######## design 1 ########
Figure 1. Cell area per tile (design 1).
8 x 7 tiles, from white (low) to dark blue (high), 0 to 100% covered.
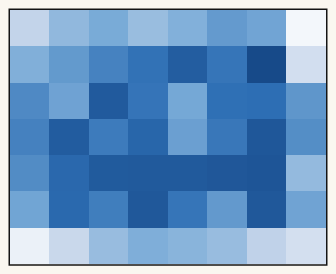

[config.mk]
export PLATFORM = sky130hd
export DESIGN_NAME = fifo_byte_unpacker
export DESIGN_NICKNAME = d
export VERILOG_FILES = /design/src/rtl/fifo_byte_unpacker.sv
export SDC_FILE = /design/constraint.sdc
export NUM_CORES = 1
export LEC_CHECK = 0
export ABC_CLOCK_PERIOD_IN_PS = 2600
export CAP_MARGIN = 20
export CORE_ASPECT_RATIO = 0.8
export CORE_UTILIZATION = 48
export DETAILED_ROUTE_END_ITERATION = 10
export GPL_ROUTABILITY_DRIVEN = 0
export PLACE_DENSITY_LB_ADDON = 0.15
export SYNTH_ARGS = -nofsm -noshare
export SYNTH_HDL_FRONTEND = slang
export SYNTH_SLANG_ARGS = --single-unit
[constraint.sdc]
create_clock -name clk -period 2.6 [get_ports clk]
set_input_delay 0.65 -clock clk [delete_from_list [all_inputs] [get_ports clk]]
set_output_delay 0.65 -clock clk [all_outputs]
set_load 0.01 [all_outputs]
[src/rtl/fifo_byte_unpacker.sv]
`default_nettype none
// ============================================================================
//  Module   : fifo_byte_unpacker
//  Purpose  : Drains 32-bit words from a synchronous FIFO one at a time and
//             emits each word as a valid/ready byte stream. The sink may
//             stall at any time. Counts the words that are fully delivered.
//  Options  : UNPACK_MSB_FIRST_EN - when defined, bytes are sent MSB first.
//             When undefined (default), bytes are sent LSB first.
//  Notes    : DATA_W must be an integer multiple of BYTE_W.
//  Revision : 1.0 - initial release
// ============================================================================
module fifo_byte_unpacker #(
   parameter int DATA_W = 32,
   parameter int BYTE_W = 8,
   parameter int CNT_W  = 16
) (
   input  logic              clk,
   input  logic              rst,
   input  logic              fifo_empty,
   input  logic [DATA_W-1:0] fifo_data,
   output logic              fifo_cs,
   output logic              fifo_rd_en,
   output logic [BYTE_W-1:0] m_data,
   output logic              m_valid,
   input  logic              m_ready,
   output logic              m_last,
   output logic [CNT_W-1:0]  word_cnt
);

   localparam int NBYTES = DATA_W / BYTE_W;
   localparam int IDX_W  = (NBYTES > 1) ? $clog2(NBYTES) : 1;
   localparam logic [IDX_W-1:0] LAST_IDX = IDX_W'(NBYTES - 1);

   typedef enum logic [1:0] {
      IDLE = 2'd0,
      REQ  = 2'd1,
      LOAD = 2'd2,
      SEND = 2'd3
   } state_t;

   state_t            state;
   state_t            state_nxt;
   logic [IDX_W-1:0]  idx;
   logic [DATA_W-1:0] shreg;
   logic [BYTE_W-1:0] byte_lane [NBYTES];
   logic              at_last;
   logic              handshake;

   // Slice the captured word into byte lanes; lane 0 is the first byte sent.
   for (genvar gi = 0; gi < NBYTES; gi++) begin : g_lane
`ifdef UNPACK_MSB_FIRST_EN
      assign byte_lane[gi] = shreg[DATA_W-1-gi*BYTE_W -: BYTE_W];
`else
      assign byte_lane[gi] = shreg[gi*BYTE_W +: BYTE_W];
`endif
   end

   assign at_last   = (idx == LAST_IDX);
   assign handshake = (state == SEND) && m_ready;

   // Byte output is decoded from the held word and index, so it cannot
   // change while a byte is stalled.
   assign m_data = byte_lane[idx];
   assign m_last = (state == SEND) && at_last;

   // State register; reset drops any partially sent word.
   always_ff @(posedge clk or posedge rst) begin
      if (rst) begin
         state <= IDLE;
      end else begin
         state <= state_nxt;
      end
   end

   // Word capture, byte index advance and completed-word counter.
   always_ff @(posedge clk or posedge rst) begin
      if (rst) begin
         shreg    <= '0;
         idx      <= '0;
         word_cnt <= '0;
      end else begin
         if (state == LOAD) begin
            shreg <= fifo_data;
            idx   <= '0;
         end else if (handshake) begin
            if (at_last) begin
               word_cnt <= word_cnt + 1'b1;
            end else begin
               idx <= idx + 1'b1;
            end
         end
      end
   end

   // Next-state logic and Moore-decoded FIFO/stream controls.
   always_comb begin
      state_nxt  = state;
      fifo_cs    = 1'b0;
      fifo_rd_en = 1'b0;
      m_valid    = 1'b0;
      case (state)
         IDLE: begin
            if (!fifo_empty) begin
               state_nxt = REQ;
            end
         end
         REQ: begin
            fifo_cs    = 1'b1;
            fifo_rd_en = 1'b1;
            state_nxt  = LOAD;
         end
         LOAD: begin
            fifo_cs   = 1'b1;
            state_nxt = SEND;
         end
         SEND: begin
            m_valid = 1'b1;
            if (handshake && at_last) begin
               state_nxt = fifo_empty ? IDLE : REQ;
            end
         end
         default: begin
            state_nxt = IDLE;
         end
      endcase
   end

endmodule
`default_nettype wire
######## design 2 ########
==> config.mk <==
export PLATFORM = sky130hd
export DESIGN_NAME = jpeg_bitstream_unpacker
export DESIGN_NICKNAME = d
export VERILOG_FILES = /design/src/rtl/jpeg_bitstream_unpacker.sv
export SDC_FILE = /design/constraint.sdc
export NUM_CORES = 1
export LEC_CHECK = 0
export ABC_AREA = 1
export CAP_MARGIN = 20
export CORE_MARGIN = 2
export CORE_UTILIZATION = 40
export CTS_CLUSTER_DIAMETER = 50
export DETAILED_ROUTE_END_ITERATION = 10
export PLACE_DENSITY_LB_ADDON = 0.2
export SKIP_CTS_REPAIR_TIMING = 1
export SLEW_MARGIN = 40
export SYNTH_ARGS = -nofsm -noshare
export SYNTH_HDL_FRONTEND = slang
export SYNTH_SLANG_ARGS = --single-unit
==> constraint.sdc <==
create_clock -name clk -period 2.5 [get_ports clk]
set_input_delay 0.375 -clock clk [delete_from_list [all_inputs] [get_ports clk]]
set_output_delay 0.375 -clock clk [all_outputs]
set_load 0.01 [all_outputs]
==> src/rtl/jpeg_bitstream_unpacker.sv <==
// jpeg_bitstream_unpacker: strips 0xFF00 stuffing, detects markers and presents an
// MSB-aligned bit window with variable-length consume to the Huffman decoder.
module jpeg_bitstream_unpacker #(
    parameter int PEEK_W = 16,
    parameter int BUF_W  = 32
) (
    input  logic              clk,
    input  logic              rst,
    input  logic              in_valid,
    input  logic [7:0]        in_data,
    output logic              in_ready,
    output logic [PEEK_W-1:0] peek_data,
    output logic [5:0]        bit_count,
    input  logic              consume_en,
    input  logic [4:0]        consume_len,
    input  logic              align_en,
    output logic              marker_valid,
    output logic [7:0]        marker_code,
    input  logic              marker_ack,
    output logic              err
);
    typedef enum logic [1:0] {NORMAL, GOT_FF, MARKER} state_t;
    localparam logic [5:0] FULL_AT  = 6'(BUF_W - 8);
    localparam logic [5:0] PEEK_MAX = 6'(PEEK_W);
    state_t state, state_next;
    logic [BUF_W-1:0] buffer, buf_shift, buf_align, buf_next;
    logic [5:0] cnt_shift, cnt_align, cnt_next;
    logic accept, clear, do_consume, bad_consume, do_append, got_marker;
    logic [7:0] app_byte;
    always_ff @(posedge clk or posedge rst) begin
        if (rst) state <= NORMAL;
        else     state <= state_next;
    end
    always_comb begin
        state_next = state;
        if (clear)
            state_next = NORMAL;
        else if (accept && state == NORMAL && in_data == 8'hFF)
            state_next = GOT_FF;
        else if (accept && state == GOT_FF && in_data == 8'h00)
            state_next = NORMAL;
        else if (got_marker)
            state_next = MARKER;
    end
    always_comb begin
        in_ready = (state != MARKER) && (bit_count <= FULL_AT);
    end
    // Datapath order: consume, then align, then append at the resulting count.
    always_comb begin
        accept      = in_valid && in_ready;
        clear       = marker_ack && state == MARKER;
        got_marker  = accept && state == GOT_FF && in_data != 8'h00 && in_data != 8'hFF;
        do_consume  = consume_en && consume_len != 5'd0 && {1'b0, consume_len} <= PEEK_MAX
                      && {1'b0, consume_len} <= bit_count;
        bad_consume = consume_en && !do_consume;
        buf_shift   = do_consume ? buffer << consume_len : buffer;
        cnt_shift   = do_consume ? bit_count - {1'b0, consume_len} : bit_count;
        buf_align   = align_en ? buf_shift << cnt_shift[2:0] : buf_shift;
        cnt_align   = align_en ? {cnt_shift[5:3], 3'b000} : cnt_shift;
        do_append   = accept && ((state == NORMAL && in_data != 8'hFF) ||
                                 (state == GOT_FF && in_data == 8'h00));
        app_byte    = state == GOT_FF ? 8'hFF : in_data;
        buf_next    = do_append ? buf_align | ({app_byte, {(BUF_W-8){1'b0}}} >> cnt_align) : buf_align;
        cnt_next    = do_append ? cnt_align + 6'd8 : cnt_align;
    end
    always_ff @(posedge clk or posedge rst) begin
        if (rst) begin
            buffer       <= '0;
            bit_count    <= '0;
            marker_valid <= 1'b0;
            marker_code  <= 8'h00;
            err          <= 1'b0;
        end else begin
            buffer       <= clear ? '0 : buf_next;
            bit_count    <= clear ? 6'd0 : cnt_next;
            marker_valid <= clear ? 1'b0 : (got_marker ? 1'b1 : marker_valid);
            marker_code  <= got_marker ? in_data : marker_code;
            err          <= err | bad_consume;
        end
    end
    assign peek_data = buffer[BUF_W-1 -: PEEK_W];
endmodule


==> screenshots <==
Cell placement.
(a)
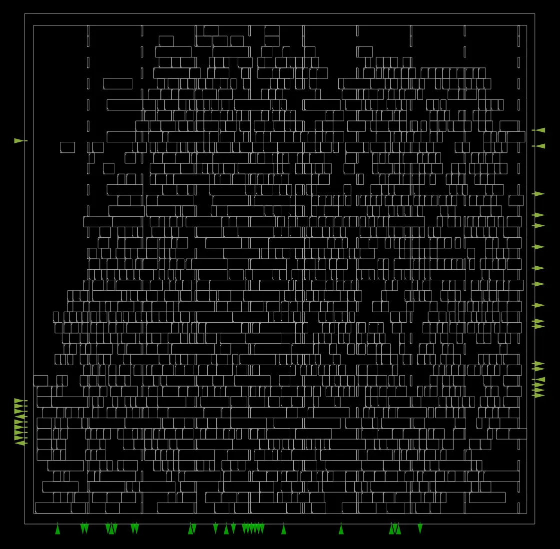
(b)
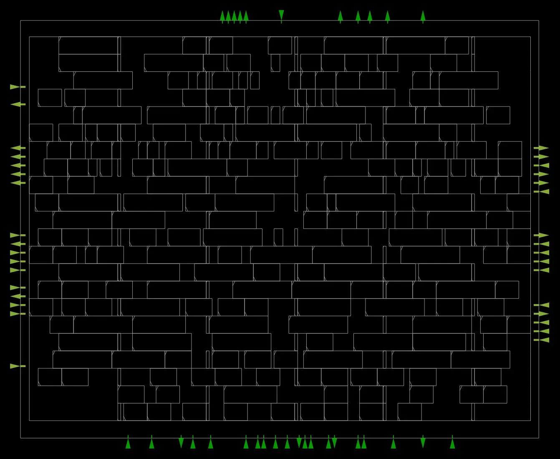
design 2 -> (a)
design 1 -> (b)
- highest utilization: (b)
- most cells: (a)

Figure 2. M3 wires (design 1).
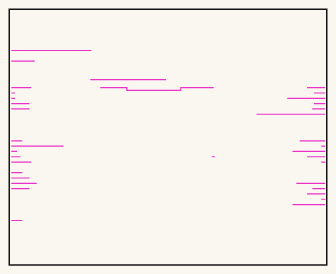
wire length on this layer: 216 um
longest straight run: 20.2 um
share of all routed wire: 4.9%
final WL: 4390 um
met3 GRT Util: 4.17%
vias post-DR: 1513

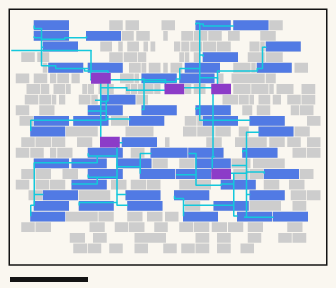
Figure 3: design 1, clock wires, drivers and flops.
Bar = 20 um.
[cyan] clock wires | length: 534 um
[blue] flip-flops | count: 52
[purple] cells driving clock nets | count: 5
routed clock nets: 6
flops lie: all over the die

About Figure 1:
tiles over 75% full: 27%
mean over tiles: 59%
fullest tile: 90%
Core ar.: 0.00468 mm2
post-layout util: 68.4%
Floorplan Utilization: 51.0%

==> CHANGELOG.md, design 1 <==
## Implementation

- Cell area leaders: dfrtp_1, mux2_2, mux4_2
- Multi-input gate count: 105
- # Taps: roughly 60
- Synth cell count leaders: dfrtp_1, mux2_2, xnor2_1, nor2_1
- Placed Area: 0.00311 mm2
- Status: complete, no violations
- Combinational share of cell area: 32.4%
- Top class by area: sequential cells
- Startpoint Class: flip-flop
- Worst Hold Depth: 1
- Post-synth EDFFs: 0
- Worst Setup SP: idx[0]
- Largest net degree at the start of global routing: 35
- R2R Setup Slk: 720 ps
- Achievable frequency: 402 MHz
- Critical path's slowest cell: mux4_2
- WP depth: 3
- Cells after DPL: 289
-- design 1: flip-flops by register name, summed over array words and instances, names as in the netlist --
name      flops
idx           2
shreg        32
state         2
word_cnt     16
-- design 1: stage by stage --
| stage | hold slack, ps | setup WS, ps |
|---|---|---|
| after global routing | 488 | 27.6 |
| after floorplan | 475 | 692 |
| after global placement | 460 | 358 |
| final | 472 | 114 |
| after detailed placement | 472 | 310 |
| after CTS | 480 | 56.1 |
-- design 1: power by group --
group,internal (uW),total [uW],switching [uW]
clock network,213,459,246
logic,875,1360,490
registers,1110,1300,197
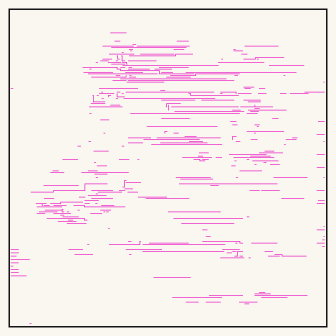
Figure 4: design 2, M3 wires.
nets with wire on the layer: 195
wire length on this layer: 2250 um
main direction: horizontal
share of all routed wire: 8.3%
longest straight run: 45.5 um

==> CHANGELOG.md, design 2 <==
## Implementation

- Number of clock buffers in the layout: 5
- Num ports: between 50 and 60
- Yosys top cell by instances: nand3_1
- Die Y: 131 um
- Routed wire length on met3: 2250 um
- Fin Hold WS: 477 ps
- Cells after Synth: 1153
- Synth logic family: simple AND/OR/NAND/NOR gates
- Placed Area: 0.00796 mm2
- CTS tree: done
- Unrepaired setup endpoints after global routing: true
- Adder share: 1.48%
- RR Startpoint: bit_count[0]
- Non-Filler Instances: 1513
- Main synth FF type: dfrtp_1
- Floorplan Utilization: 40.7%
- Clk tree area frac: 1.89%
- Crit Path Max Fanout: 6
- Largest net degree at the start of global routing: 51
- Status: finished with violations
- Ant. Diodes: 0
- Final setup violation count: 34
- Post-synth EDFFs: 0
- Wire per inst: approximately 18 um
- Failing checks: setup timing
- Delay-heaviest family, CP: simple AND/OR/NAND/NOR gates
- Non-CTS buffers: 221
- Final setup margin: -351 ps
- NonClk Buf Share: between 20% and 30%
design 2: flip-flops by register name, indices dropped and copies added, names as in the netlist:
register      count
buffer           32
marker_code       8
bit_count         6
state             2
err               1
marker_valid      1
design 2: power breakdown:
group | switching, uW | leakage, uW | internal, uW
Sequential | 535 | 0.000612 | 1140
Clock | 346 | 0.0000819 | 480
Combinational | 3690 | 0.00367 | 2800
Total | 4570 | 0.00437 | 4420

######## design 3 ########
Figure 5. Ports around the boundary (design 3).
Pins as bars across the die edge, other pins in gray.
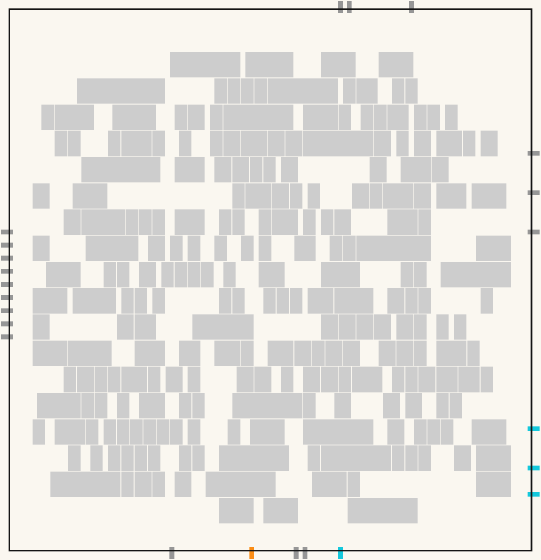

<file path="src/rtl/bcd_pkg.sv">
// Shared helpers for the BCD modulo counter: digit splits and validity.
package bcd_pkg;

  // High digit of the terminal count (MODULUS-1).
  function automatic logic [3:0] max_h(input int modulus);
    return 4'((modulus - 1) / 10);
  endfunction

  // Low digit of the terminal count (MODULUS-1).
  function automatic logic [3:0] max_l(input int modulus);
    return 4'((modulus - 1) % 10);
  endfunction

  // High digit of the reset value.
  function automatic logic [3:0] init_h(input int init);
    return 4'(init / 10);
  endfunction

  // Low digit of the reset value.
  function automatic logic [3:0] init_l(input int init);
    return 4'(init % 10);
  endfunction

  // A 4-bit code is a legal BCD digit when it is 0..9.
  function automatic logic bcd_valid(input logic [3:0] digit);
    return digit <= 4'd9;
  endfunction

endpackage

</file>
<file path="src/rtl/bcd_digit.sv">
// One registered BCD digit with 0..9 wrap and ripple flags.
module bcd_digit #(
  parameter logic [3:0] RST_VAL = 4'd0
) (
  input  logic       clk,
  input  logic       rst,
  input  logic       tick,
  input  logic       up,
  input  logic       load,
  input  logic [3:0] value,
  output logic [3:0] digit,
  output logic       at_max,
  output logic       at_min
);

  assign at_max = (digit == 4'd9);
  assign at_min = (digit == 4'd0);

  // Digit register: reset > load > tick; ticks wrap inside 0..9.
  always_ff @(posedge clk) begin
    if (rst)       digit <= RST_VAL;
    else if (load) digit <= value;
    else if (tick) begin
      if (up) digit <= at_max ? 4'd0 : digit + 4'd1;
      else    digit <= at_min ? 4'd9 : digit - 4'd1;
    end
  end

endmodule

</file>
<file path="src/rtl/bcd_mod_counter.sv">
// Two-digit BCD modulo-N counter with enable, up/down, checked load and
// a wrap pulse that lands on the same edge as the wrapped value.
module bcd_mod_counter
  import bcd_pkg::*;
#(
  parameter int MODULUS = 60,
  parameter int INIT    = 0
) (
  input  logic       clk,
  input  logic       rst,
  input  logic       en,
  input  logic       up,
  input  logic       load,
  input  logic [3:0] load_h,
  input  logic [3:0] load_l,
  output logic [3:0] cnt_h,
  output logic [3:0] cnt_l,
  output logic       carry,
  output logic       load_err
);

  if (MODULUS < 2 || MODULUS > 100) begin : g_bad_modulus
    $error("bcd_mod_counter: MODULUS must be in 2..100");
  end
  if (INIT < 0 || INIT >= MODULUS) begin : g_bad_init
    $error("bcd_mod_counter: INIT must be in 0..MODULUS-1");
  end

  localparam logic [3:0] MAX_H  = max_h(MODULUS);
  localparam logic [3:0] MAX_L  = max_l(MODULUS);
  localparam logic [3:0] INIT_H = init_h(INIT);
  localparam logic [3:0] INIT_L = init_l(INIT);

  logic       h_at_min, l_at_max, l_at_min;
  logic       unused_h_at_max;
  logic       term_up, term_dn, count, wrap;
  logic [7:0] ld_val;
  logic       ld_ok, dig_load, tick_h;
  logic [3:0] val_h, val_l;

  // Terminal counts in each direction.
  assign term_up = (cnt_h == MAX_H) && (cnt_l == MAX_L);
  assign term_dn = h_at_min && l_at_min;

  // A load cycle never counts, so en only matters without load.
  assign count = en && !load;
  assign wrap  = count && (up ? term_up : term_dn);

  // Load value must be two legal digits and below the modulus.
  assign ld_val = 8'(load_h) * 8'd10 + 8'(load_l);
  assign ld_ok  = bcd_valid(load_h) && bcd_valid(load_l) && (ld_val < 8'(MODULUS));

  // Modulus wrap reuses the digit load path: 00 going up, MODULUS-1 going down.
  assign dig_load = (load && ld_ok) || wrap;
  assign val_h    = load ? load_h : (up ? 4'd0 : MAX_H);
  assign val_l    = load ? load_l : (up ? 4'd0 : MAX_L);

  // High digit moves only when the low digit rolls over.
  assign tick_h = count && (up ? l_at_max : l_at_min);

  bcd_digit #(.RST_VAL(INIT_L)) u_lo (
    .clk    (clk),
    .rst    (rst),
    .tick   (count),
    .up     (up),
    .load   (dig_load),
    .value  (val_l),
    .digit  (cnt_l),
    .at_max (l_at_max),
    .at_min (l_at_min)
  );

  bcd_digit #(.RST_VAL(INIT_H)) u_hi (
    .clk    (clk),
    .rst    (rst),
    .tick   (tick_h),
    .up     (up),
    .load   (dig_load),
    .value  (val_h),
    .digit  (cnt_h),
    .at_max (unused_h_at_max),
    .at_min (h_at_min)
  );

  // Registered wrap pulse and load-reject pulse.
  always_ff @(posedge clk) begin
    if (rst) begin
      carry    <= 1'b0;
      load_err <= 1'b0;
    end else begin
      carry    <= wrap;
      load_err <= load && !ld_ok;
    end
  end

endmodule

</file>
<file path="config.mk">
export PLATFORM = sky130hd
export DESIGN_NAME = bcd_mod_counter
export DESIGN_NICKNAME = d
export VERILOG_FILES = /design/src/rtl/bcd_pkg.sv /design/src/rtl/bcd_digit.sv /design/src/rtl/bcd_mod_counter.sv
export SDC_FILE = /design/constraint.sdc
export NUM_CORES = 1
export LEC_CHECK = 0
export ABC_AREA = 1
export CAP_MARGIN = 20
export CORE_AREA = 2 2 52 54
export CTS_CLUSTER_SIZE = 16
export DETAILED_ROUTE_END_ITERATION = 16
export DIE_AREA = 0 0 54 56
export GPL_TIMING_DRIVEN = 0
export PLACE_DENSITY = 0.76
export SLEW_MARGIN = 10
export SYNTH_ARGS = -nofsm -noshare
export SYNTH_HDL_FRONTEND = slang
export SYNTH_SLANG_ARGS = --single-unit
export TNS_END_PERCENT = 1
</file>
<file path="constraint.sdc">
create_clock -name clk -period 2.8 [get_ports clk]
set_clock_uncertainty 0.15 [all_clocks]
set_input_delay 0.28 -clock clk [delete_from_list [all_inputs] [get_ports clk]]
set_output_delay 0.28 -clock clk [all_outputs]
set_load 0.01 [all_outputs]
</file>
######## design 4 ########
### src/rtl/ip_frame_shifter_pkg.sv
// Shared constants and state encoding for the QSIC indicator panel shifter.
// Frame geometry: four 36-bit lamp rows in one 144-bit chain.
package ip_frame_shifter_pkg;

   localparam int IP_ROWS       = 4;
   localparam int IP_ROW_BITS   = 36;
   localparam int IP_FRAME_BITS = IP_ROWS * IP_ROW_BITS;
   localparam int IP_CNT_W      = 8;

   typedef enum logic [1:0] {
      ST_LOAD  = 2'd0,
      ST_SHIFT = 2'd1,
      ST_LATCH = 2'd2
   } ip_state_e;

endpackage

### src/rtl/ip_frame_shifter_tick_div.sv
// ip_tick_div: free-running 0..CLK_DIV-1 counter with synchronous clear.
// tick marks the last system cycle of each phase.
module ip_tick_div #(
   parameter int CLK_DIV = 100
) (
   input  logic clk,
   input  logic reset,
   input  logic clear,
   output logic tick
);

   localparam int W = (CLK_DIV > 1) ? $clog2(CLK_DIV) : 1;
   localparam logic [W-1:0] LAST = W'(CLK_DIV - 1);

   logic [W-1:0] count;

   always_ff @(posedge clk) begin
      if (reset || clear) begin
         count <= '0;
      end else if (count == LAST) begin
         count <= '0;
      end else begin
         count <= count + 1'b1;
      end
   end

   assign tick = (count == LAST);

endmodule

### src/rtl/ip_frame_shifter.sv
// QSIC panel serializer: LOAD snapshot, 144-bit SHIFT, 2-phase LATCH.
// Optional IP_LAMP_TEST_EN adds lamp_test (all-ones snapshot at LOAD).
module ip_frame_shifter
   import ip_frame_shifter_pkg::*;
#(
   parameter int CLK_DIV = 100
) (
   input  logic        clk,
   input  logic        reset,
   input  logic [35:0] lamps0,
   input  logic [35:0] lamps1,
   input  logic [35:0] lamps2,
   input  logic [35:0] lamps3,
`ifdef IP_LAMP_TEST_EN
   input  logic        lamp_test,
`endif
   output logic        frame_start,
   output logic        ip_clk,
   output logic        ip_latch,
   output logic        ip_out
);

   localparam logic [IP_CNT_W-1:0] LAST_BIT = IP_CNT_W'(IP_FRAME_BITS - 1);

   ip_state_e                state;
   logic                     hi;
   logic [IP_CNT_W-1:0]      bit_cnt;
   logic [IP_FRAME_BITS-1:0] shreg;
   logic [IP_FRAME_BITS-1:0] snap;
   logic                     tick;
   logic                     div_clr;
   logic                     sclk;
   logic                     data;
   logic                     latch;

   assign div_clr = (state == ST_LOAD);

   ip_tick_div #(
      .CLK_DIV (CLK_DIV)
   ) u_div (
      .clk   (clk),
      .reset (reset),
      .clear (div_clr),
      .tick  (tick)
   );

`ifdef IP_LAMP_TEST_EN
   assign snap = lamp_test ? '1 : {lamps0, lamps1, lamps2, lamps3};
`else
   assign snap = {lamps0, lamps1, lamps2, lamps3};
`endif

   always_comb begin
      sclk  = (state == ST_SHIFT) && hi;
      data  = (state == ST_SHIFT) && shreg[IP_FRAME_BITS-1];
      latch = (state == ST_LATCH);
   end

   // Held low during reset so an aborted frame never looks like a start.
   assign frame_start = (state == ST_LOAD) && !reset;

   always_ff @(posedge clk) begin
      if (reset) begin
         state    <= ST_LOAD;
         hi       <= 1'b0;
         bit_cnt  <= '0;
         shreg    <= '0;
         ip_clk   <= 1'b1;
         ip_latch <= 1'b1;
         ip_out   <= 1'b1;
      end else begin
         ip_clk   <= ~sclk;
         ip_latch <= ~latch;
         ip_out   <= ~data;
         unique case (state)
            ST_LOAD: begin
               shreg   <= snap;
               hi      <= 1'b0;
               bit_cnt <= '0;
               state   <= ST_SHIFT;
            end
            ST_SHIFT: begin
               if (tick) begin
                  if (!hi) begin
                     hi <= 1'b1;
                  end else begin
                     hi      <= 1'b0;
                     shreg   <= {shreg[IP_FRAME_BITS-2:0], 1'b0};
                     bit_cnt <= bit_cnt + 1'b1;
                     if (bit_cnt == LAST_BIT) begin
                        state <= ST_LATCH;
                     end
                  end
               end
            end
            ST_LATCH: begin
               if (tick) begin
                  if (!hi) begin
                     hi <= 1'b1;
                  end else begin
                     hi    <= 1'b0;
                     state <= ST_LOAD;
                  end
               end
            end
            default: begin
               state <= ST_LOAD;
            end
         endcase
      end
   end

endmodule

### config.mk
export PLATFORM = sky130hd
export DESIGN_NAME = ip_frame_shifter
export DESIGN_NICKNAME = d
export VERILOG_FILES = /design/src/rtl/ip_frame_shifter_pkg.sv /design/src/rtl/ip_frame_shifter_tick_div.sv /design/src/rtl/ip_frame_shifter.sv
export SDC_FILE = /design/constraint.sdc
export NUM_CORES = 1
export LEC_CHECK = 0
export CAP_MARGIN = 20
export CORE_MARGIN = 3
export CORE_UTILIZATION = 45
export CTS_BUF_LIST = sky130_fd_sc_hd__clkbuf_16
export CTS_CLUSTER_DIAMETER = 80
export DETAILED_ROUTE_END_ITERATION = 6
export PLACE_DENSITY_LB_ADDON = 0.08
export SETUP_SLACK_MARGIN = 0.5
export SLEW_MARGIN = 20
export SYNTH_ARGS = -nofsm -noshare
export SYNTH_HDL_FRONTEND = slang
export SYNTH_HIERARCHICAL = 1
export SYNTH_SLANG_ARGS = --single-unit
### constraint.sdc
create_clock -name clk -period 5.5 [get_ports clk]
set_clock_uncertainty 0.15 [all_clocks]
set_input_delay 1.65 -clock clk [delete_from_list [all_inputs] [get_ports clk]]
set_output_delay 1.65 -clock clk [all_outputs]
set_load 0.05 [all_outputs]
######## design 5 ########
<file path="src/rtl/addsub_pipe_if.sv">
// Operand/result handshake bundle for the pipelined add/subtract unit.
// The master drives operations and consumes results; the slave is the adder.
interface addsub_pipe_if #(
  parameter int WIDTH = 8
);
  logic             flush;
  logic             in_valid;
  logic             in_ready;
  logic [WIDTH-1:0] a;
  logic [WIDTH-1:0] b;
  logic             op_sub;
  logic             op_carry;
  logic             carry_in;
  logic             out_valid;
  logic             out_ready;
  logic [WIDTH-1:0] result;
  logic             flag_c;
  logic             flag_z;
  logic             flag_n;
  logic             flag_v;

  modport master (
    output flush, in_valid, a, b, op_sub, op_carry, carry_in, out_ready,
    input  in_ready, out_valid, result, flag_c, flag_z, flag_n, flag_v
  );

  modport slave (
    input  flush, in_valid, a, b, op_sub, op_carry, carry_in, out_ready,
    output in_ready, out_valid, result, flag_c, flag_z, flag_n, flag_v
  );
endinterface

</file>
<file path="src/rtl/addsub_pipe.sv">
// Pipelined add/subtract with ALU flags: the carry chain is cut into CHUNK-bit
// slices, one register stage per slice, under valid/ready flow control.
module addsub_pipe #(
  parameter int WIDTH = 8,
  parameter int CHUNK = 4
) (
  input logic          clk,
  input logic          reset,
  addsub_pipe_if.slave bus
);
  localparam int STAGES = WIDTH / CHUNK;
  localparam int LAST   = STAGES - 1;

  logic             adv;
  logic [WIDTH-1:0] bx_in;
  logic             cin;

  logic [STAGES-1:0] valid_q, valid_d;
  logic [STAGES-1:0] carry_q, carry_d;
  logic [WIDTH-1:0]  sum_q [STAGES];
  logic [WIDTH-1:0]  sum_d [STAGES];
  logic [WIDTH-1:0]  a_q   [STAGES];
  logic [WIDTH-1:0]  a_d   [STAGES];
  logic [WIDTH-1:0]  bx_q  [STAGES];
  logic [WIDTH-1:0]  bx_d  [STAGES];
  logic              z_q, z_d;
  logic              v_q, v_d;

  logic [STAGES-1:0] st_valid;
  logic [STAGES-1:0] st_carry;
  logic [WIDTH-1:0]  st_a   [STAGES];
  logic [WIDTH-1:0]  st_bx  [STAGES];
  logic [WIDTH-1:0]  st_sum [STAGES];
  logic [CHUNK:0]    slice  [STAGES];
  logic [STAGES-1:0] load;

  always_comb begin
    bx_in = bus.op_sub ? ~bus.b : bus.b;
    cin   = bus.op_carry ? bus.carry_in : bus.op_sub;
    adv   = !valid_q[LAST] || bus.out_ready;
  end

  // Stage k is fed by the operation entering the unit (k = 0) or by stage k-1.
  always_comb begin
    st_valid[0] = bus.in_valid;
    st_carry[0] = cin;
    st_a[0]     = bus.a;
    st_bx[0]    = bx_in;
    st_sum[0]   = '0;
    for (int k = 1; k < STAGES; k++) begin
      st_valid[k] = valid_q[k-1];
      st_carry[k] = carry_q[k-1];
      st_a[k]     = a_q[k-1];
      st_bx[k]    = bx_q[k-1];
      st_sum[k]   = sum_q[k-1];
    end
  end

  always_comb begin
    valid_d = valid_q;
    if (bus.flush) begin
      valid_d = '0;
    end else if (adv) begin
      valid_d = st_valid;
    end

    for (int k = 0; k < STAGES; k++) begin
      slice[k] = {1'b0, st_a[k][k*CHUNK +: CHUNK]}
               + {1'b0, st_bx[k][k*CHUNK +: CHUNK]}
               + {{CHUNK{1'b0}}, st_carry[k]};
      load[k]    = adv && !bus.flush && st_valid[k];
      sum_d[k]   = sum_q[k];
      carry_d[k] = carry_q[k];
      a_d[k]     = a_q[k];
      bx_d[k]    = bx_q[k];
      if (load[k]) begin
        sum_d[k]                   = st_sum[k];
        sum_d[k][k*CHUNK +: CHUNK] = slice[k][CHUNK-1:0];
        carry_d[k]                 = slice[k][CHUNK];
        a_d[k]                     = st_a[k];
        bx_d[k]                    = st_bx[k];
      end
    end

    // Data only moves with a real operation, so the output keeps its last result across bubbles and flushes.
    z_d = z_q;
    v_d = v_q;
    if (load[LAST]) begin
      z_d = (sum_d[LAST] == '0);
      v_d = (st_a[LAST][WIDTH-1] == st_bx[LAST][WIDTH-1]) &&
            (sum_d[LAST][WIDTH-1] != st_a[LAST][WIDTH-1]);
    end
  end

  always_ff @(posedge clk or posedge reset) begin
    if (reset) begin
      valid_q <= '0;
      carry_q <= '0;
      z_q     <= 1'b0;
      v_q     <= 1'b0;
      for (int k = 0; k < STAGES; k++) begin
        sum_q[k] <= '0;
        a_q[k]   <= '0;
        bx_q[k]  <= '0;
      end
    end else begin
      valid_q <= valid_d;
      carry_q <= carry_d;
      z_q     <= z_d;
      v_q     <= v_d;
      for (int k = 0; k < STAGES; k++) begin
        sum_q[k] <= sum_d[k];
        a_q[k]   <= a_d[k];
        bx_q[k]  <= bx_d[k];
      end
    end
  end

  assign bus.in_ready  = adv || bus.flush;
  assign bus.out_valid = valid_q[LAST];
  assign bus.result    = sum_q[LAST];
  assign bus.flag_c    = carry_q[LAST];
  assign bus.flag_n    = sum_q[LAST][WIDTH-1];
  assign bus.flag_z    = z_q;
  assign bus.flag_v    = v_q;
endmodule
</file>
<file path="src/flat_wrapper.sv">
// flat-port wrapper written by rule: the top's interface ports become plain ports
module addsub_pipe_flat 
#(
  parameter int WIDTH = 8,
  parameter int CHUNK = 4
)
  (clk, reset, bus_flush, bus_in_valid, bus_a, bus_b, bus_op_sub, bus_op_carry, bus_carry_in, bus_out_ready, bus_in_ready, bus_out_valid, bus_result, bus_flag_c, bus_flag_z, bus_flag_n, bus_flag_v);
  addsub_pipe_if #(.WIDTH(WIDTH)) bus_i ();
  input logic clk;
  input logic reset;
  input wire logic [$bits(bus_i.flush)-1:0] bus_flush;
  input wire logic [$bits(bus_i.in_valid)-1:0] bus_in_valid;
  input wire logic [$bits(bus_i.a)-1:0] bus_a;
  input wire logic [$bits(bus_i.b)-1:0] bus_b;
  input wire logic [$bits(bus_i.op_sub)-1:0] bus_op_sub;
  input wire logic [$bits(bus_i.op_carry)-1:0] bus_op_carry;
  input wire logic [$bits(bus_i.carry_in)-1:0] bus_carry_in;
  input wire logic [$bits(bus_i.out_ready)-1:0] bus_out_ready;
  output wire logic [$bits(bus_i.in_ready)-1:0] bus_in_ready;
  output wire logic [$bits(bus_i.out_valid)-1:0] bus_out_valid;
  output wire logic [$bits(bus_i.result)-1:0] bus_result;
  output wire logic [$bits(bus_i.flag_c)-1:0] bus_flag_c;
  output wire logic [$bits(bus_i.flag_z)-1:0] bus_flag_z;
  output wire logic [$bits(bus_i.flag_n)-1:0] bus_flag_n;
  output wire logic [$bits(bus_i.flag_v)-1:0] bus_flag_v;
  assign bus_i.flush = bus_flush;
  assign bus_i.in_valid = bus_in_valid;
  assign bus_i.a = bus_a;
  assign bus_i.b = bus_b;
  assign bus_i.op_sub = bus_op_sub;
  assign bus_i.op_carry = bus_op_carry;
  assign bus_i.carry_in = bus_carry_in;
  assign bus_i.out_ready = bus_out_ready;
  assign bus_in_ready = bus_i.in_ready;
  assign bus_out_valid = bus_i.out_valid;
  assign bus_result = bus_i.result;
  assign bus_flag_c = bus_i.flag_c;
  assign bus_flag_z = bus_i.flag_z;
  assign bus_flag_n = bus_i.flag_n;
  assign bus_flag_v = bus_i.flag_v;
  addsub_pipe #(.WIDTH(WIDTH), .CHUNK(CHUNK)) u_core (.clk(clk), .reset(reset), .bus(bus_i));
endmodule
</file>
<file path="config.mk">
export PLATFORM = sky130hd
export DESIGN_NAME = addsub_pipe_flat
export DESIGN_NICKNAME = d
export VERILOG_FILES = /design/src/rtl/addsub_pipe_if.sv /design/src/rtl/addsub_pipe.sv /design/src/flat_wrapper.sv
export SDC_FILE = /design/constraint.sdc
export NUM_CORES = 1
export LEC_CHECK = 0
export CAP_MARGIN = 10
export CORE_ASPECT_RATIO = 0.8
export CORE_MARGIN = 10
export CORE_UTILIZATION = 43
export DETAILED_ROUTE_END_ITERATION = 12
export GPL_TIMING_DRIVEN = 0
export PLACE_DENSITY = 0.76
export SKIP_CTS_REPAIR_TIMING = 1
export SYNTH_ARGS = -nofsm -noshare
export SYNTH_HDL_FRONTEND = slang
export SYNTH_SLANG_ARGS = --single-unit
</file>
<file path="constraint.sdc">
create_clock -name clk -period 1.5 [get_ports clk]
set_input_delay 0.225 -clock clk [delete_from_list [all_inputs] [get_ports clk]]
set_output_delay 0.225 -clock clk [all_outputs]
set_load 0.01 [all_outputs]
</file>
Figure 6. Cell area per tile (design 3).
11 x 11 tiles, from white (low) to dark blue (high), 0 to 100% covered.
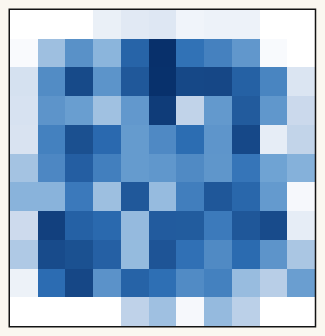
mean over tiles: 50%
tiles over 75% full: 27%
fullest tile: 100%
nearly empty tiles: 9.9%

About Figure 5:
| color | port | pins | direction | edge |
|---|---|---|---|---|
| cyan | cnt_h | 4 | output | 3 right, 1 bottom |
| orange | rst | 1 | input | bottom |
all pins by edge: 9 left, 6 right, 5 bottom, 3 top
Die Y: 56 um
buffers added on ports: 20
die span in x: 54 um

==> CHANGELOG.md, design 3 <==
## Implementation

- Status: complete, no violations
- Number of setup buffers added after CTS: 2
- H-tree depth: 1
- DR vias/cell: a little under 5
- TritonRoute pass-1 iters: 4
- Drt drc: 0
- Routed wire length on met3: around 120 um
- Warnings, synthesis: 0
- Fin Hold WS: 290 ps
- Wire per inst: 10.5 um
- Non-Filler Instances: 267
- Final TNS setup: 0 ps
- Synth cell count leaders: nand2_1, inv_1, nand3_1, nor2_1, dfxtp_1
- Clk root buf: clkbuf_4
- Worst Hold Depth: 5
- RR Startpoint: u_lo.digit[1]
- Hold EP: u_hi.digit[0]
design 3: kinds of logic after synthesis:
family,count (synthesis),synth area share (%)
AND/OR/NAND/NOR,126,47.0
buffers and inverters,38,12.9
flip-flops,10,16.1
AND-OR/OR-AND,22,11.2
XOR/XNOR,5,3.52
adder cells (fa/ha/maj),8,9.26
design 3: worst reg2reg max path: cells and delay by family, from the launching register on:
family,cells,cell delay (ps)
DFF,1,350
and+or+nand+nor,8,770
buffers and inverters,2,270
AOI/OAI and AO/OA,1,170
design 3: state kept, by name, summed over array words and instances, names as in the netlist:
register    flops
carry           1
u_hi.digit      4
load_err        1
u_lo.digit      4
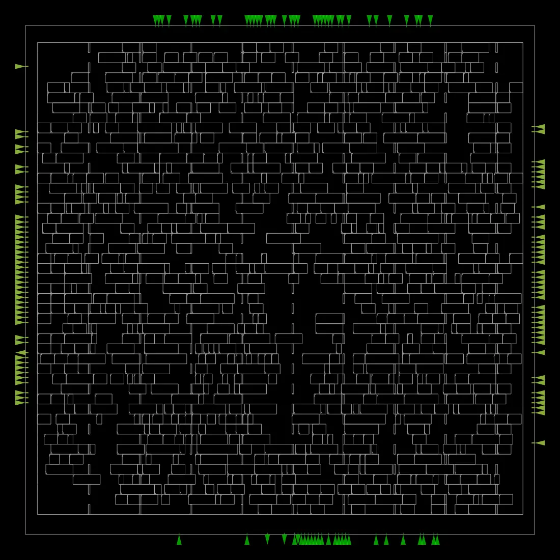
Figure 7: design 4, cell placement.
Core ar.: 0.0168 mm2
Seq/total area: 33.2%

==> CHANGELOG.md, design 4 <==
## Implementation

- Combinational Area: 0.00414 mm2
- DR vias/cell: 5.21
- Worst Setup SP: reset
- Synth cell count leaders: dfxtp_1, nor2_1, mux2i_1, a211oi_2, a211oi_1
- Maximum buffer depth of the clock tree: 2
- Fill cells: between 1000 and 1500
- Int Pwr: slightly below 3000 uW
- Gate power share: 32.3%
- Switching power: 1410 uW
- Final WL: 16300 um
- R2R Path End: shreg[93]
- Cells after DPL: 1062
- Yosys top cell by instances: dfxtp_1
- Clk sinks: 165
- Crit Path Max Fanout: 2
- Clk tree area frac: between 6 and 7%
- Log Warnings: 34
- Ant. Diodes: 0
- Slowest stage delay, CP: 840 ps
- Mapped cell area: 0.00783 mm2
- Status: complete, no violations
- Combinational share of cell area: 41.7%
- TritonRoute pass-1 iters: 4
## design 4: sequential cells by signal, summed over array words and instances (netlist names)
name / count
shreg: 144
bit_cnt: 8
u_div/count: 7
state: 2
hi: 1
ip_clk: 1
ip_latch: 1
ip_out: 1
## design 4: power by group through the flow
stage | clock (uW) | sequential [uW] | combinational [uW]
floorplan | 0 | 1630 | 1220
global placement | 0 | 1660 | 1360
detailed placement | 0 | 1670 | 1410
CTS | 1310 | 1650 | 1420
global route | 1360 | 1680 | 1550
finish | 1290 | 1650 | 1400
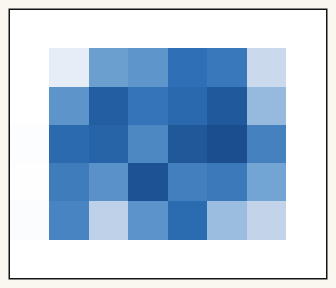
Figure 8: design 5, cell area per tile.
8 x 7 tiles, from white (low) to dark blue (high), 0 to 100% covered.
mean over tiles: 33%
tiles over 75% full: 16%
densest ninth of the die: middle
post-layout util: 65.6%
Core ar.: 0.00306 mm2
Floorplan Utilization: 44.8%

==> CHANGELOG.md, design 5 <==
## Implementation

- P_comb: 1190 uW
- First-pass GRT wire length: 5060 um
- Synth cell types: 23
- Hold Crit Class: in -> reg
- Number of cells in Yosys stat: 113
- Power density over cell area: ~1300 mW/mm2
- Placer Congestion: approximately 0.75
- Final WL: 3000 um
- Failing checks: setup timing
- Met2 wire len: around 1400 um
- Synth cell count leaders: dfrtp_1, mux2_2, a21oi_1, nand2_1
- TritonRoute pass-1 iters: 4
- Log Warnings: 28
- Non-CTS buffers: 47
- Combinational Area: between 700 and 800 um2
- Final Hold Viols: 0
- Die span in x: 83.1 um
- Final setup violation count: 10
- H-tree depth: 1
- R2R Path End: u_core.bus.flag_z
- Hold Path Origin: bus_op_sub
- Synth flops: 26
- Starting DRT DRC Count: 40
- Fill cells: 248
- Worst Path Required: 1670 ps
- Die Y: 70.5 um
- NonClk Buf Share: 23.0%
- Final setup margin: -252 ps
- Status: finished with violations
- Worst setup EP type: flip-flop
## design 5: kinds of logic (layout without fill, tap and decap cells)
logic type / Yosys count / after routing / share of synthesized area, %
flip-flops: 26 / 26 / 47.4
AND-OR/OR-AND: 20 / 20 / 10.0
AND/OR/NAND/NOR: 19 / 19 / 7.85
multiplexers: 14 / 14 / 11.5
XOR/XNOR: 13 / 13 / 8.30
buffers and inverters: 11 / 57 / 3.56
adder cells (fa/ha/maj): 10 / 10 / 11.3
## design 5: critical path, stage by stage, from the launching register on
cell and delay, ps:
dfrtp_1 410, fa_2 410, a21o_1 220, a21oi_4 190
xnor2_2 110, o41ai_2 310

######## design 6 ########
===== config.mk =====
export PLATFORM = sky130hd
export DESIGN_NAME = cronometru_traseu_flat
export DESIGN_NICKNAME = d
export VERILOG_FILES = /design/src/rtl/cronometru_traseu_if.sv /design/src/rtl/cronometru_traseu.sv /design/src/flat_wrapper.sv
export SDC_FILE = /design/constraint.sdc
export NUM_CORES = 1
export LEC_CHECK = 0
export CAP_MARGIN = 0
export CORE_ASPECT_RATIO = 0.9
export CORE_UTILIZATION = 30
export CTS_CLUSTER_SIZE = 30
export DETAILED_ROUTE_END_ITERATION = 7
export PLACE_DENSITY = 0.45
export SYNTH_ARGS = -nofsm -noshare
export SYNTH_HDL_FRONTEND = slang
export SYNTH_SLANG_ARGS = --single-unit

===== constraint.sdc =====
create_clock -name clock -period 3.1 [get_ports clock]
set_input_delay 0.775 -clock clock [delete_from_list [all_inputs] [get_ports clock]]
set_output_delay 0.775 -clock clock [all_outputs]
set_load 0.02 [all_outputs]

===== src/rtl/cronometru_traseu_if.sv =====
// Bus between the car's control logic and the run-time stopwatch:
// start/stop requests in, BCD digits and run-state flags out.
interface cronometru_traseu_if;
  logic       start;
  logic       oprire;
  logic [3:0] cifra_zeci;
  logic [3:0] cifra_unitati;
  logic       stop;
  logic       activ;

  modport master (
    output start, oprire,
    input  cifra_zeci, cifra_unitati, stop, activ
  );

  modport slave (
    input  start, oprire,
    output cifra_zeci, cifra_unitati, stop, activ
  );
endinterface


===== src/rtl/cronometru_traseu.sv =====
// Run-time stopwatch: two BCD digits 00-99 advanced once every DIVIZOR cycles.
// Optional macro CRONOMETRU_SATURARE_EN: freeze at 99 and stop instead of wrapping to 00.
module cronometru_traseu #(
  parameter int unsigned DIVIZOR = 50000000
) (
  input logic           clock,
  input logic           reset,
  cronometru_traseu_if.slave bus
);

  localparam int unsigned PW = (DIVIZOR > 1) ? $clog2(DIVIZOR) : 1;
  localparam logic [PW-1:0] PRE_MAX = PW'(DIVIZOR - 1);

  typedef enum logic [1:0] {
    ASTEPTARE = 2'd0,
    NUMARARE  = 2'd1,
    OPRIT     = 2'd2
  } stare_t;

  stare_t        stare_reg, stare_next;
  logic [PW-1:0] pre_reg, pre_next;
  logic [3:0]    zeci_reg, zeci_next;
  logic [3:0]    unit_reg, unit_next;
  logic          stop_reg, stop_next;
  logic          activ_reg, activ_next;

  always_ff @(posedge clock) begin
    if (reset) begin
      stare_reg <= ASTEPTARE;
      pre_reg   <= '0;
      zeci_reg  <= 4'd0;
      unit_reg  <= 4'd0;
      stop_reg  <= 1'b0;
      activ_reg <= 1'b0;
    end else begin
      stare_reg <= stare_next;
      pre_reg   <= pre_next;
      zeci_reg  <= zeci_next;
      unit_reg  <= unit_next;
      stop_reg  <= stop_next;
      activ_reg <= activ_next;
    end
  end

  always_comb begin
    stare_next = stare_reg;
    pre_next   = pre_reg;
    zeci_next  = zeci_reg;
    unit_next  = unit_reg;

    case (stare_reg)
      ASTEPTARE: begin
        if (bus.start) begin
          stare_next = NUMARARE;
          pre_next   = '0;
        end
      end

      NUMARARE: begin
        // A stop request wins over a coincident tick: the digits freeze unchanged.
        if (bus.oprire) begin
          stare_next = OPRIT;
        end else if (pre_reg == PRE_MAX) begin
          pre_next = '0;
          if (unit_reg < 4'd9) begin
            unit_next = unit_reg + 4'd1;
          end else if (zeci_reg < 4'd9) begin
            unit_next = 4'd0;
            zeci_next = zeci_reg + 4'd1;
          end else begin
`ifdef CRONOMETRU_SATURARE_EN
            stare_next = OPRIT;
`else
            unit_next = 4'd0;
            zeci_next = 4'd0;
`endif
          end
        end else begin
          pre_next = pre_reg + PW'(1);
        end
      end

      OPRIT: begin
        if (bus.start) begin
          stare_next = NUMARARE;
          pre_next   = '0;
          zeci_next  = 4'd0;
          unit_next  = 4'd0;
        end
      end

      default: begin
        stare_next = ASTEPTARE;
      end
    endcase

    // Flags are registered alongside the state so they track it with no input-to-output path.
    stop_next  = (stare_next == OPRIT);
    activ_next = (stare_next == NUMARARE);
  end

  assign bus.cifra_zeci    = zeci_reg;
  assign bus.cifra_unitati = unit_reg;
  assign bus.stop          = stop_reg;
  assign bus.activ         = activ_reg;

endmodule

===== src/flat_wrapper.sv =====
// flat-port wrapper written by rule: the top's interface ports become plain ports
module cronometru_traseu_flat 
#(
  parameter int unsigned DIVIZOR = 50000000
)
  (clock, reset, bus_start, bus_oprire, bus_cifra_zeci, bus_cifra_unitati, bus_stop, bus_activ);
  cronometru_traseu_if bus_i ();
  input logic clock;
  input logic reset;
  input wire logic [$bits(bus_i.start)-1:0] bus_start;
  input wire logic [$bits(bus_i.oprire)-1:0] bus_oprire;
  output wire logic [$bits(bus_i.cifra_zeci)-1:0] bus_cifra_zeci;
  output wire logic [$bits(bus_i.cifra_unitati)-1:0] bus_cifra_unitati;
  output wire logic [$bits(bus_i.stop)-1:0] bus_stop;
  output wire logic [$bits(bus_i.activ)-1:0] bus_activ;
  assign bus_i.start = bus_start;
  assign bus_i.oprire = bus_oprire;
  assign bus_cifra_zeci = bus_i.cifra_zeci;
  assign bus_cifra_unitati = bus_i.cifra_unitati;
  assign bus_stop = bus_i.stop;
  assign bus_activ = bus_i.activ;
  cronometru_traseu #(.DIVIZOR(DIVIZOR)) u_core (.clock(clock), .reset(reset), .bus(bus_i));
endmodule

######## design 7 ########
`src/rtl/ccgrcg_pkg.sv`:
```
// Shared constants, FSM state type and code functions
// for the ccgrcg 15-bit code decoder.
package ccgrcg_pkg;

    localparam int CODE_W = 15;
    localparam int DATA_W = 4;
    localparam int FIFO_W = DATA_W + 1;

    typedef enum logic {
        ST_RUN  = 1'b0,
        ST_HALT = 1'b1
    } state_e;

    function automatic logic maj3(
        input logic a,
        input logic b,
        input logic c
    );
        return (a & b) | (a & c) | (b & c);
    endfunction

    // Bit k of the code word carries f(k+1).
    function automatic logic [CODE_W-1:0] ccgrcg_encode(
        input logic [DATA_W-1:0] d
    );
        logic [CODE_W-1:0] f;
        f[0]  = ~d[1];
        f[1]  = d[1];
        f[2]  = ~(d[0] & d[3]);
        f[3]  = d[1];
        f[4]  = ~d[1] & ~d[2];
        f[5]  = d[3];
        f[6]  = d[3];
        f[7]  = d[3];
        f[8]  = ~(d[0] ^ d[1]);
        f[9]  = d[0];
        f[10] = d[0] | d[3];
        f[11] = ~(d[0] & d[2]);
        f[12] = d[2];
        f[13] = ~d[0] & ~d[3];
        f[14] = d[2];
        return f;
    endfunction

    // x1 and x3 are voted from their redundant copies.
    function automatic logic [DATA_W-1:0] ccgrcg_recover(
        input logic [CODE_W-1:0] c
    );
        logic [DATA_W-1:0] x;
        x[0] = c[9];
        x[1] = maj3(c[1], c[3], ~c[0]);
        x[2] = c[12];
        x[3] = maj3(c[5], c[6], c[7]);
        return x;
    endfunction

endpackage

```
`src/rtl/ccgrcg_out_fifo.sv`:
```
// Two-entry output FIFO; the head register drives
// the outputs directly so there is no read mux.
module ccgrcg_out_fifo
    import ccgrcg_pkg::*;
#(
    parameter int W = FIFO_W
) (
    input  logic         clk,
    input  logic         rst_n,
    input  logic         i_push,
    input  logic [W-1:0] i_din,
    input  logic         i_pop,
    output logic [W-1:0] o_dout,
    output logic         o_valid,
    output logic [1:0]   o_cnt
);

    logic [W-1:0] r_head;
    logic [W-1:0] r_tail;
    logic [1:0]   r_cnt;
    logic         w_push;
    logic         w_pop;

    assign w_push  = i_push && (r_cnt != 2'd2);
    assign w_pop   = i_pop && (r_cnt != 2'd0);
    assign o_dout  = r_head;
    assign o_valid = (r_cnt != 2'd0);
    assign o_cnt   = r_cnt;

    // Head/tail shuffle; simultaneous push+pop keeps order.
    always_ff @(posedge clk or negedge rst_n) begin
        if (!rst_n) begin
            r_head <= '0;
            r_tail <= '0;
            r_cnt  <= 2'd0;
        end else begin
            case ({w_push, w_pop})
                2'b10: begin
                    if (r_cnt == 2'd0) r_head <= i_din;
                    else               r_tail <= i_din;
                    r_cnt <= r_cnt + 2'd1;
                end
                2'b01: begin
                    if (r_cnt == 2'd2) r_head <= r_tail;
                    r_cnt <= r_cnt - 2'd1;
                end
                2'b11: begin
                    // Only reachable with one entry held.
                    r_head <= i_din;
                end
                default: ;
            endcase
        end
    end

endmodule

```
`src/rtl/ccgrcg_code_decoder.sv`:
```
// Decodes 15-bit code words to nibbles, flags words that
// fail re-encoding and halts after a run of errored words.
module ccgrcg_code_decoder
    import ccgrcg_pkg::*;
#(
    parameter int ERR_LIMIT = 4,
    parameter int CNT_W     = 8
) (
    input  logic              clk,
    input  logic              rst_n,
    input  logic              in_valid,
    output logic              in_ready,
    input  logic [CODE_W-1:0] in_code,
    output logic              out_valid,
    input  logic              out_ready,
    output logic [DATA_W-1:0] out_data,
    output logic              out_err,
    output logic [CNT_W-1:0]  err_cnt,
    output logic              halted,
    input  logic              clear
);

    localparam logic [8:0] LIM = 9'(ERR_LIMIT);

    state_e            r_state;
    state_e            w_state_nxt;
    logic [7:0]        r_consec;
    logic [7:0]        w_consec_nxt;
    logic [8:0]        w_consec_inc;
    logic [CNT_W-1:0]  r_err_cnt;
    logic [DATA_W-1:0] w_recov;
    logic              w_err;
    logic              w_acc;
    logic              w_pop;
    logic [FIFO_W-1:0] w_head;
    logic [1:0]        w_cnt;

    assign w_recov = ccgrcg_recover(in_code);
    assign w_err   = (ccgrcg_encode(w_recov) != in_code);

    // Depends only on registered state, never on out_ready.
    assign in_ready = (r_state == ST_RUN) && (w_cnt != 2'd2);
    assign w_acc    = in_valid && in_ready;
    assign w_pop    = out_valid && out_ready;

    assign w_consec_inc = {1'b0, r_consec} + 9'd1;

    assign out_err  = w_head[DATA_W];
    assign out_data = w_head[DATA_W-1:0];
    assign err_cnt  = r_err_cnt;
    assign halted   = (r_state == ST_HALT);

    ccgrcg_out_fifo #(
        .W(FIFO_W)
    ) u_fifo (
        .clk    (clk),
        .rst_n  (rst_n),
        .i_push (w_acc),
        .i_din  ({w_err, w_recov}),
        .i_pop  (w_pop),
        .o_dout (w_head),
        .o_valid(out_valid),
        .o_cnt  (w_cnt)
    );

    // State and consecutive-error register.
    always_ff @(posedge clk or negedge rst_n) begin
        if (!rst_n) begin
            r_state  <= ST_RUN;
            r_consec <= 8'd0;
        end else begin
            r_state  <= w_state_nxt;
            r_consec <= w_consec_nxt;
        end
    end

    // Next state: clear overrides any accepted word.
    always_comb begin
        w_state_nxt  = r_state;
        w_consec_nxt = r_consec;
        if (clear) begin
            w_state_nxt  = ST_RUN;
            w_consec_nxt = 8'd0;
        end else if (w_acc) begin
            if (w_err) begin
                w_consec_nxt = w_consec_inc[7:0];
                if (w_consec_inc >= LIM) w_state_nxt = ST_HALT;
            end else begin
                w_consec_nxt = 8'd0;
            end
        end
    end

    // Saturating total error counter.
    always_ff @(posedge clk or negedge rst_n) begin
        if (!rst_n) begin
            r_err_cnt <= '0;
        end else if (clear) begin
            r_err_cnt <= '0;
        end else if (w_acc && w_err && (r_err_cnt != '1)) begin
            r_err_cnt <= r_err_cnt + 1'b1;
        end
    end

endmodule
```
`config.mk`:
```
export PLATFORM = sky130hd
export DESIGN_NAME = ccgrcg_code_decoder
export DESIGN_NICKNAME = d
export VERILOG_FILES = /design/src/rtl/ccgrcg_pkg.sv /design/src/rtl/ccgrcg_out_fifo.sv /design/src/rtl/ccgrcg_code_decoder.sv
export SDC_FILE = /design/constraint.sdc
export NUM_CORES = 1
export LEC_CHECK = 0
export CORE_AREA = 2 2 60 90
export DETAILED_ROUTE_END_ITERATION = 8
export DIE_AREA = 0 0 62 92
export PLACE_DENSITY_LB_ADDON = 0.08
export SETUP_SLACK_MARGIN = 0.2
export SLEW_MARGIN = 20
export SYNTH_ARGS = -nofsm -noshare
export SYNTH_HDL_FRONTEND = slang
export SYNTH_SLANG_ARGS = --single-unit
export TNS_END_PERCENT = 20
```
`constraint.sdc`:
```
create_clock -name clk -period 2.7 [get_ports clk]
set_clock_uncertainty 0.2 [all_clocks]
set_input_delay 0.54 -clock clk [delete_from_list [all_inputs] [get_ports clk]]
set_output_delay 0.54 -clock clk [all_outputs]
set_load 0.05 [all_outputs]
```
######## design 8 ########
===== config.mk =====
export PLATFORM = sky130hd
export DESIGN_NAME = hilo_muldiv
export DESIGN_NICKNAME = d
export VERILOG_FILES = /design/src/rtl/hilo_muldiv_pkg.sv /design/src/rtl/hilo_div_core.sv /design/src/rtl/hilo_muldiv.sv
export SDC_FILE = /design/constraint.sdc
export NUM_CORES = 2
export LEC_CHECK = 0
export ABC_AREA = 1
export CAP_MARGIN = 40
export CORE_ASPECT_RATIO = 1.25
export CORE_MARGIN = 5
export CORE_UTILIZATION = 48
export DETAILED_ROUTE_END_ITERATION = 7
export SYNTH_ARGS = -nofsm -noshare
export SYNTH_HDL_FRONTEND = slang
export SYNTH_SLANG_ARGS = --single-unit

===== constraint.sdc =====
create_clock -name clk -period 10.91 [get_ports clk]
set_input_delay 2.7275 -clock clk [delete_from_list [all_inputs] [get_ports clk]]
set_output_delay 2.7275 -clock clk [all_outputs]
set_load 0.01 [all_outputs]

===== src/rtl/hilo_muldiv_pkg.sv =====
// hilo_muldiv_pkg: op codes, FSM states and HI/LO bus width
// shared by the multiply/divide unit and the HI/LO file.
`ifndef DATA_BUS
`define DATA_BUS 31:0
`endif

package hilo_muldiv_pkg;

  localparam int DATA_BUS_W = $bits(logic [`DATA_BUS]);

  localparam logic [2:0] MULDIV_OP_MULT  = 3'd0;
  localparam logic [2:0] MULDIV_OP_MULTU = 3'd1;
  localparam logic [2:0] MULDIV_OP_DIV   = 3'd2;
  localparam logic [2:0] MULDIV_OP_DIVU  = 3'd3;
  localparam logic [2:0] MULDIV_OP_MADD  = 3'd4;
  localparam logic [2:0] MULDIV_OP_MADDU = 3'd5;
  localparam logic [2:0] MULDIV_OP_MSUB  = 3'd6;
  localparam logic [2:0] MULDIV_OP_MSUBU = 3'd7;

  typedef enum logic [1:0] {
    ST_IDLE    = 2'd0,
    ST_MUL     = 2'd1,
    ST_DIV_RUN = 2'd2,
    ST_DONE    = 2'd3
  } muldiv_state_e;

  function automatic logic op_is_div(
    input logic [2:0] op
  );
    return (op == MULDIV_OP_DIV) ||
           (op == MULDIV_OP_DIVU);
  endfunction

  function automatic logic op_is_signed(
    input logic [2:0] op
  );
    return (op == MULDIV_OP_MULT) ||
           (op == MULDIV_OP_DIV)  ||
           (op == MULDIV_OP_MADD) ||
           (op == MULDIV_OP_MSUB);
  endfunction

endpackage


===== src/rtl/hilo_div_core.sv =====
// hilo_div_core: iterative radix-2 restoring divider on operand
// magnitudes, one quotient bit per cycle, signs fixed on output.
// Ports: clk, rst, clear (abort), start (load operands), dividend,
// divisor, is_signed -> done (last iteration), quotient, remainder.
module hilo_div_core
  import hilo_muldiv_pkg::*;
#(
  parameter int DATA_W     = 32,
  parameter int DIV_CYCLES = 32
) (
  input  logic              clk,
  input  logic              rst,
  input  logic              clear,
  input  logic              start,
  input  logic [DATA_W-1:0] dividend,
  input  logic [DATA_W-1:0] divisor,
  input  logic              is_signed,
  output logic              done,
  output logic [DATA_W-1:0] quotient,
  output logic [DATA_W-1:0] remainder
);

  localparam int CW = $clog2(DIV_CYCLES);
  localparam logic [CW-1:0] LAST = CW'(DIV_CYCLES - 1);

  logic              active_q, active_d;
  logic [CW-1:0]     cnt_q, cnt_d;
  logic [DATA_W-1:0] rem_q, rem_d;
  logic [DATA_W-1:0] quo_q, quo_d;
  logic [DATA_W-1:0] dvs_q, dvs_d;
  logic              negq_q, negq_d;
  logic              negr_q, negr_d;
  logic [DATA_W:0]   shifted;
  logic [DATA_W:0]   trial;
  logic              sa, sb;

  always_comb begin
    active_d = active_q;
    cnt_d    = cnt_q;
    rem_d    = rem_q;
    quo_d    = quo_q;
    dvs_d    = dvs_q;
    negq_d   = negq_q;
    negr_d   = negr_q;
    sa       = is_signed & dividend[DATA_W-1];
    sb       = is_signed & divisor[DATA_W-1];
    shifted  = {rem_q, quo_q[DATA_W-1]};
    trial    = shifted - {1'b0, dvs_q};
    if (clear) begin
      active_d = 1'b0;
      cnt_d    = '0;
    end else if (start) begin
      active_d = 1'b1;
      cnt_d    = '0;
      rem_d    = '0;
      quo_d    = sa ? -dividend : dividend;
      dvs_d    = sb ? -divisor : divisor;
      negq_d   = sa ^ sb;
      negr_d   = sa;
    end else if (active_q) begin
      // A borrow out of the trial subtract means restore.
      rem_d = trial[DATA_W] ? shifted[DATA_W-1:0]
                            : trial[DATA_W-1:0];
      quo_d = {quo_q[DATA_W-2:0], ~trial[DATA_W]};
      if (cnt_q == LAST) begin
        active_d = 1'b0;
        cnt_d    = '0;
      end else begin
        cnt_d = cnt_q + CW'(1);
      end
    end
  end

  always_ff @(posedge clk) begin
    if (rst) begin
      active_q <= 1'b0;
      cnt_q    <= '0;
      rem_q    <= '0;
      quo_q    <= '0;
      dvs_q    <= '0;
      negq_q   <= 1'b0;
      negr_q   <= 1'b0;
    end else begin
      active_q <= active_d;
      cnt_q    <= cnt_d;
      rem_q    <= rem_d;
      quo_q    <= quo_d;
      dvs_q    <= dvs_d;
      negq_q   <= negq_d;
      negr_q   <= negr_d;
    end
  end

  assign done      = active_q & (cnt_q == LAST);
  assign quotient  = negq_q ? -quo_q : quo_q;
  assign remainder = negr_q ? -rem_q : rem_q;

endmodule


===== src/rtl/hilo_muldiv.sv =====
// hilo_muldiv: multi-cycle EX-stage mul/div producing HI/LO write
// data + strobe, stalling the pipe while an op is in flight.
// Ports: clk, rst (sync, high), start, op, operand_1/2,
// hi/lo_input_data (forwarded HI/LO), flush -> stall_request,
// hilo_write_en, hi/lo_write_data, busy.
// Macro HILO_MULDIV_ACCUM_EN enables MADD/MADDU/MSUB/MSUBU.
module hilo_muldiv
  import hilo_muldiv_pkg::*;
#(
  parameter int DATA_W     = 32,
  parameter int DIV_CYCLES = 32
) (
  input  logic              clk,
  input  logic              rst,
  input  logic              start,
  input  logic [2:0]        op,
  input  logic [DATA_W-1:0] operand_1,
  input  logic [DATA_W-1:0] operand_2,
  input  logic [DATA_W-1:0] hi_input_data,
  input  logic [DATA_W-1:0] lo_input_data,
  input  logic              flush,
  output logic              stall_request,
  output logic              hilo_write_en,
  output logic [DATA_W-1:0] hi_write_data,
  output logic [DATA_W-1:0] lo_write_data,
  output logic              busy
);

  localparam int PW = 2 * DATA_W;

  muldiv_state_e     state_q, state_d;
  logic [2:0]        op_q, op_d;
  logic [DATA_W-1:0] a_q, a_d;
  logic [DATA_W-1:0] b_q, b_d;
  logic              dz_q, dz_d;
  logic [PW-1:0]     prod_q, prod_d;
  logic [DATA_W-1:0] hi_q, hi_d;
  logic [DATA_W-1:0] lo_q, lo_d;

  logic              op_mul;
  logic              op_ok;
  logic              div_start;
  logic              div_done;
  logic [DATA_W-1:0] quo;
  logic [DATA_W-1:0] rem;
  logic              msgn;
  logic [PW-1:0]     ext_a, ext_b;
  logic [PW-1:0]     res;

  always_comb begin
    op_mul = 1'b0;
    case (op)
      MULDIV_OP_MULT,
      MULDIV_OP_MULTU: op_mul = 1'b1;
`ifdef HILO_MULDIV_ACCUM_EN
      MULDIV_OP_MADD,
      MULDIV_OP_MADDU,
      MULDIV_OP_MSUB,
      MULDIV_OP_MSUBU: op_mul = 1'b1;
`endif
      default: op_mul = 1'b0;
    endcase
    op_ok = op_mul | op_is_div(op);
  end

  always_comb begin
    msgn  = op_is_signed(op_q);
    ext_a = {{DATA_W{msgn & a_q[DATA_W-1]}}, a_q};
    ext_b = {{DATA_W{msgn & b_q[DATA_W-1]}}, b_q};
  end

  always_comb begin
    state_d       = state_q;
    op_d          = op_q;
    a_d           = a_q;
    b_d           = b_q;
    dz_d          = dz_q;
    prod_d        = prod_q;
    div_start     = 1'b0;
    stall_request = 1'b0;
    case (state_q)
      ST_IDLE: begin
        stall_request = start & op_ok;
        if (start & op_ok & ~flush) begin
          op_d = op;
          a_d  = operand_1;
          b_d  = operand_2;
          dz_d = op_is_div(op) & (operand_2 == '0);
          if (op_mul) begin
            state_d = ST_MUL;
          end else if (operand_2 == '0) begin
            state_d = ST_DONE;
          end else begin
            state_d   = ST_DIV_RUN;
            div_start = 1'b1;
          end
        end
      end
      ST_MUL: begin
        stall_request = 1'b1;
        prod_d        = ext_a * ext_b;
        state_d       = ST_DONE;
      end
      ST_DIV_RUN: begin
        stall_request = 1'b1;
        if (div_done) state_d = ST_DONE;
      end
      ST_DONE: state_d = ST_IDLE;
      default: state_d = ST_IDLE;
    endcase
    if (flush) state_d = ST_IDLE;
  end

  hilo_div_core #(
    .DATA_W     (DATA_W),
    .DIV_CYCLES (DIV_CYCLES)
  ) u_div (
    .clk       (clk),
    .rst       (rst),
    .clear     (flush),
    .start     (div_start),
    .dividend  (operand_1),
    .divisor   (operand_2),
    .is_signed (op == MULDIV_OP_DIV),
    .done      (div_done),
    .quotient  (quo),
    .remainder (rem)
  );

  // Accumulate reads the forwarded HI/LO in the write cycle
  // itself so a just-retired HI/LO write is seen.
  always_comb begin
    res = prod_q;
    if (op_is_div(op_q)) begin
      res = dz_q ? {a_q, {DATA_W{1'b1}}} : {rem, quo};
    end
`ifdef HILO_MULDIV_ACCUM_EN
    else if (op_q[2]) begin
      res = op_q[1]
          ? {hi_input_data, lo_input_data} - prod_q
          : {hi_input_data, lo_input_data} + prod_q;
    end
`endif
  end

`ifndef HILO_MULDIV_ACCUM_EN
  logic unused_hilo_in;
  assign unused_hilo_in = ^{hi_input_data, lo_input_data};
`endif

  assign hilo_write_en = (state_q == ST_DONE) & ~flush;
  assign busy          = (state_q != ST_IDLE);
  assign hi_d          = hilo_write_en ? res[PW-1:DATA_W] : hi_q;
  assign lo_d          = hilo_write_en ? res[DATA_W-1:0] : lo_q;
  assign hi_write_data = hi_d;
  assign lo_write_data = lo_d;

  always_ff @(posedge clk) begin
    if (rst) begin
      state_q <= ST_IDLE;
      op_q    <= '0;
      a_q     <= '0;
      b_q     <= '0;
      dz_q    <= 1'b0;
      prod_q  <= '0;
      hi_q    <= '0;
      lo_q    <= '0;
    end else begin
      state_q <= state_d;
      op_q    <= op_d;
      a_q     <= a_d;
      b_q     <= b_d;
      dz_q    <= dz_d;
      prod_q  <= prod_d;
      hi_q    <= hi_d;
      lo_q    <= lo_d;
    end
  end

endmodule

######## design 9 ########
--- config.mk ---
export PLATFORM = sky130hd
export DESIGN_NAME = seq_div
export DESIGN_NICKNAME = d
export VERILOG_FILES = /design/src/rtl/div_pkg.sv /design/src/rtl/div_step.sv /design/src/rtl/seq_div.sv
export SDC_FILE = /design/constraint.sdc
export NUM_CORES = 1
export LEC_CHECK = 0
export ABC_AREA = 1
export CORE_MARGIN = 2
export CORE_UTILIZATION = 60
export CTS_CLUSTER_DIAMETER = 30
export DETAILED_ROUTE_END_ITERATION = 12
export PLACE_DENSITY_LB_ADDON = 0.08
export SETUP_SLACK_MARGIN = 0.5
export SYNTH_ARGS = -nofsm -noshare
export SYNTH_HDL_FRONTEND = slang
export SYNTH_SLANG_ARGS = --single-unit
--- constraint.sdc ---
create_clock -name clk -period 3 [get_ports clk]
set_input_delay 0.3 -clock clk [delete_from_list [all_inputs] [get_ports clk]]
set_output_delay 0.3 -clock clk [all_outputs]
set_load 0.03 [all_outputs]
--- src/rtl/div_pkg.sv ---
// div_pkg: shared types, default width and magnitude helper for the sequential divider
package div_pkg;
  typedef enum logic [1:0] {IDLE, CALC, FIX} div_state_t;
  localparam int DIV_W = 6;
  function automatic logic [31:0] abs_mag(input logic signed [31:0] value);
    return value[31] ? 32'(-value) : value;
  endfunction
endpackage

--- src/rtl/div_step.sv ---
// div_step: one restoring-division iteration on unsigned magnitudes
module div_step
  import div_pkg::*;
#(
  parameter int width = DIV_W
) (
  input  logic [width:0]   prem,
  input  logic             dbit,
  input  logic [width-1:0] dvs,
  output logic [width:0]   nrem,
  output logic             qbit
);
  logic [width+1:0] diff;
  // the extra top bit of diff acts as the borrow of the trial subtraction
  assign diff = {prem, dbit} - {2'b00, dvs};
  assign qbit = ~diff[width+1];
  assign nrem = qbit ? diff[width:0] : {prem[width-1:0], dbit};
endmodule

--- src/rtl/seq_div.sv ---
// seq_div: signed restoring divider, one quotient bit per clock with start/busy/done handshake
module seq_div
  import div_pkg::*;
#(
  parameter int width = DIV_W
) (
  input  logic             clk,
  input  logic             rst,
  input  logic             start,
  input  logic [width-1:0] in1,
  input  logic [width-1:0] in2,
  output logic             busy,
  output logic             done,
  output logic [width-1:0] quot,
  output logic [width-1:0] rem,
  output logic             dz,
  output logic             ovf
);
  localparam int cw = $clog2(width) + 1;
  div_state_t state, nxt;
  logic [cw-1:0] cnt;
  logic [width:0] prem, nrem;
  logic [width-1:0] acc, dvs;
  logic sq, sr, dz_p, ovf_p, qbit;
  div_step #(.width(width)) u_step (
    .prem(prem),
    .dbit(acc[width-1]),
    .dvs (dvs),
    .nrem(nrem),
    .qbit(qbit)
  );
  always_comb begin
    nxt = IDLE;
    if (state == IDLE) nxt = start ? CALC : IDLE;
    else if (state == CALC) nxt = (cnt == cw'(width - 1)) ? FIX : CALC;
  end
  assign busy = state != IDLE;
  // acc starts as the dividend magnitude and fills with quotient bits as it shifts out
  always_ff @(posedge clk or posedge rst) begin
    if (rst) begin
      state <= IDLE;
      done  <= 1'b0;
      quot  <= '0;
      rem   <= '0;
      dz    <= 1'b0;
      ovf   <= 1'b0;
      cnt   <= '0;
      prem  <= '0;
      acc   <= '0;
      dvs   <= '0;
      sq    <= 1'b0;
      sr    <= 1'b0;
      dz_p  <= 1'b0;
      ovf_p <= 1'b0;
    end else begin
      state <= nxt;
      done  <= state == FIX;
      if (state == IDLE && start) begin
        sq    <= in1[width-1];
        sr    <= in1[width-1] ^ in2[width-1];
        acc   <= width'(abs_mag(32'(signed'(in1))));
        dvs   <= width'(abs_mag(32'(signed'(in2))));
        prem  <= '0;
        cnt   <= '0;
        dz_p  <= in2 == '0;
        ovf_p <= in1 == {1'b1, {(width-1){1'b0}}} && in2 == '1;
      end
      if (state == CALC) begin
        prem <= nrem;
        acc  <= {acc[width-2:0], qbit};
        cnt  <= cnt + cw'(1);
      end
      if (state == FIX) begin
        quot <= dz_p ? '1 : sr ? -acc : acc;
        rem  <= sq ? -prem[width-1:0] : prem[width-1:0];
        dz   <= dz_p;
        ovf  <= ovf_p;
      end
    end
  end
endmodule

Figure 9. M3 wires (design 8).
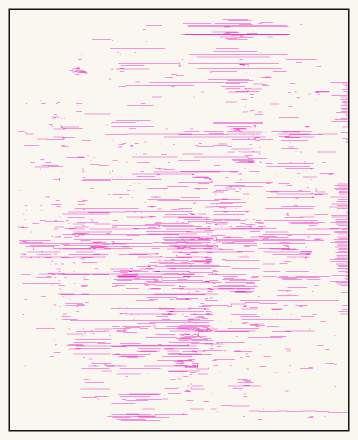
share of all routed wire: 7.8%
nets with wire on the layer: 653
vias post-DR: 50836
final WL: 214000 um
met3 GRT Util: 5.40%

==> CHANGELOG.md, design 8 <==
## Implementation

- Worst Setup SP: op_q[0]
- Drt drc: 0
- Worst setup path end: prod_q[63]
- H-tree depth: 2
- Top class by area: combinational gates
- Worst setup EP type: flip-flop
- Final setup margin: 2040 ps
- Warnings, synthesis: 0
- Combinational Area: 0.0434 mm2
- Number of setup buffers added after CTS: 0
- Yosys aoi share: 7.15%
- Post-synth EDFFs: 0
- Max Transition Viols Final: 0
- Largest net degree at the start of global routing: 94
- Int Pwr: 2450 uW
- CTS tree: done
- Top pwr grp: combinational cells
- Synth cell count leaders: nand2_1, inv_1, fa_1, nor2_1, clkbuf_1
- Synth flops: 302
- Routed wire length on met3: 16700 um
- Log Warnings: roughly 94
- Status: complete, no violations
- R2R depth: 29
- Hold_buf cts: 0
- Number of cells in Yosys stat: ~8000
==> design 8: how the worst min path moves through the flow <==
| stage | start | to | slack, ps | cells past startpoint |
|---|---|---|---|---|
| 2_1_floorplan | op_q[2] | op_q[2] | 420 | 2 |
| 3_3_place_gp | u_div.cnt_q[4] | u_div.cnt_q[4] | 450 | 2 |
| 3_5_place_dp | u_div.dvs_q[23] | u_div.dvs_q[23] | 460 | 2 |
| 4_1_cts | u_div.dvs_q[23] | u_div.dvs_q[23] | 470 | 2 |
| 5_1_grt | lo_q[28] | lo_q[28] | 490 | 2 |
| 6_report | lo_q[23] | lo_q[23] | 470 | 2 |
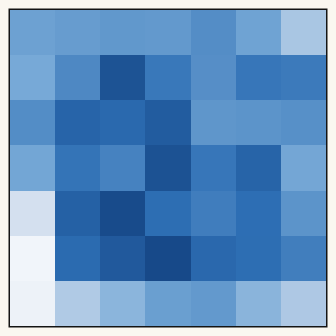
Figure 10: design 9, cell area per tile.
7 x 7 tiles, from white (low) to dark blue (high), 0 to 100% covered.
mean over tiles: 62%
tiles over 75% full: 31%
densest ninth of the die: middle
fullest tile: 90%
Core ar.: 0.00429 mm2
post-layout util: 72.1%

==> CHANGELOG.md, design 9 <==
## Implementation

- Status: complete, no violations
- Overall power: 3730 uW
- Main synth FF type: dfrtp_1
- Async set-reset flop share out of synthesis: 100%
- Met2 wire len: approximately 2400 um
- Combinational share of cell area: 42.0%
- Final HPWL DP: a little over 4000 um
- Final TNS setup: 0 ps
- # Taps: 52
- Clk root buf: clkbuf_8
- GR Overflow Total: 0
- Hold Crit Class: in -> async
- Synth Net Count: 362
- Number of cells in Yosys stat: 333
- Max cap viols: 0
- Warnings, synthesis: 0
- WP data arrival: 2280 ps
- Number of non-clock inverters in the layout: 50
- Layout area overhead: 18.2%
- Log Warnings: 28
- Worst Path Required: between 3000 and 4000 ps
- Switching power: 1730 uW
- Placed Area: 0.00297 mm2
- Setup Skew: between 4 and 5 ps
- CTS tree: done
- Initial antenna violation count: 0
- Cells after Synth: 333
[design 9: logic make-up (layout without fill, tap and decap cells)]
logic type	count (synthesis)	count (layout)	synth area share, %
and+or+nand+nor	157	157	27.4
buffers and inverters	57	89	8.40
AOI/OAI and AO/OA	51	51	11.9
DFF	44	44	42.0
adders and majority gates	14	14	6.97
xor gates and xnor gates	10	10	3.34
[design 9: registers in the layout, summed over array words and instances (netlist names), 2 cells and up]
name and flops:
acc 6, cnt 4, dvs 6, prem 7, quot 6, rem 6, state 2
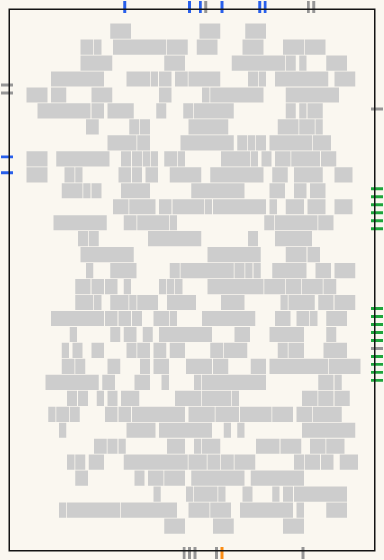
Figure 11: design 7, ports around the boundary.
Pins as bars across the die edge, other pins in gray.
| color | port | pins | direction | edge |
|---|---|---|---|---|
| blue | err_cnt | 8 | output | 6 top, 2 left |
| green | in_code | 15 | input | right |
| orange | out_valid | 1 | output | bottom |
all pins by edge: 17 right, 9 top, 6 bottom, 4 left
buffers added on ports: 35
die span in x: 62 um
Die Y: 92 um

==> CHANGELOG.md, design 7 <==
## Implementation

- Non-CTS buffers: 62
- R2R depth: 8
- DR vias/cell: 5.06
- LEAKAGE: 0.00120 uW
- Design Area, Final: 0.00278 mm2
- Critical path's slowest cell: or4b_4
- Achievable frequency: 393 MHz
- Chip Area, Yosys: 0.00192 mm2
- Status: complete, no violations
- Worst Setup SP: in_code[7]
- Cells after DPL: around 330
- Slowest stage delay, CP: 540 ps
- Xor+xnor area frac: 2.74%
- Clk tree area frac: 4.82%
- Top class by area: combinational gates
- NonClk Buf Share: 19.8%
- Layout area overhead: 44.7%
- Hold EP: u_fifo.o_dout[3]
- Number of cells in Yosys stat: 213
- First-pass GRT wire length: around 8000 um
[design 7: cells in the mapped netlist (all sizes together), types with 2 or more instances]
library cell	count
and3	7
nand3b	2
clkbuf	8
mux2i	5
o22ai	2
a21oi	8
a211oi	2
inv	6
nor2b	11
mux2	8
o21ai	12
ha	6
nor3b	4
nand2b	5
nor4	3
nor2	19
dfrtp	29
xnor2	3
xor2	3
nand2	25
o2111ai	2
nand3	15
nor3	3
a31oi	8
[design 7: report_power, final]
group / total, uW / internal (uW) / switching, uW
combinational: 853 / 331 / 521
sequential: 605 / 535 / 70.6
clock: 540 / 366 / 173
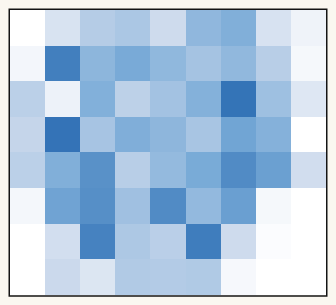
Figure 12: design 6, cell area per tile.
9 x 8 tiles, from white (low) to dark blue (high), 0 to 100% covered.
fullest tile: 73%
emptiest ninth of the die: bottom right
mean over tiles: 32%
nearly empty tiles: 13%
Floorplan Utilization: 31.7%
Core ar.: 0.00625 mm2
post-layout util: 37.5%

==> CHANGELOG.md, design 6 <==
## Implementation

- Status: complete, no violations
- Buffers added on ports: 13
- CTS tree: done
- Non-Filler Instances: around 350
- Max-area cell share: a little under two fifths
- Vias in the first global route: 1603
- Number of clock buffers in the layout: 7
- Warnings, synthesis: 0
- Mapped cell area: about 0.002 mm2
- Non-CTS buffers: 21
- Max cap viols: 0
- Fin Hold WS: 479 ps
- Largest area contributor in the netlist: dfxtp_1
- Hold_buf cts: 0
- Wire per inst: roughly 13 um
- TritonRoute pass-1 iters: 4
- Async set-reset flop share out of synthesis: 0%
- Largest register FFs: 26
- Uppermost layer routed: met4
- Maximum buffer depth of the clock tree: 2
- Slowest stage delay, CP: just under 600 ps
design 6: where the power goes:
group | internal (uW) | switching [uW] | leakage, uW
Clock | 180 | 173 | 0.0000482
Combinational | 26.1 | 40.1 | 0.000346
Sequential | 494 | 7.29 | 0.000307
design 6: cells by family (layout without fill, tap and decap cells):
group,Yosys count,count (layout),synth area share (%)
simple gates,134,134,36.7
xor+xnor,15,15,6.63
fa+ha+maj,5,5,3.16
compound gates,39,39,12.4
flops,38,38,38.4
buf+inv,14,36,2.78

######## design 10 ########
**src/rtl/echo_delay_ctrl.sv**
```systemverilog
// echo_delay_ctrl: sequences a single-port delay-line RAM and mixes the attenuated echo into each live sample
module echo_delay_ctrl #(
  parameter int ADDR_WIDTH  = 15,
  parameter int ATTEN_SHIFT = 1
) (
  input  logic                  clk,
  input  logic                  reset,
  input  logic                  song_done,
  input  logic                  enable,
  input  logic [ADDR_WIDTH-1:0] delay_len,
  input  logic                  sample_in_ready,
  input  logic [15:0]           sample_in,
  output logic [ADDR_WIDTH-1:0] ram_addr,
  output logic                  ram_we,
  output logic [15:0]           ram_wdata,
  input  logic [15:0]           ram_rdata,
  output logic [15:0]           sample_out,
  output logic                  sample_out_ready,
  output logic                  busy,
  output logic                  overrun
);
  typedef enum logic [2:0] {IDLE, READ, WAIT, MIX, WRITE} state_t;
  state_t state, state_nx;
  logic [ADDR_WIDTH-1:0] wr_ptr, fill_cnt, dly_reg;
  logic [15:0] in_reg, out_reg, hold_q;
  logic en_reg, accept, hist_ok;
  logic signed [15:0] d, sat;
  logic signed [16:0] mix;
  assign accept = sample_in_ready && state == IDLE && !song_done;
  always_comb begin
    state_nx = state;
    if (song_done) state_nx = IDLE;
    else if (state == IDLE) state_nx = sample_in_ready ? READ : IDLE;
    else state_nx = state == WRITE ? IDLE : state_t'(state + 3'd1);
  end
  // echo term only counts once the requested delay has really been recorded
  always_comb begin
    hist_ok = dly_reg != '0 && fill_cnt >= dly_reg;
    d = hist_ok ? $signed(ram_rdata) >>> ATTEN_SHIFT : 16'sd0;
    mix = $signed({in_reg[15], in_reg}) + $signed({d[15], d});
    sat = mix[16] != mix[15] ? (mix[16] ? 16'sh8000 : 16'sh7fff) : mix[15:0];
  end
  // read address is held from READ through MIX so any RAM latency is covered
  assign ram_addr = state == WRITE ? wr_ptr : wr_ptr - dly_reg;
  assign ram_we = state == WRITE && !song_done;
  assign ram_wdata = in_reg;
  assign sample_out_ready = ram_we;
  assign sample_out = sample_out_ready ? out_reg : hold_q;
  assign busy = state != IDLE;
  assign overrun = sample_in_ready && busy && !song_done;
  always_ff @(posedge clk or negedge reset) begin
    if (!reset) begin
      state <= IDLE;
      wr_ptr <= '0;
      fill_cnt <= '0;
      dly_reg <= '0;
      in_reg <= '0;
      out_reg <= '0;
      hold_q <= '0;
      en_reg <= 1'b0;
    end else begin
      state <= state_nx;
      if (song_done) begin
        wr_ptr <= '0;
        fill_cnt <= '0;
      end else begin
        if (accept) begin
          in_reg <= sample_in;
          dly_reg <= delay_len;
          en_reg <= enable;
        end
        if (state == MIX) out_reg <= en_reg ? sat : in_reg;
        if (state == WRITE) begin
          hold_q <= out_reg;
          wr_ptr <= wr_ptr + ADDR_WIDTH'(1);
          fill_cnt <= &fill_cnt ? fill_cnt : fill_cnt + ADDR_WIDTH'(1);
        end
      end
    end
  end
endmodule
```
**config.mk**
```make
export PLATFORM = sky130hd
export DESIGN_NAME = echo_delay_ctrl
export DESIGN_NICKNAME = d
export VERILOG_FILES = /design/src/rtl/echo_delay_ctrl.sv
export SDC_FILE = /design/constraint.sdc
export NUM_CORES = 1
export LEC_CHECK = 0
export CAP_MARGIN = 20
export CORE_UTILIZATION = 58
export DETAILED_ROUTE_END_ITERATION = 12
export DONT_BUFFER_PORTS = 1
export GPL_TIMING_DRIVEN = 0
export PLACE_DENSITY = 0.77
export SYNTH_ARGS = -nofsm -noshare
export SYNTH_HDL_FRONTEND = slang
export SYNTH_SLANG_ARGS = --single-unit
```
**constraint.sdc**
```tcl
create_clock -name clk -period 3.7 [get_ports clk]
set_clock_uncertainty 0.15 [all_clocks]
set_input_delay 0.555 -clock clk [delete_from_list [all_inputs] [get_ports clk]]
set_output_delay 0.555 -clock clk [all_outputs]
set_load 0.03 [all_outputs]
```
######## design 11 ########
File: src/rtl/cpu_ctrl_pkg.sv
// Shared encodings for the miniCPU sequencer: FSM states and special opcodes.
package cpu_ctrl_pkg;

    localparam int OPCODE_W = 4;

    typedef enum logic [2:0] {
        ST_IDLE   = 3'd0,
        ST_FETCH  = 3'd1,
        ST_DECODE = 3'd2,
        ST_EXEC   = 3'd3,
        ST_WB     = 3'd4,
        ST_HALT   = 3'd5
    } state_e;

    localparam logic [OPCODE_W-1:0] HALT_OP = 4'hF;
    localparam logic [OPCODE_W-1:0] NOP_OP  = 4'h0;

    function automatic logic state_busy(input state_e s);
        logic b;
        case (s)
            ST_FETCH, ST_DECODE, ST_EXEC, ST_WB: b = 1'b1;
            default:                             b = 1'b0;
        endcase
        return b;
    endfunction

endpackage

File: src/rtl/cpu_seq_ctrl_sat_counter.sv
// Saturating up-counter with async active-low reset; holds at all-ones.
module sat_counter #(
    parameter int W = 8
) (
    input  logic         clk,
    input  logic         rst_n,
    input  logic         inc,
    output logic [W-1:0] count
);

    localparam logic [W-1:0] ONE  = {{(W-1){1'b0}}, 1'b1};
    localparam logic [W-1:0] FULL = {W{1'b1}};

    // Count register: advance on inc unless already saturated.
    always_ff @(posedge clk or negedge rst_n) begin
        if (!rst_n) begin
            count <= {W{1'b0}};
        end else if (inc && (count != FULL)) begin
            count <= count + ONE;
        end else begin
            count <= count;
        end
    end

endmodule

File: src/rtl/cpu_seq_ctrl.sv
// Fetch/decode/execute/writeback sequencer for the miniCPU.
// Optional single-step mode is enabled by defining CPU_CTRL_STEP_EN.
module cpu_seq_ctrl
    import cpu_ctrl_pkg::*;
#(
    parameter int              PC_W    = 4,
    parameter logic [PC_W-1:0] PC_LAST = 4'hF,
    parameter int              CNT_W   = 8
) (
    input  logic                clk,
    input  logic                reset,
    input  logic                start,
    input  logic                stop,
    input  logic                step,
    input  logic [OPCODE_W-1:0] opcode,
    input  logic [PC_W-1:0]     pc,
    output logic                ir_load,
    output logic                rf_we,
    output logic                pc_inc,
    output logic [2:0]          state,
    output logic                busy,
    output logic                halted,
    output logic [CNT_W-1:0]    instr_cnt
);

    state_e state_r;
    state_e next_s;
    logic   step_mode_s;
    logic   retire_s;

`ifdef CPU_CTRL_STEP_EN
    logic step_mode_r;
    logic step_next_s;
    assign step_mode_s = step_mode_r;
`else
    logic unused_step_s;
    assign unused_step_s = step;
    assign step_mode_s   = 1'b0;
`endif

    // Next-state decode; stop is only looked at on an instruction boundary.
    always_comb begin
        next_s = state_r;
`ifdef CPU_CTRL_STEP_EN
        step_next_s = step_mode_r;
`endif
        case (state_r)
            ST_IDLE: begin
                if (start && !stop) begin
                    next_s = ST_FETCH;
`ifdef CPU_CTRL_STEP_EN
                    step_next_s = 1'b0;
                end else if (!start && step) begin
                    next_s      = ST_FETCH;
                    step_next_s = 1'b1;
`endif
                end else begin
                    next_s = ST_IDLE;
                end
            end
            ST_FETCH:  next_s = ST_DECODE;
            ST_DECODE: begin
                if (opcode == HALT_OP) begin
                    next_s = ST_HALT;
                end else begin
                    next_s = ST_EXEC;
                end
            end
            ST_EXEC:   next_s = ST_WB;
            ST_WB: begin
                if (pc == PC_LAST) begin
                    next_s = ST_HALT;
                end else if (stop || step_mode_s) begin
                    next_s = ST_IDLE;
                end else begin
                    next_s = ST_FETCH;
                end
            end
            ST_HALT:   next_s = ST_HALT;
            default:   next_s = ST_IDLE;
        endcase
    end

    // State and strobes are registered together so every output is a clean flop.
    always_ff @(posedge clk or negedge reset) begin
        if (!reset) begin
            state_r <= ST_IDLE;
            ir_load <= 1'b0;
            rf_we   <= 1'b0;
            pc_inc  <= 1'b0;
            busy    <= 1'b0;
            halted  <= 1'b0;
`ifdef CPU_CTRL_STEP_EN
            step_mode_r <= 1'b0;
`endif
        end else begin
            state_r <= next_s;
            ir_load <= (next_s == ST_FETCH);
            // opcode is already stable in EXEC, so NOP can be screened on entry to WB.
            rf_we   <= (next_s == ST_WB) && (opcode != NOP_OP);
            pc_inc  <= (next_s == ST_WB);
            busy    <= state_busy(next_s);
            halted  <= (next_s == ST_HALT);
`ifdef CPU_CTRL_STEP_EN
            step_mode_r <= step_next_s;
`endif
        end
    end

    assign state    = state_r;
    assign retire_s = (state_r == ST_WB);

    sat_counter #(
        .W(CNT_W)
    ) u_instr_cnt (
        .clk   (clk),
        .rst_n (reset),
        .inc   (retire_s),
        .count (instr_cnt)
    );

endmodule

File: config.mk
export PLATFORM = sky130hd
export DESIGN_NAME = cpu_seq_ctrl
export DESIGN_NICKNAME = d
export VERILOG_FILES = /design/src/rtl/cpu_ctrl_pkg.sv /design/src/rtl/cpu_seq_ctrl_sat_counter.sv /design/src/rtl/cpu_seq_ctrl.sv
export SDC_FILE = /design/constraint.sdc
export NUM_CORES = 1
export LEC_CHECK = 0
export CAP_MARGIN = 10
export CORE_MARGIN = 2
export CORE_UTILIZATION = 41
export DETAILED_ROUTE_END_ITERATION = 10
export PLACE_DENSITY = 0.75
export SLEW_MARGIN = 20
export SYNTH_ARGS = -nofsm -noshare
export SYNTH_HDL_FRONTEND = slang
export SYNTH_SLANG_ARGS = --single-unit
File: constraint.sdc
create_clock -name clk -period 2.1 [get_ports clk]
set_input_delay 0.42 -clock clk [delete_from_list [all_inputs] [get_ports clk]]
set_output_delay 0.42 -clock clk [all_outputs]
set_load 0.02 [all_outputs]
######## design 12 ########
[src/rtl/led7seg_scan_drv.sv]
// Multiplexed N-digit 7-segment scan driver with blanking gap, blink, zero suppression
// and frame-synchronous latching so a displayed frame never mixes two latched values.
module led7seg_scan_drv #(
  parameter int C_DIGITS = 4,
  parameter int C_FCK    = 48_000_000,
  parameter int C_FSCAN  = 1_000,
  parameter int C_FBLINK = 2,
  parameter int C_GAP    = 16
) (
  input  logic                  CK_i,
  input  logic                  RST_i,
  input  logic                  EN_CK_i,
  input  logic                  LATCH_i,
  input  logic [4*C_DIGITS-1:0] DAT_i,
  input  logic [C_DIGITS-1:0]   DOT_i,
  input  logic [C_DIGITS-1:0]   BLINK_i,
  input  logic                  ZSUP_i,
  output logic [C_DIGITS-1:0]   ACT_DIGIT_o,
  output logic [6:0]            SEG7_o,
  output logic                  DP_o,
  output logic                  FRAME_o
);

  localparam int C_SLOT = C_FCK / (C_FSCAN * C_DIGITS);
  localparam int C_HALF = C_FCK / (2 * C_FBLINK);
  localparam int PW     = (C_SLOT > 1) ? $clog2(C_SLOT) : 1;
  localparam int BW     = (C_HALF > 1) ? $clog2(C_HALF) : 1;
  localparam int IW     = (C_DIGITS > 1) ? $clog2(C_DIGITS) : 1;
  localparam logic [PW-1:0] SLOT_LAST = PW'(C_SLOT - 1);
  localparam logic [BW-1:0] HALF_LAST = BW'(C_HALF - 1);
  localparam logic [PW-1:0] GAP_END   = PW'(C_GAP);
  localparam logic [IW-1:0] IDX_LAST  = IW'(C_DIGITS - 1);

  logic [PW-1:0]         prescCnt_q, prescCnt_d;
  logic [IW-1:0]         digitIdx_q, digitIdx_d;
  logic [BW-1:0]         blinkCnt_q, blinkCnt_d;
  logic                  blinkPhase_q, blinkPhase_d;
  logic [4*C_DIGITS-1:0] pendDat_q, pendDat_d, actDat_q, actDat_d;
  logic [C_DIGITS-1:0]   pendDot_q, pendDot_d, actDot_q, actDot_d;
  logic [C_DIGITS-1:0]   pendBlink_q, pendBlink_d, actBlink_q, actBlink_d;
  logic                  pendZsup_q, pendZsup_d, actZsup_q, actZsup_d;
  logic [C_DIGITS-1:0]   actDigit_q, actDigit_d;
  logic [6:0]            seg_q, seg_d;
  logic                  dp_q, dp_d, frame_q, frame_d;

  logic                  frameStart;
  logic [3:0]            digitVal;
  logic                  digitDot, digitBlink, digitSupp;

  function automatic logic [6:0] hexSeg(input logic [3:0] v);
    case (v)
      4'h0: hexSeg = 7'h3F;  4'h1: hexSeg = 7'h06;  4'h2: hexSeg = 7'h5B;  4'h3: hexSeg = 7'h4F;
      4'h4: hexSeg = 7'h66;  4'h5: hexSeg = 7'h6D;  4'h6: hexSeg = 7'h7D;  4'h7: hexSeg = 7'h07;
      4'h8: hexSeg = 7'h7F;  4'h9: hexSeg = 7'h6F;  4'hA: hexSeg = 7'h77;  4'hB: hexSeg = 7'h7C;
      4'hC: hexSeg = 7'h39;  4'hD: hexSeg = 7'h5E;  4'hE: hexSeg = 7'h79;  default: hexSeg = 7'h71;
    endcase
  endfunction

  // Pick the attributes of the digit currently being scanned out of the active set.
  always_comb begin
    digitVal   = '0;
    digitDot   = 1'b0;
    digitBlink = 1'b0;
    for (int k = 0; k < C_DIGITS; k++) begin
      if (digitIdx_q == IW'(k)) begin
        digitVal   = actDat_q[4*k +: 4];
        digitDot   = actDot_q[k];
        digitBlink = actBlink_q[k];
      end
    end
    digitSupp  = actZsup_q && (digitIdx_q != '0) && ((actDat_q >> {digitIdx_q, 2'b00}) == '0);
    frameStart = (prescCnt_q == '0) && (digitIdx_q == '0);
  end

  always_comb begin
    prescCnt_d   = prescCnt_q;
    digitIdx_d   = digitIdx_q;
    blinkCnt_d   = blinkCnt_q;
    blinkPhase_d = blinkPhase_q;
    pendDat_d    = pendDat_q;
    pendDot_d    = pendDot_q;
    pendBlink_d  = pendBlink_q;
    pendZsup_d   = pendZsup_q;
    actDat_d     = actDat_q;
    actDot_d     = actDot_q;
    actBlink_d   = actBlink_q;
    actZsup_d    = actZsup_q;
    actDigit_d   = actDigit_q;
    seg_d        = seg_q;
    dp_d         = dp_q;
    frame_d      = frame_q;
    if (EN_CK_i) begin
      if (prescCnt_q == SLOT_LAST) begin
        prescCnt_d = '0;
        digitIdx_d = (digitIdx_q == IDX_LAST) ? '0 : digitIdx_q + 1'b1;
      end else begin
        prescCnt_d = prescCnt_q + 1'b1;
      end
      if (blinkCnt_q == HALF_LAST) begin
        blinkCnt_d   = '0;
        blinkPhase_d = ~blinkPhase_q;
      end else begin
        blinkCnt_d = blinkCnt_q + 1'b1;
      end
      if (LATCH_i) begin
        pendDat_d   = DAT_i;
        pendDot_d   = DOT_i;
        pendBlink_d = BLINK_i;
        pendZsup_d  = ZSUP_i;
      end
      // Active set only changes at the frame boundary; a latch on this same cycle waits a frame.
      if (frameStart) begin
        actDat_d   = pendDat_q;
        actDot_d   = pendDot_q;
        actBlink_d = pendBlink_q;
        actZsup_d  = pendZsup_q;
      end
      frame_d = frameStart;
      if (prescCnt_q < GAP_END) begin
        actDigit_d = '0;
        seg_d      = '0;
        dp_d       = 1'b0;
      end else begin
        actDigit_d = C_DIGITS'(1) << digitIdx_q;
        seg_d      = (digitSupp || (blinkPhase_q && digitBlink)) ? 7'h00 : hexSeg(digitVal);
        dp_d       = digitDot && !(blinkPhase_q && digitBlink);
      end
    end
  end

  always_ff @(posedge CK_i) begin
    if (RST_i) begin
      prescCnt_q   <= '0;
      digitIdx_q   <= '0;
      blinkCnt_q   <= '0;
      blinkPhase_q <= 1'b0;
      pendDat_q    <= '0;
      pendDot_q    <= '0;
      pendBlink_q  <= '0;
      pendZsup_q   <= 1'b0;
      actDat_q     <= '0;
      actDot_q     <= '0;
      actBlink_q   <= '0;
      actZsup_q    <= 1'b0;
      actDigit_q   <= '0;
      seg_q        <= '0;
      dp_q         <= 1'b0;
      frame_q      <= 1'b0;
    end else begin
      prescCnt_q   <= prescCnt_d;
      digitIdx_q   <= digitIdx_d;
      blinkCnt_q   <= blinkCnt_d;
      blinkPhase_q <= blinkPhase_d;
      pendDat_q    <= pendDat_d;
      pendDot_q    <= pendDot_d;
      pendBlink_q  <= pendBlink_d;
      pendZsup_q   <= pendZsup_d;
      actDat_q     <= actDat_d;
      actDot_q     <= actDot_d;
      actBlink_q   <= actBlink_d;
      actZsup_q    <= actZsup_d;
      actDigit_q   <= actDigit_d;
      seg_q        <= seg_d;
      dp_q         <= dp_d;
      frame_q      <= frame_d;
    end
  end

  assign ACT_DIGIT_o = actDigit_q;
  assign SEG7_o      = seg_q;
  assign DP_o        = dp_q;
  assign FRAME_o     = frame_q;

endmodule

[config.mk]
export PLATFORM = sky130hd
export DESIGN_NAME = led7seg_scan_drv
export DESIGN_NICKNAME = d
export VERILOG_FILES = /design/src/rtl/led7seg_scan_drv.sv
export SDC_FILE = /design/constraint.sdc
export NUM_CORES = 1
export LEC_CHECK = 0
export CAP_MARGIN = 20
export CORE_ASPECT_RATIO = 0.8
export CORE_MARGIN = 5
export CORE_UTILIZATION = 54
export CTS_CLUSTER_SIZE = 24
export DETAILED_ROUTE_END_ITERATION = 8
export PLACE_DENSITY = 0.75
export RECOVER_POWER = 50
export SETUP_SLACK_MARGIN = 0.1
export SYNTH_ARGS = -nofsm -noshare
export SYNTH_HDL_FRONTEND = slang
export SYNTH_SLANG_ARGS = --single-unit
[constraint.sdc]
create_clock -name CK_i -period 3.4 [get_ports CK_i]
set_clock_uncertainty 0.15 [all_clocks]
set_input_delay 0.51 -clock CK_i [delete_from_list [all_inputs] [get_ports CK_i]]
set_output_delay 0.51 -clock CK_i [all_outputs]
set_load 0.005 [all_outputs]
Figure 13. Cell placement (design 11).
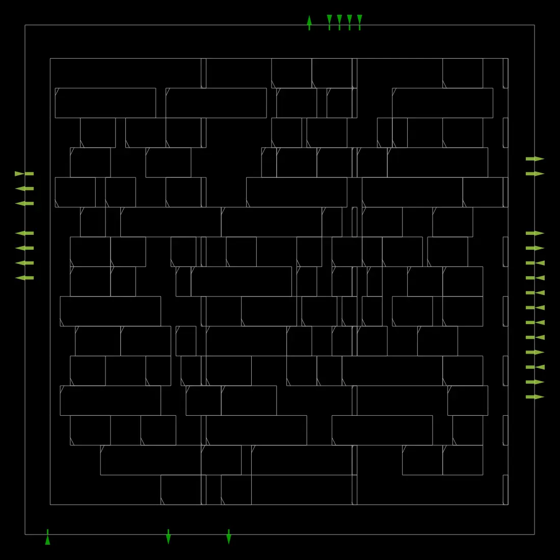
post-layout util: 62.9%
Non-Filler Instances: 117
Seq/total area: 37.3%

==> CHANGELOG.md, design 11 <==
## Implementation

- Status: complete, no violations
- Max Transition Viols Final: 0
- NonClk Buf Share: 25.9%
- Synth Net Count: 76
- Uppermost layer routed: met4
- Most frequent logic cell in the layout: clkdlybuf4s50_1
- H-tree depth: 1
- Buffers added on ports: 27
- Clk tree area frac: approximately 3.4%
- Synth cell types: 31
- Metal-1 WL: about 630 um
- Worst setup EP type: output pin
- DR vias/cell: 5.15
- Routed wire length on met3: 125 um
- Hold Crit Class: in -> async
- Sequential group power: ~550 uW
- Yosys aoi share: 12.8%
- Maximum buffer depth of the clock tree: 2
- Mapped cell area: 743 um2
- Mux share: 2.86%
- Met1 Use GR: 19.4%
- Number of clock buffers in the layout: 4
- Core ar.: 0.00171 mm2
- Die span in x: roughly 47 um
- Final ANT Viol Nets: 0
[design 11: worst max path at each step]
stage                               startpoint                    to  slack, ps
final                                 state[0]              state[0]        180
after global routing                  state[0]              state[0]         60
after CTS                             state[0]              state[0]        150
after detailed placement  u_instr_cnt.count[0]  u_instr_cnt.count[1]        300
after global placement    u_instr_cnt.count[0]  u_instr_cnt.count[1]        320
after floorplan           u_instr_cnt.count[0]  u_instr_cnt.count[1]        320
[design 11: through the flow]
stage	setup slack [ps]	instance area, um2	cells
after global placement	321	1040	113
after detailed placement	302	1040	113
after floorplan	316	743	62
final	176	1070	117
after global routing	64.7	1070	117
after CTS	148	1070	117
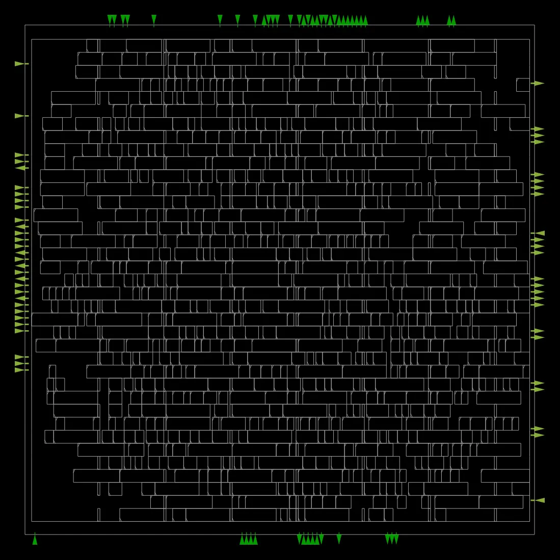
Figure 14: design 10, cell placement.
post-layout util: 75.3%
# Taps: 136

==> CHANGELOG.md, design 10 <==
## Implementation

- Wire per inst: 21.0 um
- Switching power: 2220 uW
- Combinational Area: 0.00433 mm2
- Vias in the first global route: 5459
- Failing checks: setup timing
- NonClk Buf Share: 8.39%
- Final setup violation count: 16
- Max-slew headroom: 34.8%
- Most frequent cells in the layout: dfrtp_1, buf_4, nand2_1
- Layout area overhead: 24.7%
- Placer Congestion: 0.915
- Cells after DPL: 821
- Largest area contributor in the netlist: dfrtp_1
- Max Transition Viols Final: 0
- Status: finished with violations
- Worst setup path end: out_reg[2]
- CP most frequent cell: buf_6
- Async set-reset flop share out of synthesis: 100%
- Clock-pin slew on the worst setup and hold paths: about 100 ps
- Seq/total area: 31.0%
- RR Startpoint: fill_cnt[8]
- Final setup margin: -371 ps
- R2R Path End: out_reg[2]
- Syn_area_per_cell: between 9 and 10 um2
- Multi-input gate count: around 530
- Mapped cell area: between 0.006 and 0.007 mm2
- TritonCTS Buffers: 9
- Warnings, synthesis: 0
- Ant. Diodes: 0
- Switching share of total power: 46.8%
design 10: repair_timing:
action                                 4_1_cts  5_1_grt
endpoints found under the hold margin       97        0
buffers inserted                            34       26
resized                                     86       52
setup endpoints to repair                   19       30
pin swaps                                   28       24
cloned                                       3        0
hold buffers                                 2        0
design 10: per-layer routing:
metal	share of wire [%]	global-route usage [%]	vias to the layer above	routed length, um
met4	3.6	12.6	0	689
met5	0	0	-	0
li1	-	-	2564	-
met2	45	50.6	377	8450
met3	9.9	9.01	73	1860
met1	42	44.1	2746	7900
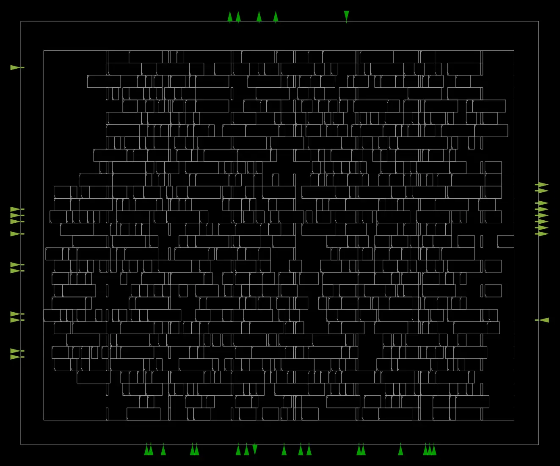
Figure 15: design 12, cell placement.
Seq/total area: 38.7%
FP Rows: 30
# Taps: 112

==> CHANGELOG.md, design 12 <==
## Implementation

- Status: complete, no violations
- First-pass GRT wire length: 17600 um
- Hold Path Origin: pendDat_q[3]
- Post-layout util: 63.4%
- WP data arrival: 3130 ps
- Starting DRT DRC Count: 252
- Max-slew headroom: slightly above 40%
- Switching power: 536 uW
- Floorplan Utilization: 55.5%
- Yosys aoi share: 15.9%
- Warnings, synthesis: 0
- Main synth FF type: dfxtp_1
- Number of non-clock inverters in the layout: 15
- Post-synth EDFFs: 0
- Sequential group power: about 1300 uW
- Drt drc: 0
- Final HPWL DP: 7410 um
- Maximum buffer depth of the clock tree: 2
- Die Y: 93.5 um
- Uppermost layer routed: met4
- Log Warnings: 35
- Mux share: under 10%
- Wire per inst: 14.3 um
- P_comb: 156 uW
- H-tree depth: 3
- Layout area overhead: 14.2%
- CP Cell Sequence: dlygate4sd3_1, clkbuf_1, nand4_1, clkbuf_1, nor2_1, buf_4, nand2_1, a21oi_1
design 12: cells by family after synthesis:
family / count (synthesis)
simple gates: 248
compound gates: 122
flops: 104
buf+inv: 48
xor+xnor: 36
fa+ha+maj: 13
mux: 5
design 12: final timing paths:
| check | to | slack (ps) | cells past startpoint |
|---|---|---|---|
| min | actDat_q[3] | 310 | 2 |
| max | actDot_q[1] | 420 | 8 |
| max reg2reg | SEG7_o[5] | 460 | 10 |
| min reg2reg | actDat_q[3] | 310 | 2 |

######## design 13 ########
Figure 16. Cell area per tile (design 13).
10 x 11 tiles, from white (low) to dark blue (high), 0 to 100% covered.
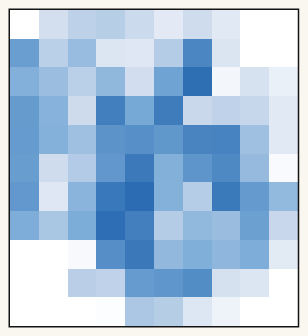

--- src/rtl/eth_rx_ctrl_if.sv ---
// Byte-stream, filter, buffer and CPU-handshake signals of the Ethernet receive controller.
// The controller connects through the slave modport and its stimulus side through master.
interface eth_rx_ctrl_if;
  logic        byte_valid;
  logic [7:0]  byte_data;
  logic        frame_end;
  logic        frame_err;
  logic        promisc;
  logic        n_inhibit;
  logic        n_ss;
  logic [3:0]  filt_a;
  logic        n_recv_buf_we;
  logic        buf_we;
  logic [10:0] buf_addr;
  logic [7:0]  buf_data;
  logic        frame_ready;
  logic [10:0] frame_len;
  logic        frame_ack;
  logic [7:0]  drop_cnt;

  modport slave (
    input  byte_valid, byte_data, frame_end, frame_err, promisc, n_inhibit, frame_ack,
    output n_ss, filt_a, n_recv_buf_we, buf_we, buf_addr, buf_data,
           frame_ready, frame_len, drop_cnt
  );

  modport master (
    output byte_valid, byte_data, frame_end, frame_err, promisc, n_inhibit, frame_ack,
    input  n_ss, filt_a, n_recv_buf_we, buf_we, buf_addr, buf_data,
           frame_ready, frame_len, drop_cnt
  );
endinterface

--- src/rtl/eth_rx_ctrl.sv ---
// Ethernet receive controller: writes accepted frame bytes to the buffer, applies the MAC
// filter and length limits, hands complete frames to the CPU and counts dropped frames.
module eth_rx_ctrl #(
  parameter int MAX_LEN = 1518,
  parameter int MIN_LEN = 14
) (
  input  logic          clk,
  input  logic          rst,
  eth_rx_ctrl_if.slave  bus
);

  typedef enum logic [1:0] {IDLE, RECV, DROP, HOLD} state_t;

  localparam logic [11:0] MAX_L = 12'(MAX_LEN);
  localparam logic [11:0] MIN_L = 12'(MIN_LEN);

  state_t      state, state_nx;
  logic [10:0] idx, idx_nx;
  logic        skip, skip_nx;
  logic        frame_ready, ready_nx;
  logic [10:0] frame_len, len_nx;
  logic [7:0]  drop_cnt;
  logic        drop_inc;
  logic        wr;
  logic [10:0] cur_idx;
  logic [11:0] length;
  logic        mac_reject, len_reject;
  logic        in_ovr, ovr_done;
  logic        n_ss, n_recv_buf_we, buf_we;
  logic [3:0]  filt_a;
  logic [10:0] buf_addr;
  logic [7:0]  buf_data;

  always_comb begin
    state_nx = state;
    idx_nx   = idx;
    skip_nx  = skip;
    ready_nx = frame_ready;
    len_nx   = frame_len;
    drop_inc = 1'b0;
    wr       = 1'b0;

    // The first byte of a frame arrives in IDLE, where idx is always zero.
    cur_idx    = (state == IDLE) ? 11'd0 : idx;
    length     = {1'b0, cur_idx} + 12'd1;
    mac_reject = (cur_idx == 11'd6) && !bus.n_inhibit && !bus.promisc;
    len_reject = ({1'b0, cur_idx} >= MAX_L);
    in_ovr     = skip || bus.byte_valid;
    ovr_done   = in_ovr && ((bus.byte_valid && bus.frame_end) || bus.frame_err);

    case (state)
      IDLE, RECV: begin
        if (state == RECV && bus.frame_err) begin
          state_nx = IDLE;
          idx_nx   = 11'd0;
          drop_inc = 1'b1;
        end else if (bus.byte_valid) begin
          if (mac_reject || len_reject) begin
            state_nx = bus.frame_end ? IDLE : DROP;
            idx_nx   = 11'd0;
            drop_inc = bus.frame_end;
          end else begin
            wr = 1'b1;
            if (bus.frame_end) begin
              idx_nx = 11'd0;
              if (length < MIN_L) begin
                state_nx = IDLE;
                drop_inc = 1'b1;
              end else begin
                state_nx = HOLD;
                ready_nx = 1'b1;
                len_nx   = length[10:0];
              end
            end else begin
              state_nx = RECV;
              idx_nx   = cur_idx + 11'd1;
            end
          end
        end
      end
      DROP: begin
        if ((bus.byte_valid && bus.frame_end) || bus.frame_err) begin
          state_nx = IDLE;
          drop_inc = 1'b1;
        end
      end
      HOLD: begin
        // An overrun frame still in progress at ack time finishes in DROP, which counts it.
        if (ovr_done) begin
          skip_nx  = 1'b0;
          drop_inc = 1'b1;
        end else begin
          skip_nx = in_ovr;
        end
        if (bus.frame_ack) begin
          ready_nx = 1'b0;
          state_nx = skip_nx ? DROP : IDLE;
          skip_nx  = 1'b0;
        end
      end
      default: state_nx = IDLE;
    endcase
  end

  always_ff @(posedge clk) begin
    if (rst) begin
      state         <= IDLE;
      idx           <= 11'd0;
      skip          <= 1'b0;
      frame_ready   <= 1'b0;
      frame_len     <= 11'd0;
      drop_cnt      <= 8'd0;
      n_ss          <= 1'b1;
      n_recv_buf_we <= 1'b1;
      buf_we        <= 1'b0;
      buf_addr      <= 11'd0;
      buf_data      <= 8'd0;
      filt_a        <= 4'd0;
    end else begin
      state         <= state_nx;
      idx           <= idx_nx;
      skip          <= skip_nx;
      frame_ready   <= ready_nx;
      frame_len     <= len_nx;
      n_ss          <= (state_nx != RECV);
      n_recv_buf_we <= !wr;
      buf_we        <= wr;
      if (wr) begin
        buf_addr <= cur_idx;
        buf_data <= bus.byte_data;
        filt_a   <= cur_idx[3:0];
      end
      if (drop_inc && drop_cnt != 8'hFF) begin
        drop_cnt <= drop_cnt + 8'd1;
      end
    end
  end

  assign bus.n_ss          = n_ss;
  assign bus.filt_a        = filt_a;
  assign bus.n_recv_buf_we = n_recv_buf_we;
  assign bus.buf_we        = buf_we;
  assign bus.buf_addr      = buf_addr;
  assign bus.buf_data      = buf_data;
  assign bus.frame_ready   = frame_ready;
  assign bus.frame_len     = frame_len;
  assign bus.drop_cnt      = drop_cnt;

endmodule

--- src/flat_wrapper.sv ---
// flat-port wrapper written by rule: the top's interface ports become plain ports
module eth_rx_ctrl_flat 
#(
  parameter int MAX_LEN = 1518,
  parameter int MIN_LEN = 14
)
  (clk, rst, bus_byte_valid, bus_byte_data, bus_frame_end, bus_frame_err, bus_promisc, bus_n_inhibit, bus_frame_ack, bus_n_ss, bus_filt_a, bus_n_recv_buf_we, bus_buf_we, bus_buf_addr, bus_buf_data, bus_frame_ready, bus_frame_len, bus_drop_cnt);
  eth_rx_ctrl_if bus_i ();
  input  logic clk;
  input  logic rst;
  input wire logic [$bits(bus_i.byte_valid)-1:0] bus_byte_valid;
  input wire logic [$bits(bus_i.byte_data)-1:0] bus_byte_data;
  input wire logic [$bits(bus_i.frame_end)-1:0] bus_frame_end;
  input wire logic [$bits(bus_i.frame_err)-1:0] bus_frame_err;
  input wire logic [$bits(bus_i.promisc)-1:0] bus_promisc;
  input wire logic [$bits(bus_i.n_inhibit)-1:0] bus_n_inhibit;
  input wire logic [$bits(bus_i.frame_ack)-1:0] bus_frame_ack;
  output wire logic [$bits(bus_i.n_ss)-1:0] bus_n_ss;
  output wire logic [$bits(bus_i.filt_a)-1:0] bus_filt_a;
  output wire logic [$bits(bus_i.n_recv_buf_we)-1:0] bus_n_recv_buf_we;
  output wire logic [$bits(bus_i.buf_we)-1:0] bus_buf_we;
  output wire logic [$bits(bus_i.buf_addr)-1:0] bus_buf_addr;
  output wire logic [$bits(bus_i.buf_data)-1:0] bus_buf_data;
  output wire logic [$bits(bus_i.frame_ready)-1:0] bus_frame_ready;
  output wire logic [$bits(bus_i.frame_len)-1:0] bus_frame_len;
  output wire logic [$bits(bus_i.drop_cnt)-1:0] bus_drop_cnt;
  assign bus_i.byte_valid = bus_byte_valid;
  assign bus_i.byte_data = bus_byte_data;
  assign bus_i.frame_end = bus_frame_end;
  assign bus_i.frame_err = bus_frame_err;
  assign bus_i.promisc = bus_promisc;
  assign bus_i.n_inhibit = bus_n_inhibit;
  assign bus_i.frame_ack = bus_frame_ack;
  assign bus_n_ss = bus_i.n_ss;
  assign bus_filt_a = bus_i.filt_a;
  assign bus_n_recv_buf_we = bus_i.n_recv_buf_we;
  assign bus_buf_we = bus_i.buf_we;
  assign bus_buf_addr = bus_i.buf_addr;
  assign bus_buf_data = bus_i.buf_data;
  assign bus_frame_ready = bus_i.frame_ready;
  assign bus_frame_len = bus_i.frame_len;
  assign bus_drop_cnt = bus_i.drop_cnt;
  eth_rx_ctrl #(.MAX_LEN(MAX_LEN), .MIN_LEN(MIN_LEN)) u_core (.clk(clk), .rst(rst), .bus(bus_i));
endmodule
--- config.mk ---
export PLATFORM = sky130hd
export DESIGN_NAME = eth_rx_ctrl_flat
export DESIGN_NICKNAME = d
export VERILOG_FILES = /design/src/rtl/eth_rx_ctrl_if.sv /design/src/rtl/eth_rx_ctrl.sv /design/src/flat_wrapper.sv
export SDC_FILE = /design/constraint.sdc
export NUM_CORES = 1
export LEC_CHECK = 0
export CORE_ASPECT_RATIO = 1.1
export CORE_MARGIN = 1
export CORE_UTILIZATION = 30
export CTS_BUF_LIST = sky130_fd_sc_hd__clkbuf_4 sky130_fd_sc_hd__clkbuf_8 sky130_fd_sc_hd__clkbuf_16
export DETAILED_ROUTE_END_ITERATION = 12
export PLACE_DENSITY_LB_ADDON = 0.2
export SYNTH_ARGS = -nofsm -noshare
export SYNTH_HDL_FRONTEND = slang
export SYNTH_SLANG_ARGS = --single-unit
--- constraint.sdc ---
create_clock -name clk -period 2.9 [get_ports clk]
set_input_delay 0.58 -clock clk [delete_from_list [all_inputs] [get_ports clk]]
set_output_delay 0.58 -clock clk [all_outputs]
set_load 0.1 [all_outputs]
######## design 14 ########
`src/rtl/fetch_queue.sv`:
```
`default_nettype none
// +--------------------------------------------------------------------------+
// | Module   : fetch_queue                                                   |
// | Purpose  : Decoupling FIFO between instruction fetch and decode (RV32).  |
// |            Captures {instr, PC, PC+4} from fetch and presents the oldest |
// |            entry to decode with a valid/ready handshake. Back-pressures  |
// |            fetch when full and discards everything on a redirect flush.  |
// | Ports    : clk, rst_n (async, active-low)                                |
// |            f_valid/f_ready, f_instr, f_pc, f_pcplus4  - fetch side       |
// |            flush                                      - redirect         |
// |            d_valid/d_ready, d_instr, d_pc, d_pcplus4  - decode side      |
// |            level                                      - occupancy        |
// |            stall_cnt, flush_cnt                       - stats (optional) |
// | Config   : IFQ_STATS_EN - adds saturating stall_cnt / flush_cnt outputs  |
// | Revision : 1.0 - initial release                                         |
// +--------------------------------------------------------------------------+
module fetch_queue #(
  parameter int              XLEN  = 32,
  parameter int              DEPTH = 2,
  parameter logic [XLEN-1:0] NOP   = 32'h00000013
) (
  input  logic                       clk,
  input  logic                       rst_n,
  input  logic                       f_valid,
  output logic                       f_ready,
  input  logic [XLEN-1:0]            f_instr,
  input  logic [XLEN-1:0]            f_pc,
  input  logic [XLEN-1:0]            f_pcplus4,
  input  logic                       flush,
  output logic                       d_valid,
  input  logic                       d_ready,
  output logic [XLEN-1:0]            d_instr,
  output logic [XLEN-1:0]            d_pc,
  output logic [XLEN-1:0]            d_pcplus4,
  output logic [$clog2(DEPTH+1)-1:0] level
`ifdef IFQ_STATS_EN
  ,
  output logic [31:0]                stall_cnt,
  output logic [31:0]                flush_cnt
`endif
);

  localparam int PTR_W = $clog2(DEPTH);
  localparam int LVL_W = $clog2(DEPTH+1);
  localparam logic [LVL_W-1:0] FULL_LVL = LVL_W'(DEPTH);

  logic [PTR_W-1:0] wr_ptr_q, wr_ptr_d;
  logic [PTR_W-1:0] rd_ptr_q, rd_ptr_d;
  logic [LVL_W-1:0] level_q, level_d;

  // Storage carries no reset; validity is tracked solely by level_q.
  logic [XLEN-1:0] instr_q [DEPTH];
  logic [XLEN-1:0] pc_q    [DEPTH];
  logic [XLEN-1:0] pc4_q   [DEPTH];

  logic push;
  logic pop;

  // Handshake is derived from registered occupancy only, so f_ready never
  // depends on d_ready (no combinational path across the queue).
  always_comb begin
    f_ready = (level_q != FULL_LVL);
    d_valid = (level_q != '0);
    push    = f_valid & f_ready;
    pop     = d_valid & d_ready;
  end

  // Next-state: flush overrides any concurrent push/pop.
  always_comb begin
    wr_ptr_d = wr_ptr_q;
    rd_ptr_d = rd_ptr_q;
    level_d  = level_q;
    if (flush) begin
      wr_ptr_d = '0;
      rd_ptr_d = '0;
      level_d  = '0;
    end else begin
      if (push) wr_ptr_d = wr_ptr_q + PTR_W'(1);
      if (pop)  rd_ptr_d = rd_ptr_q + PTR_W'(1);
      case ({push, pop})
        2'b10:   level_d = level_q + LVL_W'(1);
        2'b01:   level_d = level_q - LVL_W'(1);
        default: level_d = level_q;
      endcase
    end
  end

  always_ff @(posedge clk or negedge rst_n) begin
    if (!rst_n) begin
      wr_ptr_q <= '0;
      rd_ptr_q <= '0;
      level_q  <= '0;
    end else begin
      wr_ptr_q <= wr_ptr_d;
      rd_ptr_q <= rd_ptr_d;
      level_q  <= level_d;
    end
  end

  always_ff @(posedge clk) begin
    if (push && !flush) begin
      instr_q[wr_ptr_q] <= f_instr;
      pc_q[wr_ptr_q]    <= f_pc;
      pc4_q[wr_ptr_q]   <= f_pcplus4;
    end
  end

  // Head entry is a pure mux of storage, so it holds steady while decode stalls.
  always_comb begin
    d_instr   = NOP;
    d_pc      = '0;
    d_pcplus4 = '0;
    if (d_valid) begin
      d_instr   = instr_q[rd_ptr_q];
      d_pc      = pc_q[rd_ptr_q];
      d_pcplus4 = pc4_q[rd_ptr_q];
    end
    level = level_q;
  end

`ifdef IFQ_STATS_EN
  logic [31:0] stall_cnt_q;
  logic [31:0] flush_cnt_q;

  // Saturating counters; flush only counts, it never clears them.
  always_ff @(posedge clk or negedge rst_n) begin
    if (!rst_n) begin
      stall_cnt_q <= '0;
      flush_cnt_q <= '0;
    end else begin
      if (f_valid && !f_ready && !flush && (stall_cnt_q != '1))
        stall_cnt_q <= stall_cnt_q + 32'd1;
      if (flush && (flush_cnt_q != '1))
        flush_cnt_q <= flush_cnt_q + 32'd1;
    end
  end

  always_comb begin
    stall_cnt = stall_cnt_q;
    flush_cnt = flush_cnt_q;
  end
`endif

endmodule
`default_nettype wire

```
`config.mk`:
```
export PLATFORM = sky130hd
export DESIGN_NAME = fetch_queue
export DESIGN_NICKNAME = d
export VERILOG_FILES = /design/src/rtl/fetch_queue.sv
export SDC_FILE = /design/constraint.sdc
export NUM_CORES = 1
export LEC_CHECK = 0
export CAP_MARGIN = 20
export CORE_ASPECT_RATIO = 1.75
export CORE_MARGIN = 1.5
export CORE_UTILIZATION = 44
export DETAILED_ROUTE_END_ITERATION = 8
export GPL_TIMING_DRIVEN = 0
export PLACE_DENSITY_LB_ADDON = 0.3
export SYNTH_ARGS = -nofsm -noshare
export SYNTH_HDL_FRONTEND = slang
export SYNTH_SLANG_ARGS = --single-unit
```
`constraint.sdc`:
```
create_clock -name clk -period 8.55 [get_ports clk]
set_clock_uncertainty 0.2 [all_clocks]
set_input_delay 1.71 -clock clk [delete_from_list [all_inputs] [get_ports clk]]
set_output_delay 1.71 -clock clk [all_outputs]
set_load 0.05 [all_outputs]
```

## Gallery

Ports around the boundary.
Pins as bars across the die edge, other pins in gray.
panel A
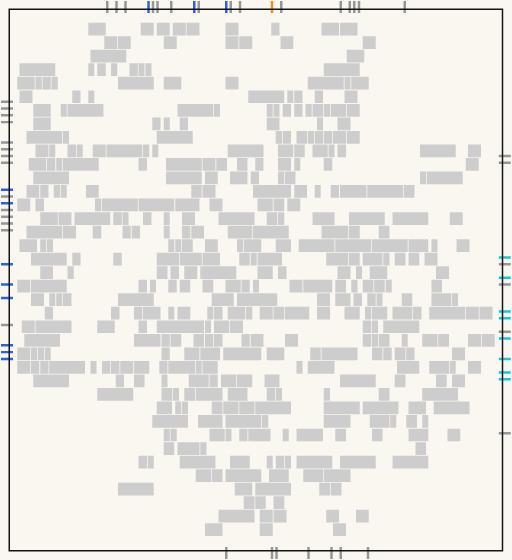
panel B
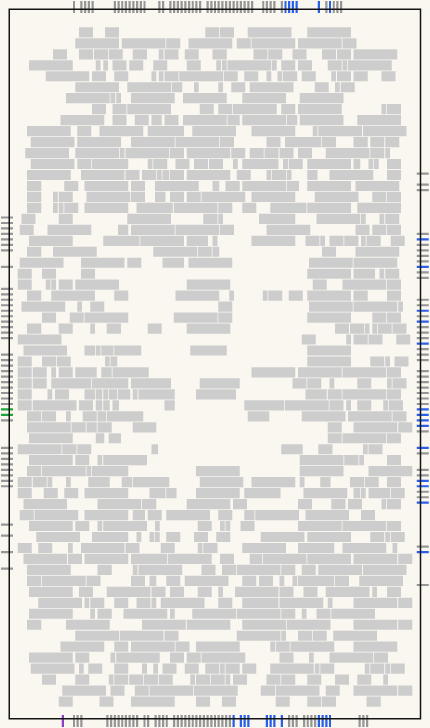
Of these, most pins: panel B
Panel B is design 14.
Panel A is design 13.

Key to panel B:
| color | port | pins | direction | edge |
|---|---|---|---|---|
| purple | clk | 1 | input | bottom |
| green | level | 2 | output | left |
| blue | f_instr | 32 | input | 14 right, 12 bottom, 6 top |
all pins by edge: 57 bottom, 53 top, 48 right, 43 left

Figure 17. Clock wires, drivers and flops (design 14).
Bar = 20 um.
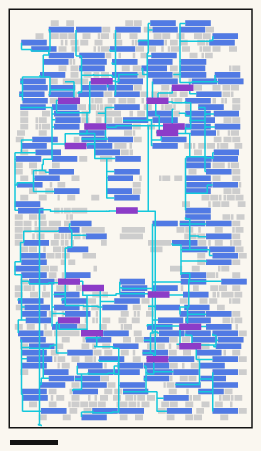
[blue] flip-flops | count: 196
[cyan] clock wires | length: 2070 um
[purple] cells driving clock nets | count: 17
flops lie: all over the die

==> CHANGELOG.md, design 14 <==
## Implementation

- Status: complete, no violations
- Yosys aoi share: less than 1%
- Drt drc: 0
- Hold_buf cts: 0
- Worst setup EP type: output pin
- Non-Filler Instances: 898
- Clk sinks: 196
- Vias in the first global route: 4685
- Startpoint Class: flip-flop
- Xor+xnor area frac: less than 1%
- Cells after Synth: approximately 430
- Reg power frac: a little under half
- Maximum buffer depth of the clock tree: 2
- WS Path Type: reg -> out
- Hold EP: wr_ptr_q
- Sequential group power: 1100 uW
- Initial antenna violation count: 0
- Mux share: between 10% and 20%
- Synth Net Count: 533
- Adder share: 0%
- Delay-heaviest family, CP: buffers and inverters
==> design 14: flip-flops by register name (all words and copies together), names as in the netlist <==
register and cells:
instr_q 64, pc_q 64, rd_ptr_q 1, pc4_q 64
wr_ptr_q 1, level 2
==> design 14: area by class of cell <==
class / instances / share of cell area, %
Clock inverter: 13 / 1.51
Tap cell: 224 / 2.64
Clock buffer: 18 / 4.05
Timing Repair Buffer: 211 / 21.0
Inverter: 3 / 0.106
Multi-Input combinational cell: 212 / 13.9
Sequential cell: 196 / 55.3
Buffer: 21 / 1.49
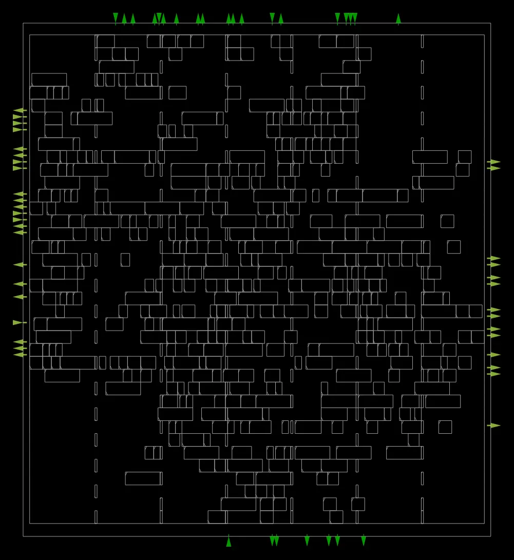
Figure 18: design 13, cell placement.
Core ar.: 0.00994 mm2
post-layout util: 38.6%
Non-Filler Instances: 542
Seq/total area: 29.3%

## Picture notes: Figure 16
fullest tile: 76%
densest ninth of the die: middle
mean over tiles: 34%

==> CHANGELOG.md, design 13 <==
## Implementation

- Status: complete, no violations
- Max cap viols: 0
- Switching share of total power: 30.8%
- GR Overflow Total: 0
- Die Y: 109 um
- Number of setup buffers added after CTS: 0
- Initial antenna violation count: 0
- Synth Seq Share: 36.2%
- Max-slew headroom: 51.2%
- Sequential group power: 791 uW
- Largest net degree at the start of global routing: 42
- Met2 wire len: 3720 um
- DR vias/cell: 5.03
- Achievable frequency: 373 MHz
- Worst setup path end: u_core.idx[6]
- Syn_area_per_cell: about 8.5 um2
- Die area: 0.0107 mm2
- TritonCTS Buffers: 5
- WP data arrival: 2930 ps
## design 13: layer usage
| layer | track usage, % | up-vias |
|---|---|---|
| li1 | - | 1373 |
| met1 | 20.4 | 1272 |
| met2 | 25.1 | 70 |
| met3 | 3.10 | 9 |
| met4 | 4.05 | 0 |
| met5 | 0 | - |
## design 13: worst max-delay path: stages (launching register included)
cell and delay (ps):
dfxtp_1 320, or2_1 250, and2_1 200, ha_1 220, o211a_1 200, o21ai_1 200
a311oi_4 160, or2_1 300, or3_1 480, o31ai_2 260


## Gallery

Ports around the boundary.
Pins as bars across the die edge, other pins in gray.
shot_01.png
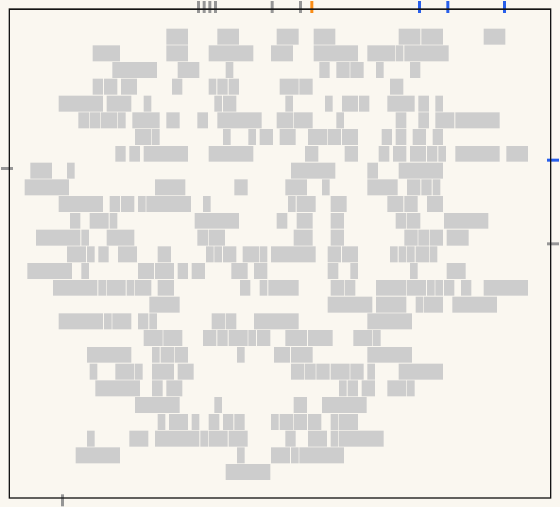
shot_02.png
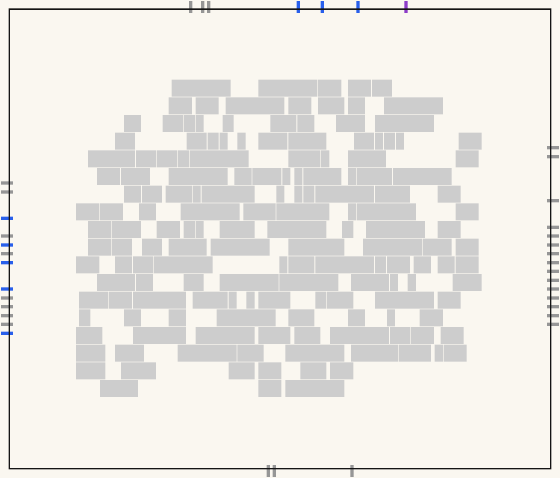
shot_03.png
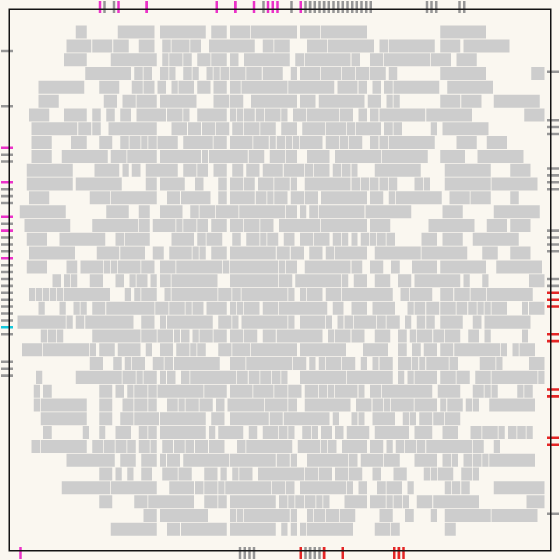
shot_04.png
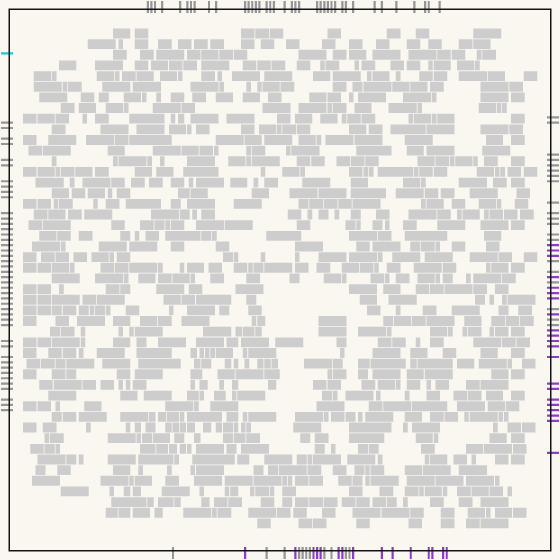
shot_05.png
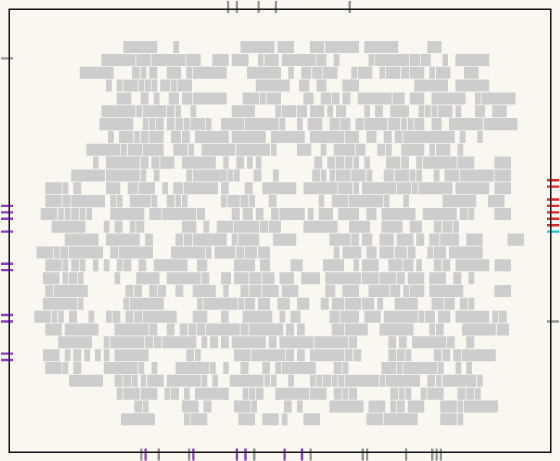
shot_06.png
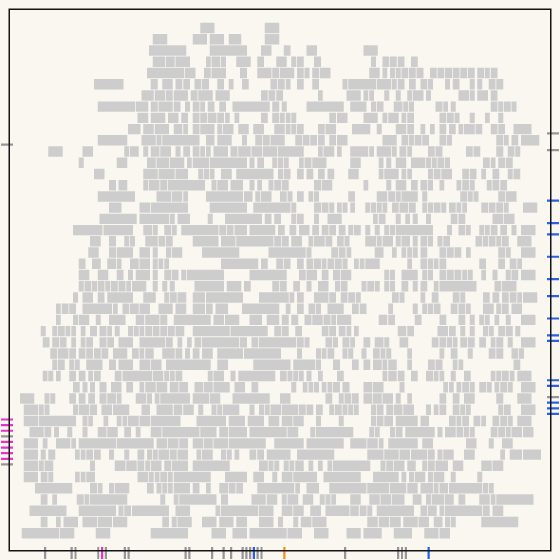
| picture | from |
|---|---|
| shot_06.png | design 2 |
| shot_01.png | design 6 |
| shot_04.png | design 4 |
| shot_03.png | design 10 |
| shot_02.png | design 5 |
| shot_05.png | design 12 |

Key to shot_04.png:
| color | port | pins | direction | edge |
|---|---|---|---|---|
| cyan | clk | 1 | input | left |
| purple | lamps3 | 36 | input | 21 right, 15 bottom |


==> screenshots <==
Ports around the boundary.
Pins as bars across the die edge, other pins in gray.
picture 1
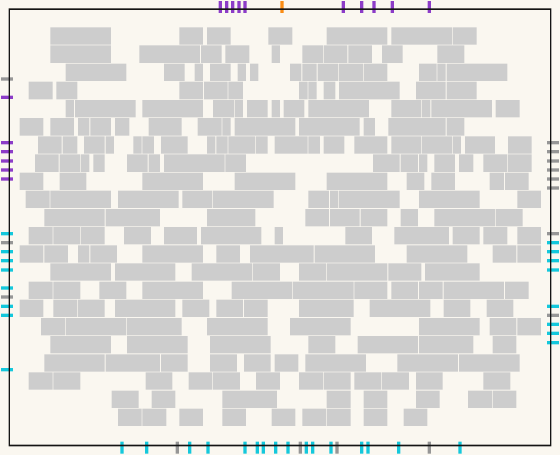
picture 2
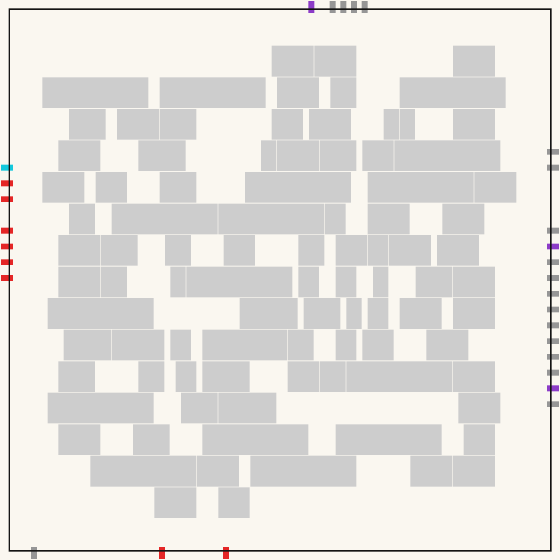
picture 3
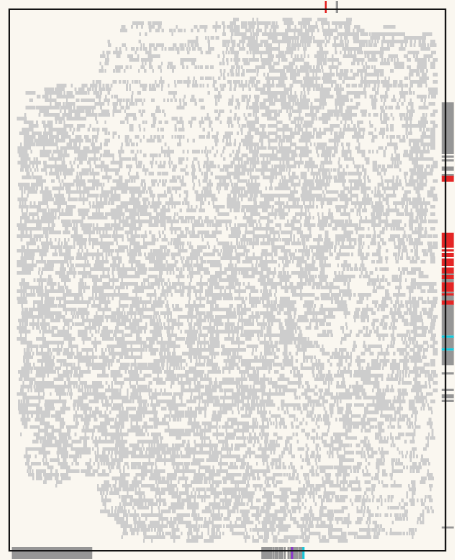
picture 4
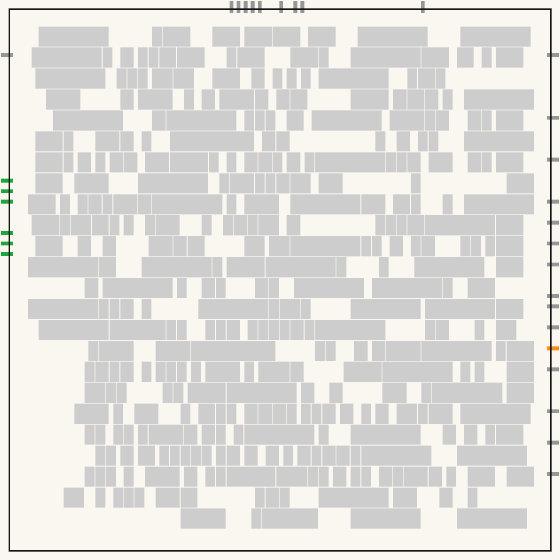
Of these, most pins: picture 3
For design 9, see picture 4.
For design 8, see picture 3.
For design 1, see picture 1.
For design 11, see picture 2.

Key to picture 2:
| color | port | pins | direction | edge |
|---|---|---|---|---|
| purple | state | 3 | output | 2 right, 1 top |
| cyan | clk | 1 | input | left |
| red | instr_cnt | 8 | output | 6 left, 2 bottom |

Power is estimated from default activity; no workload was simulated.
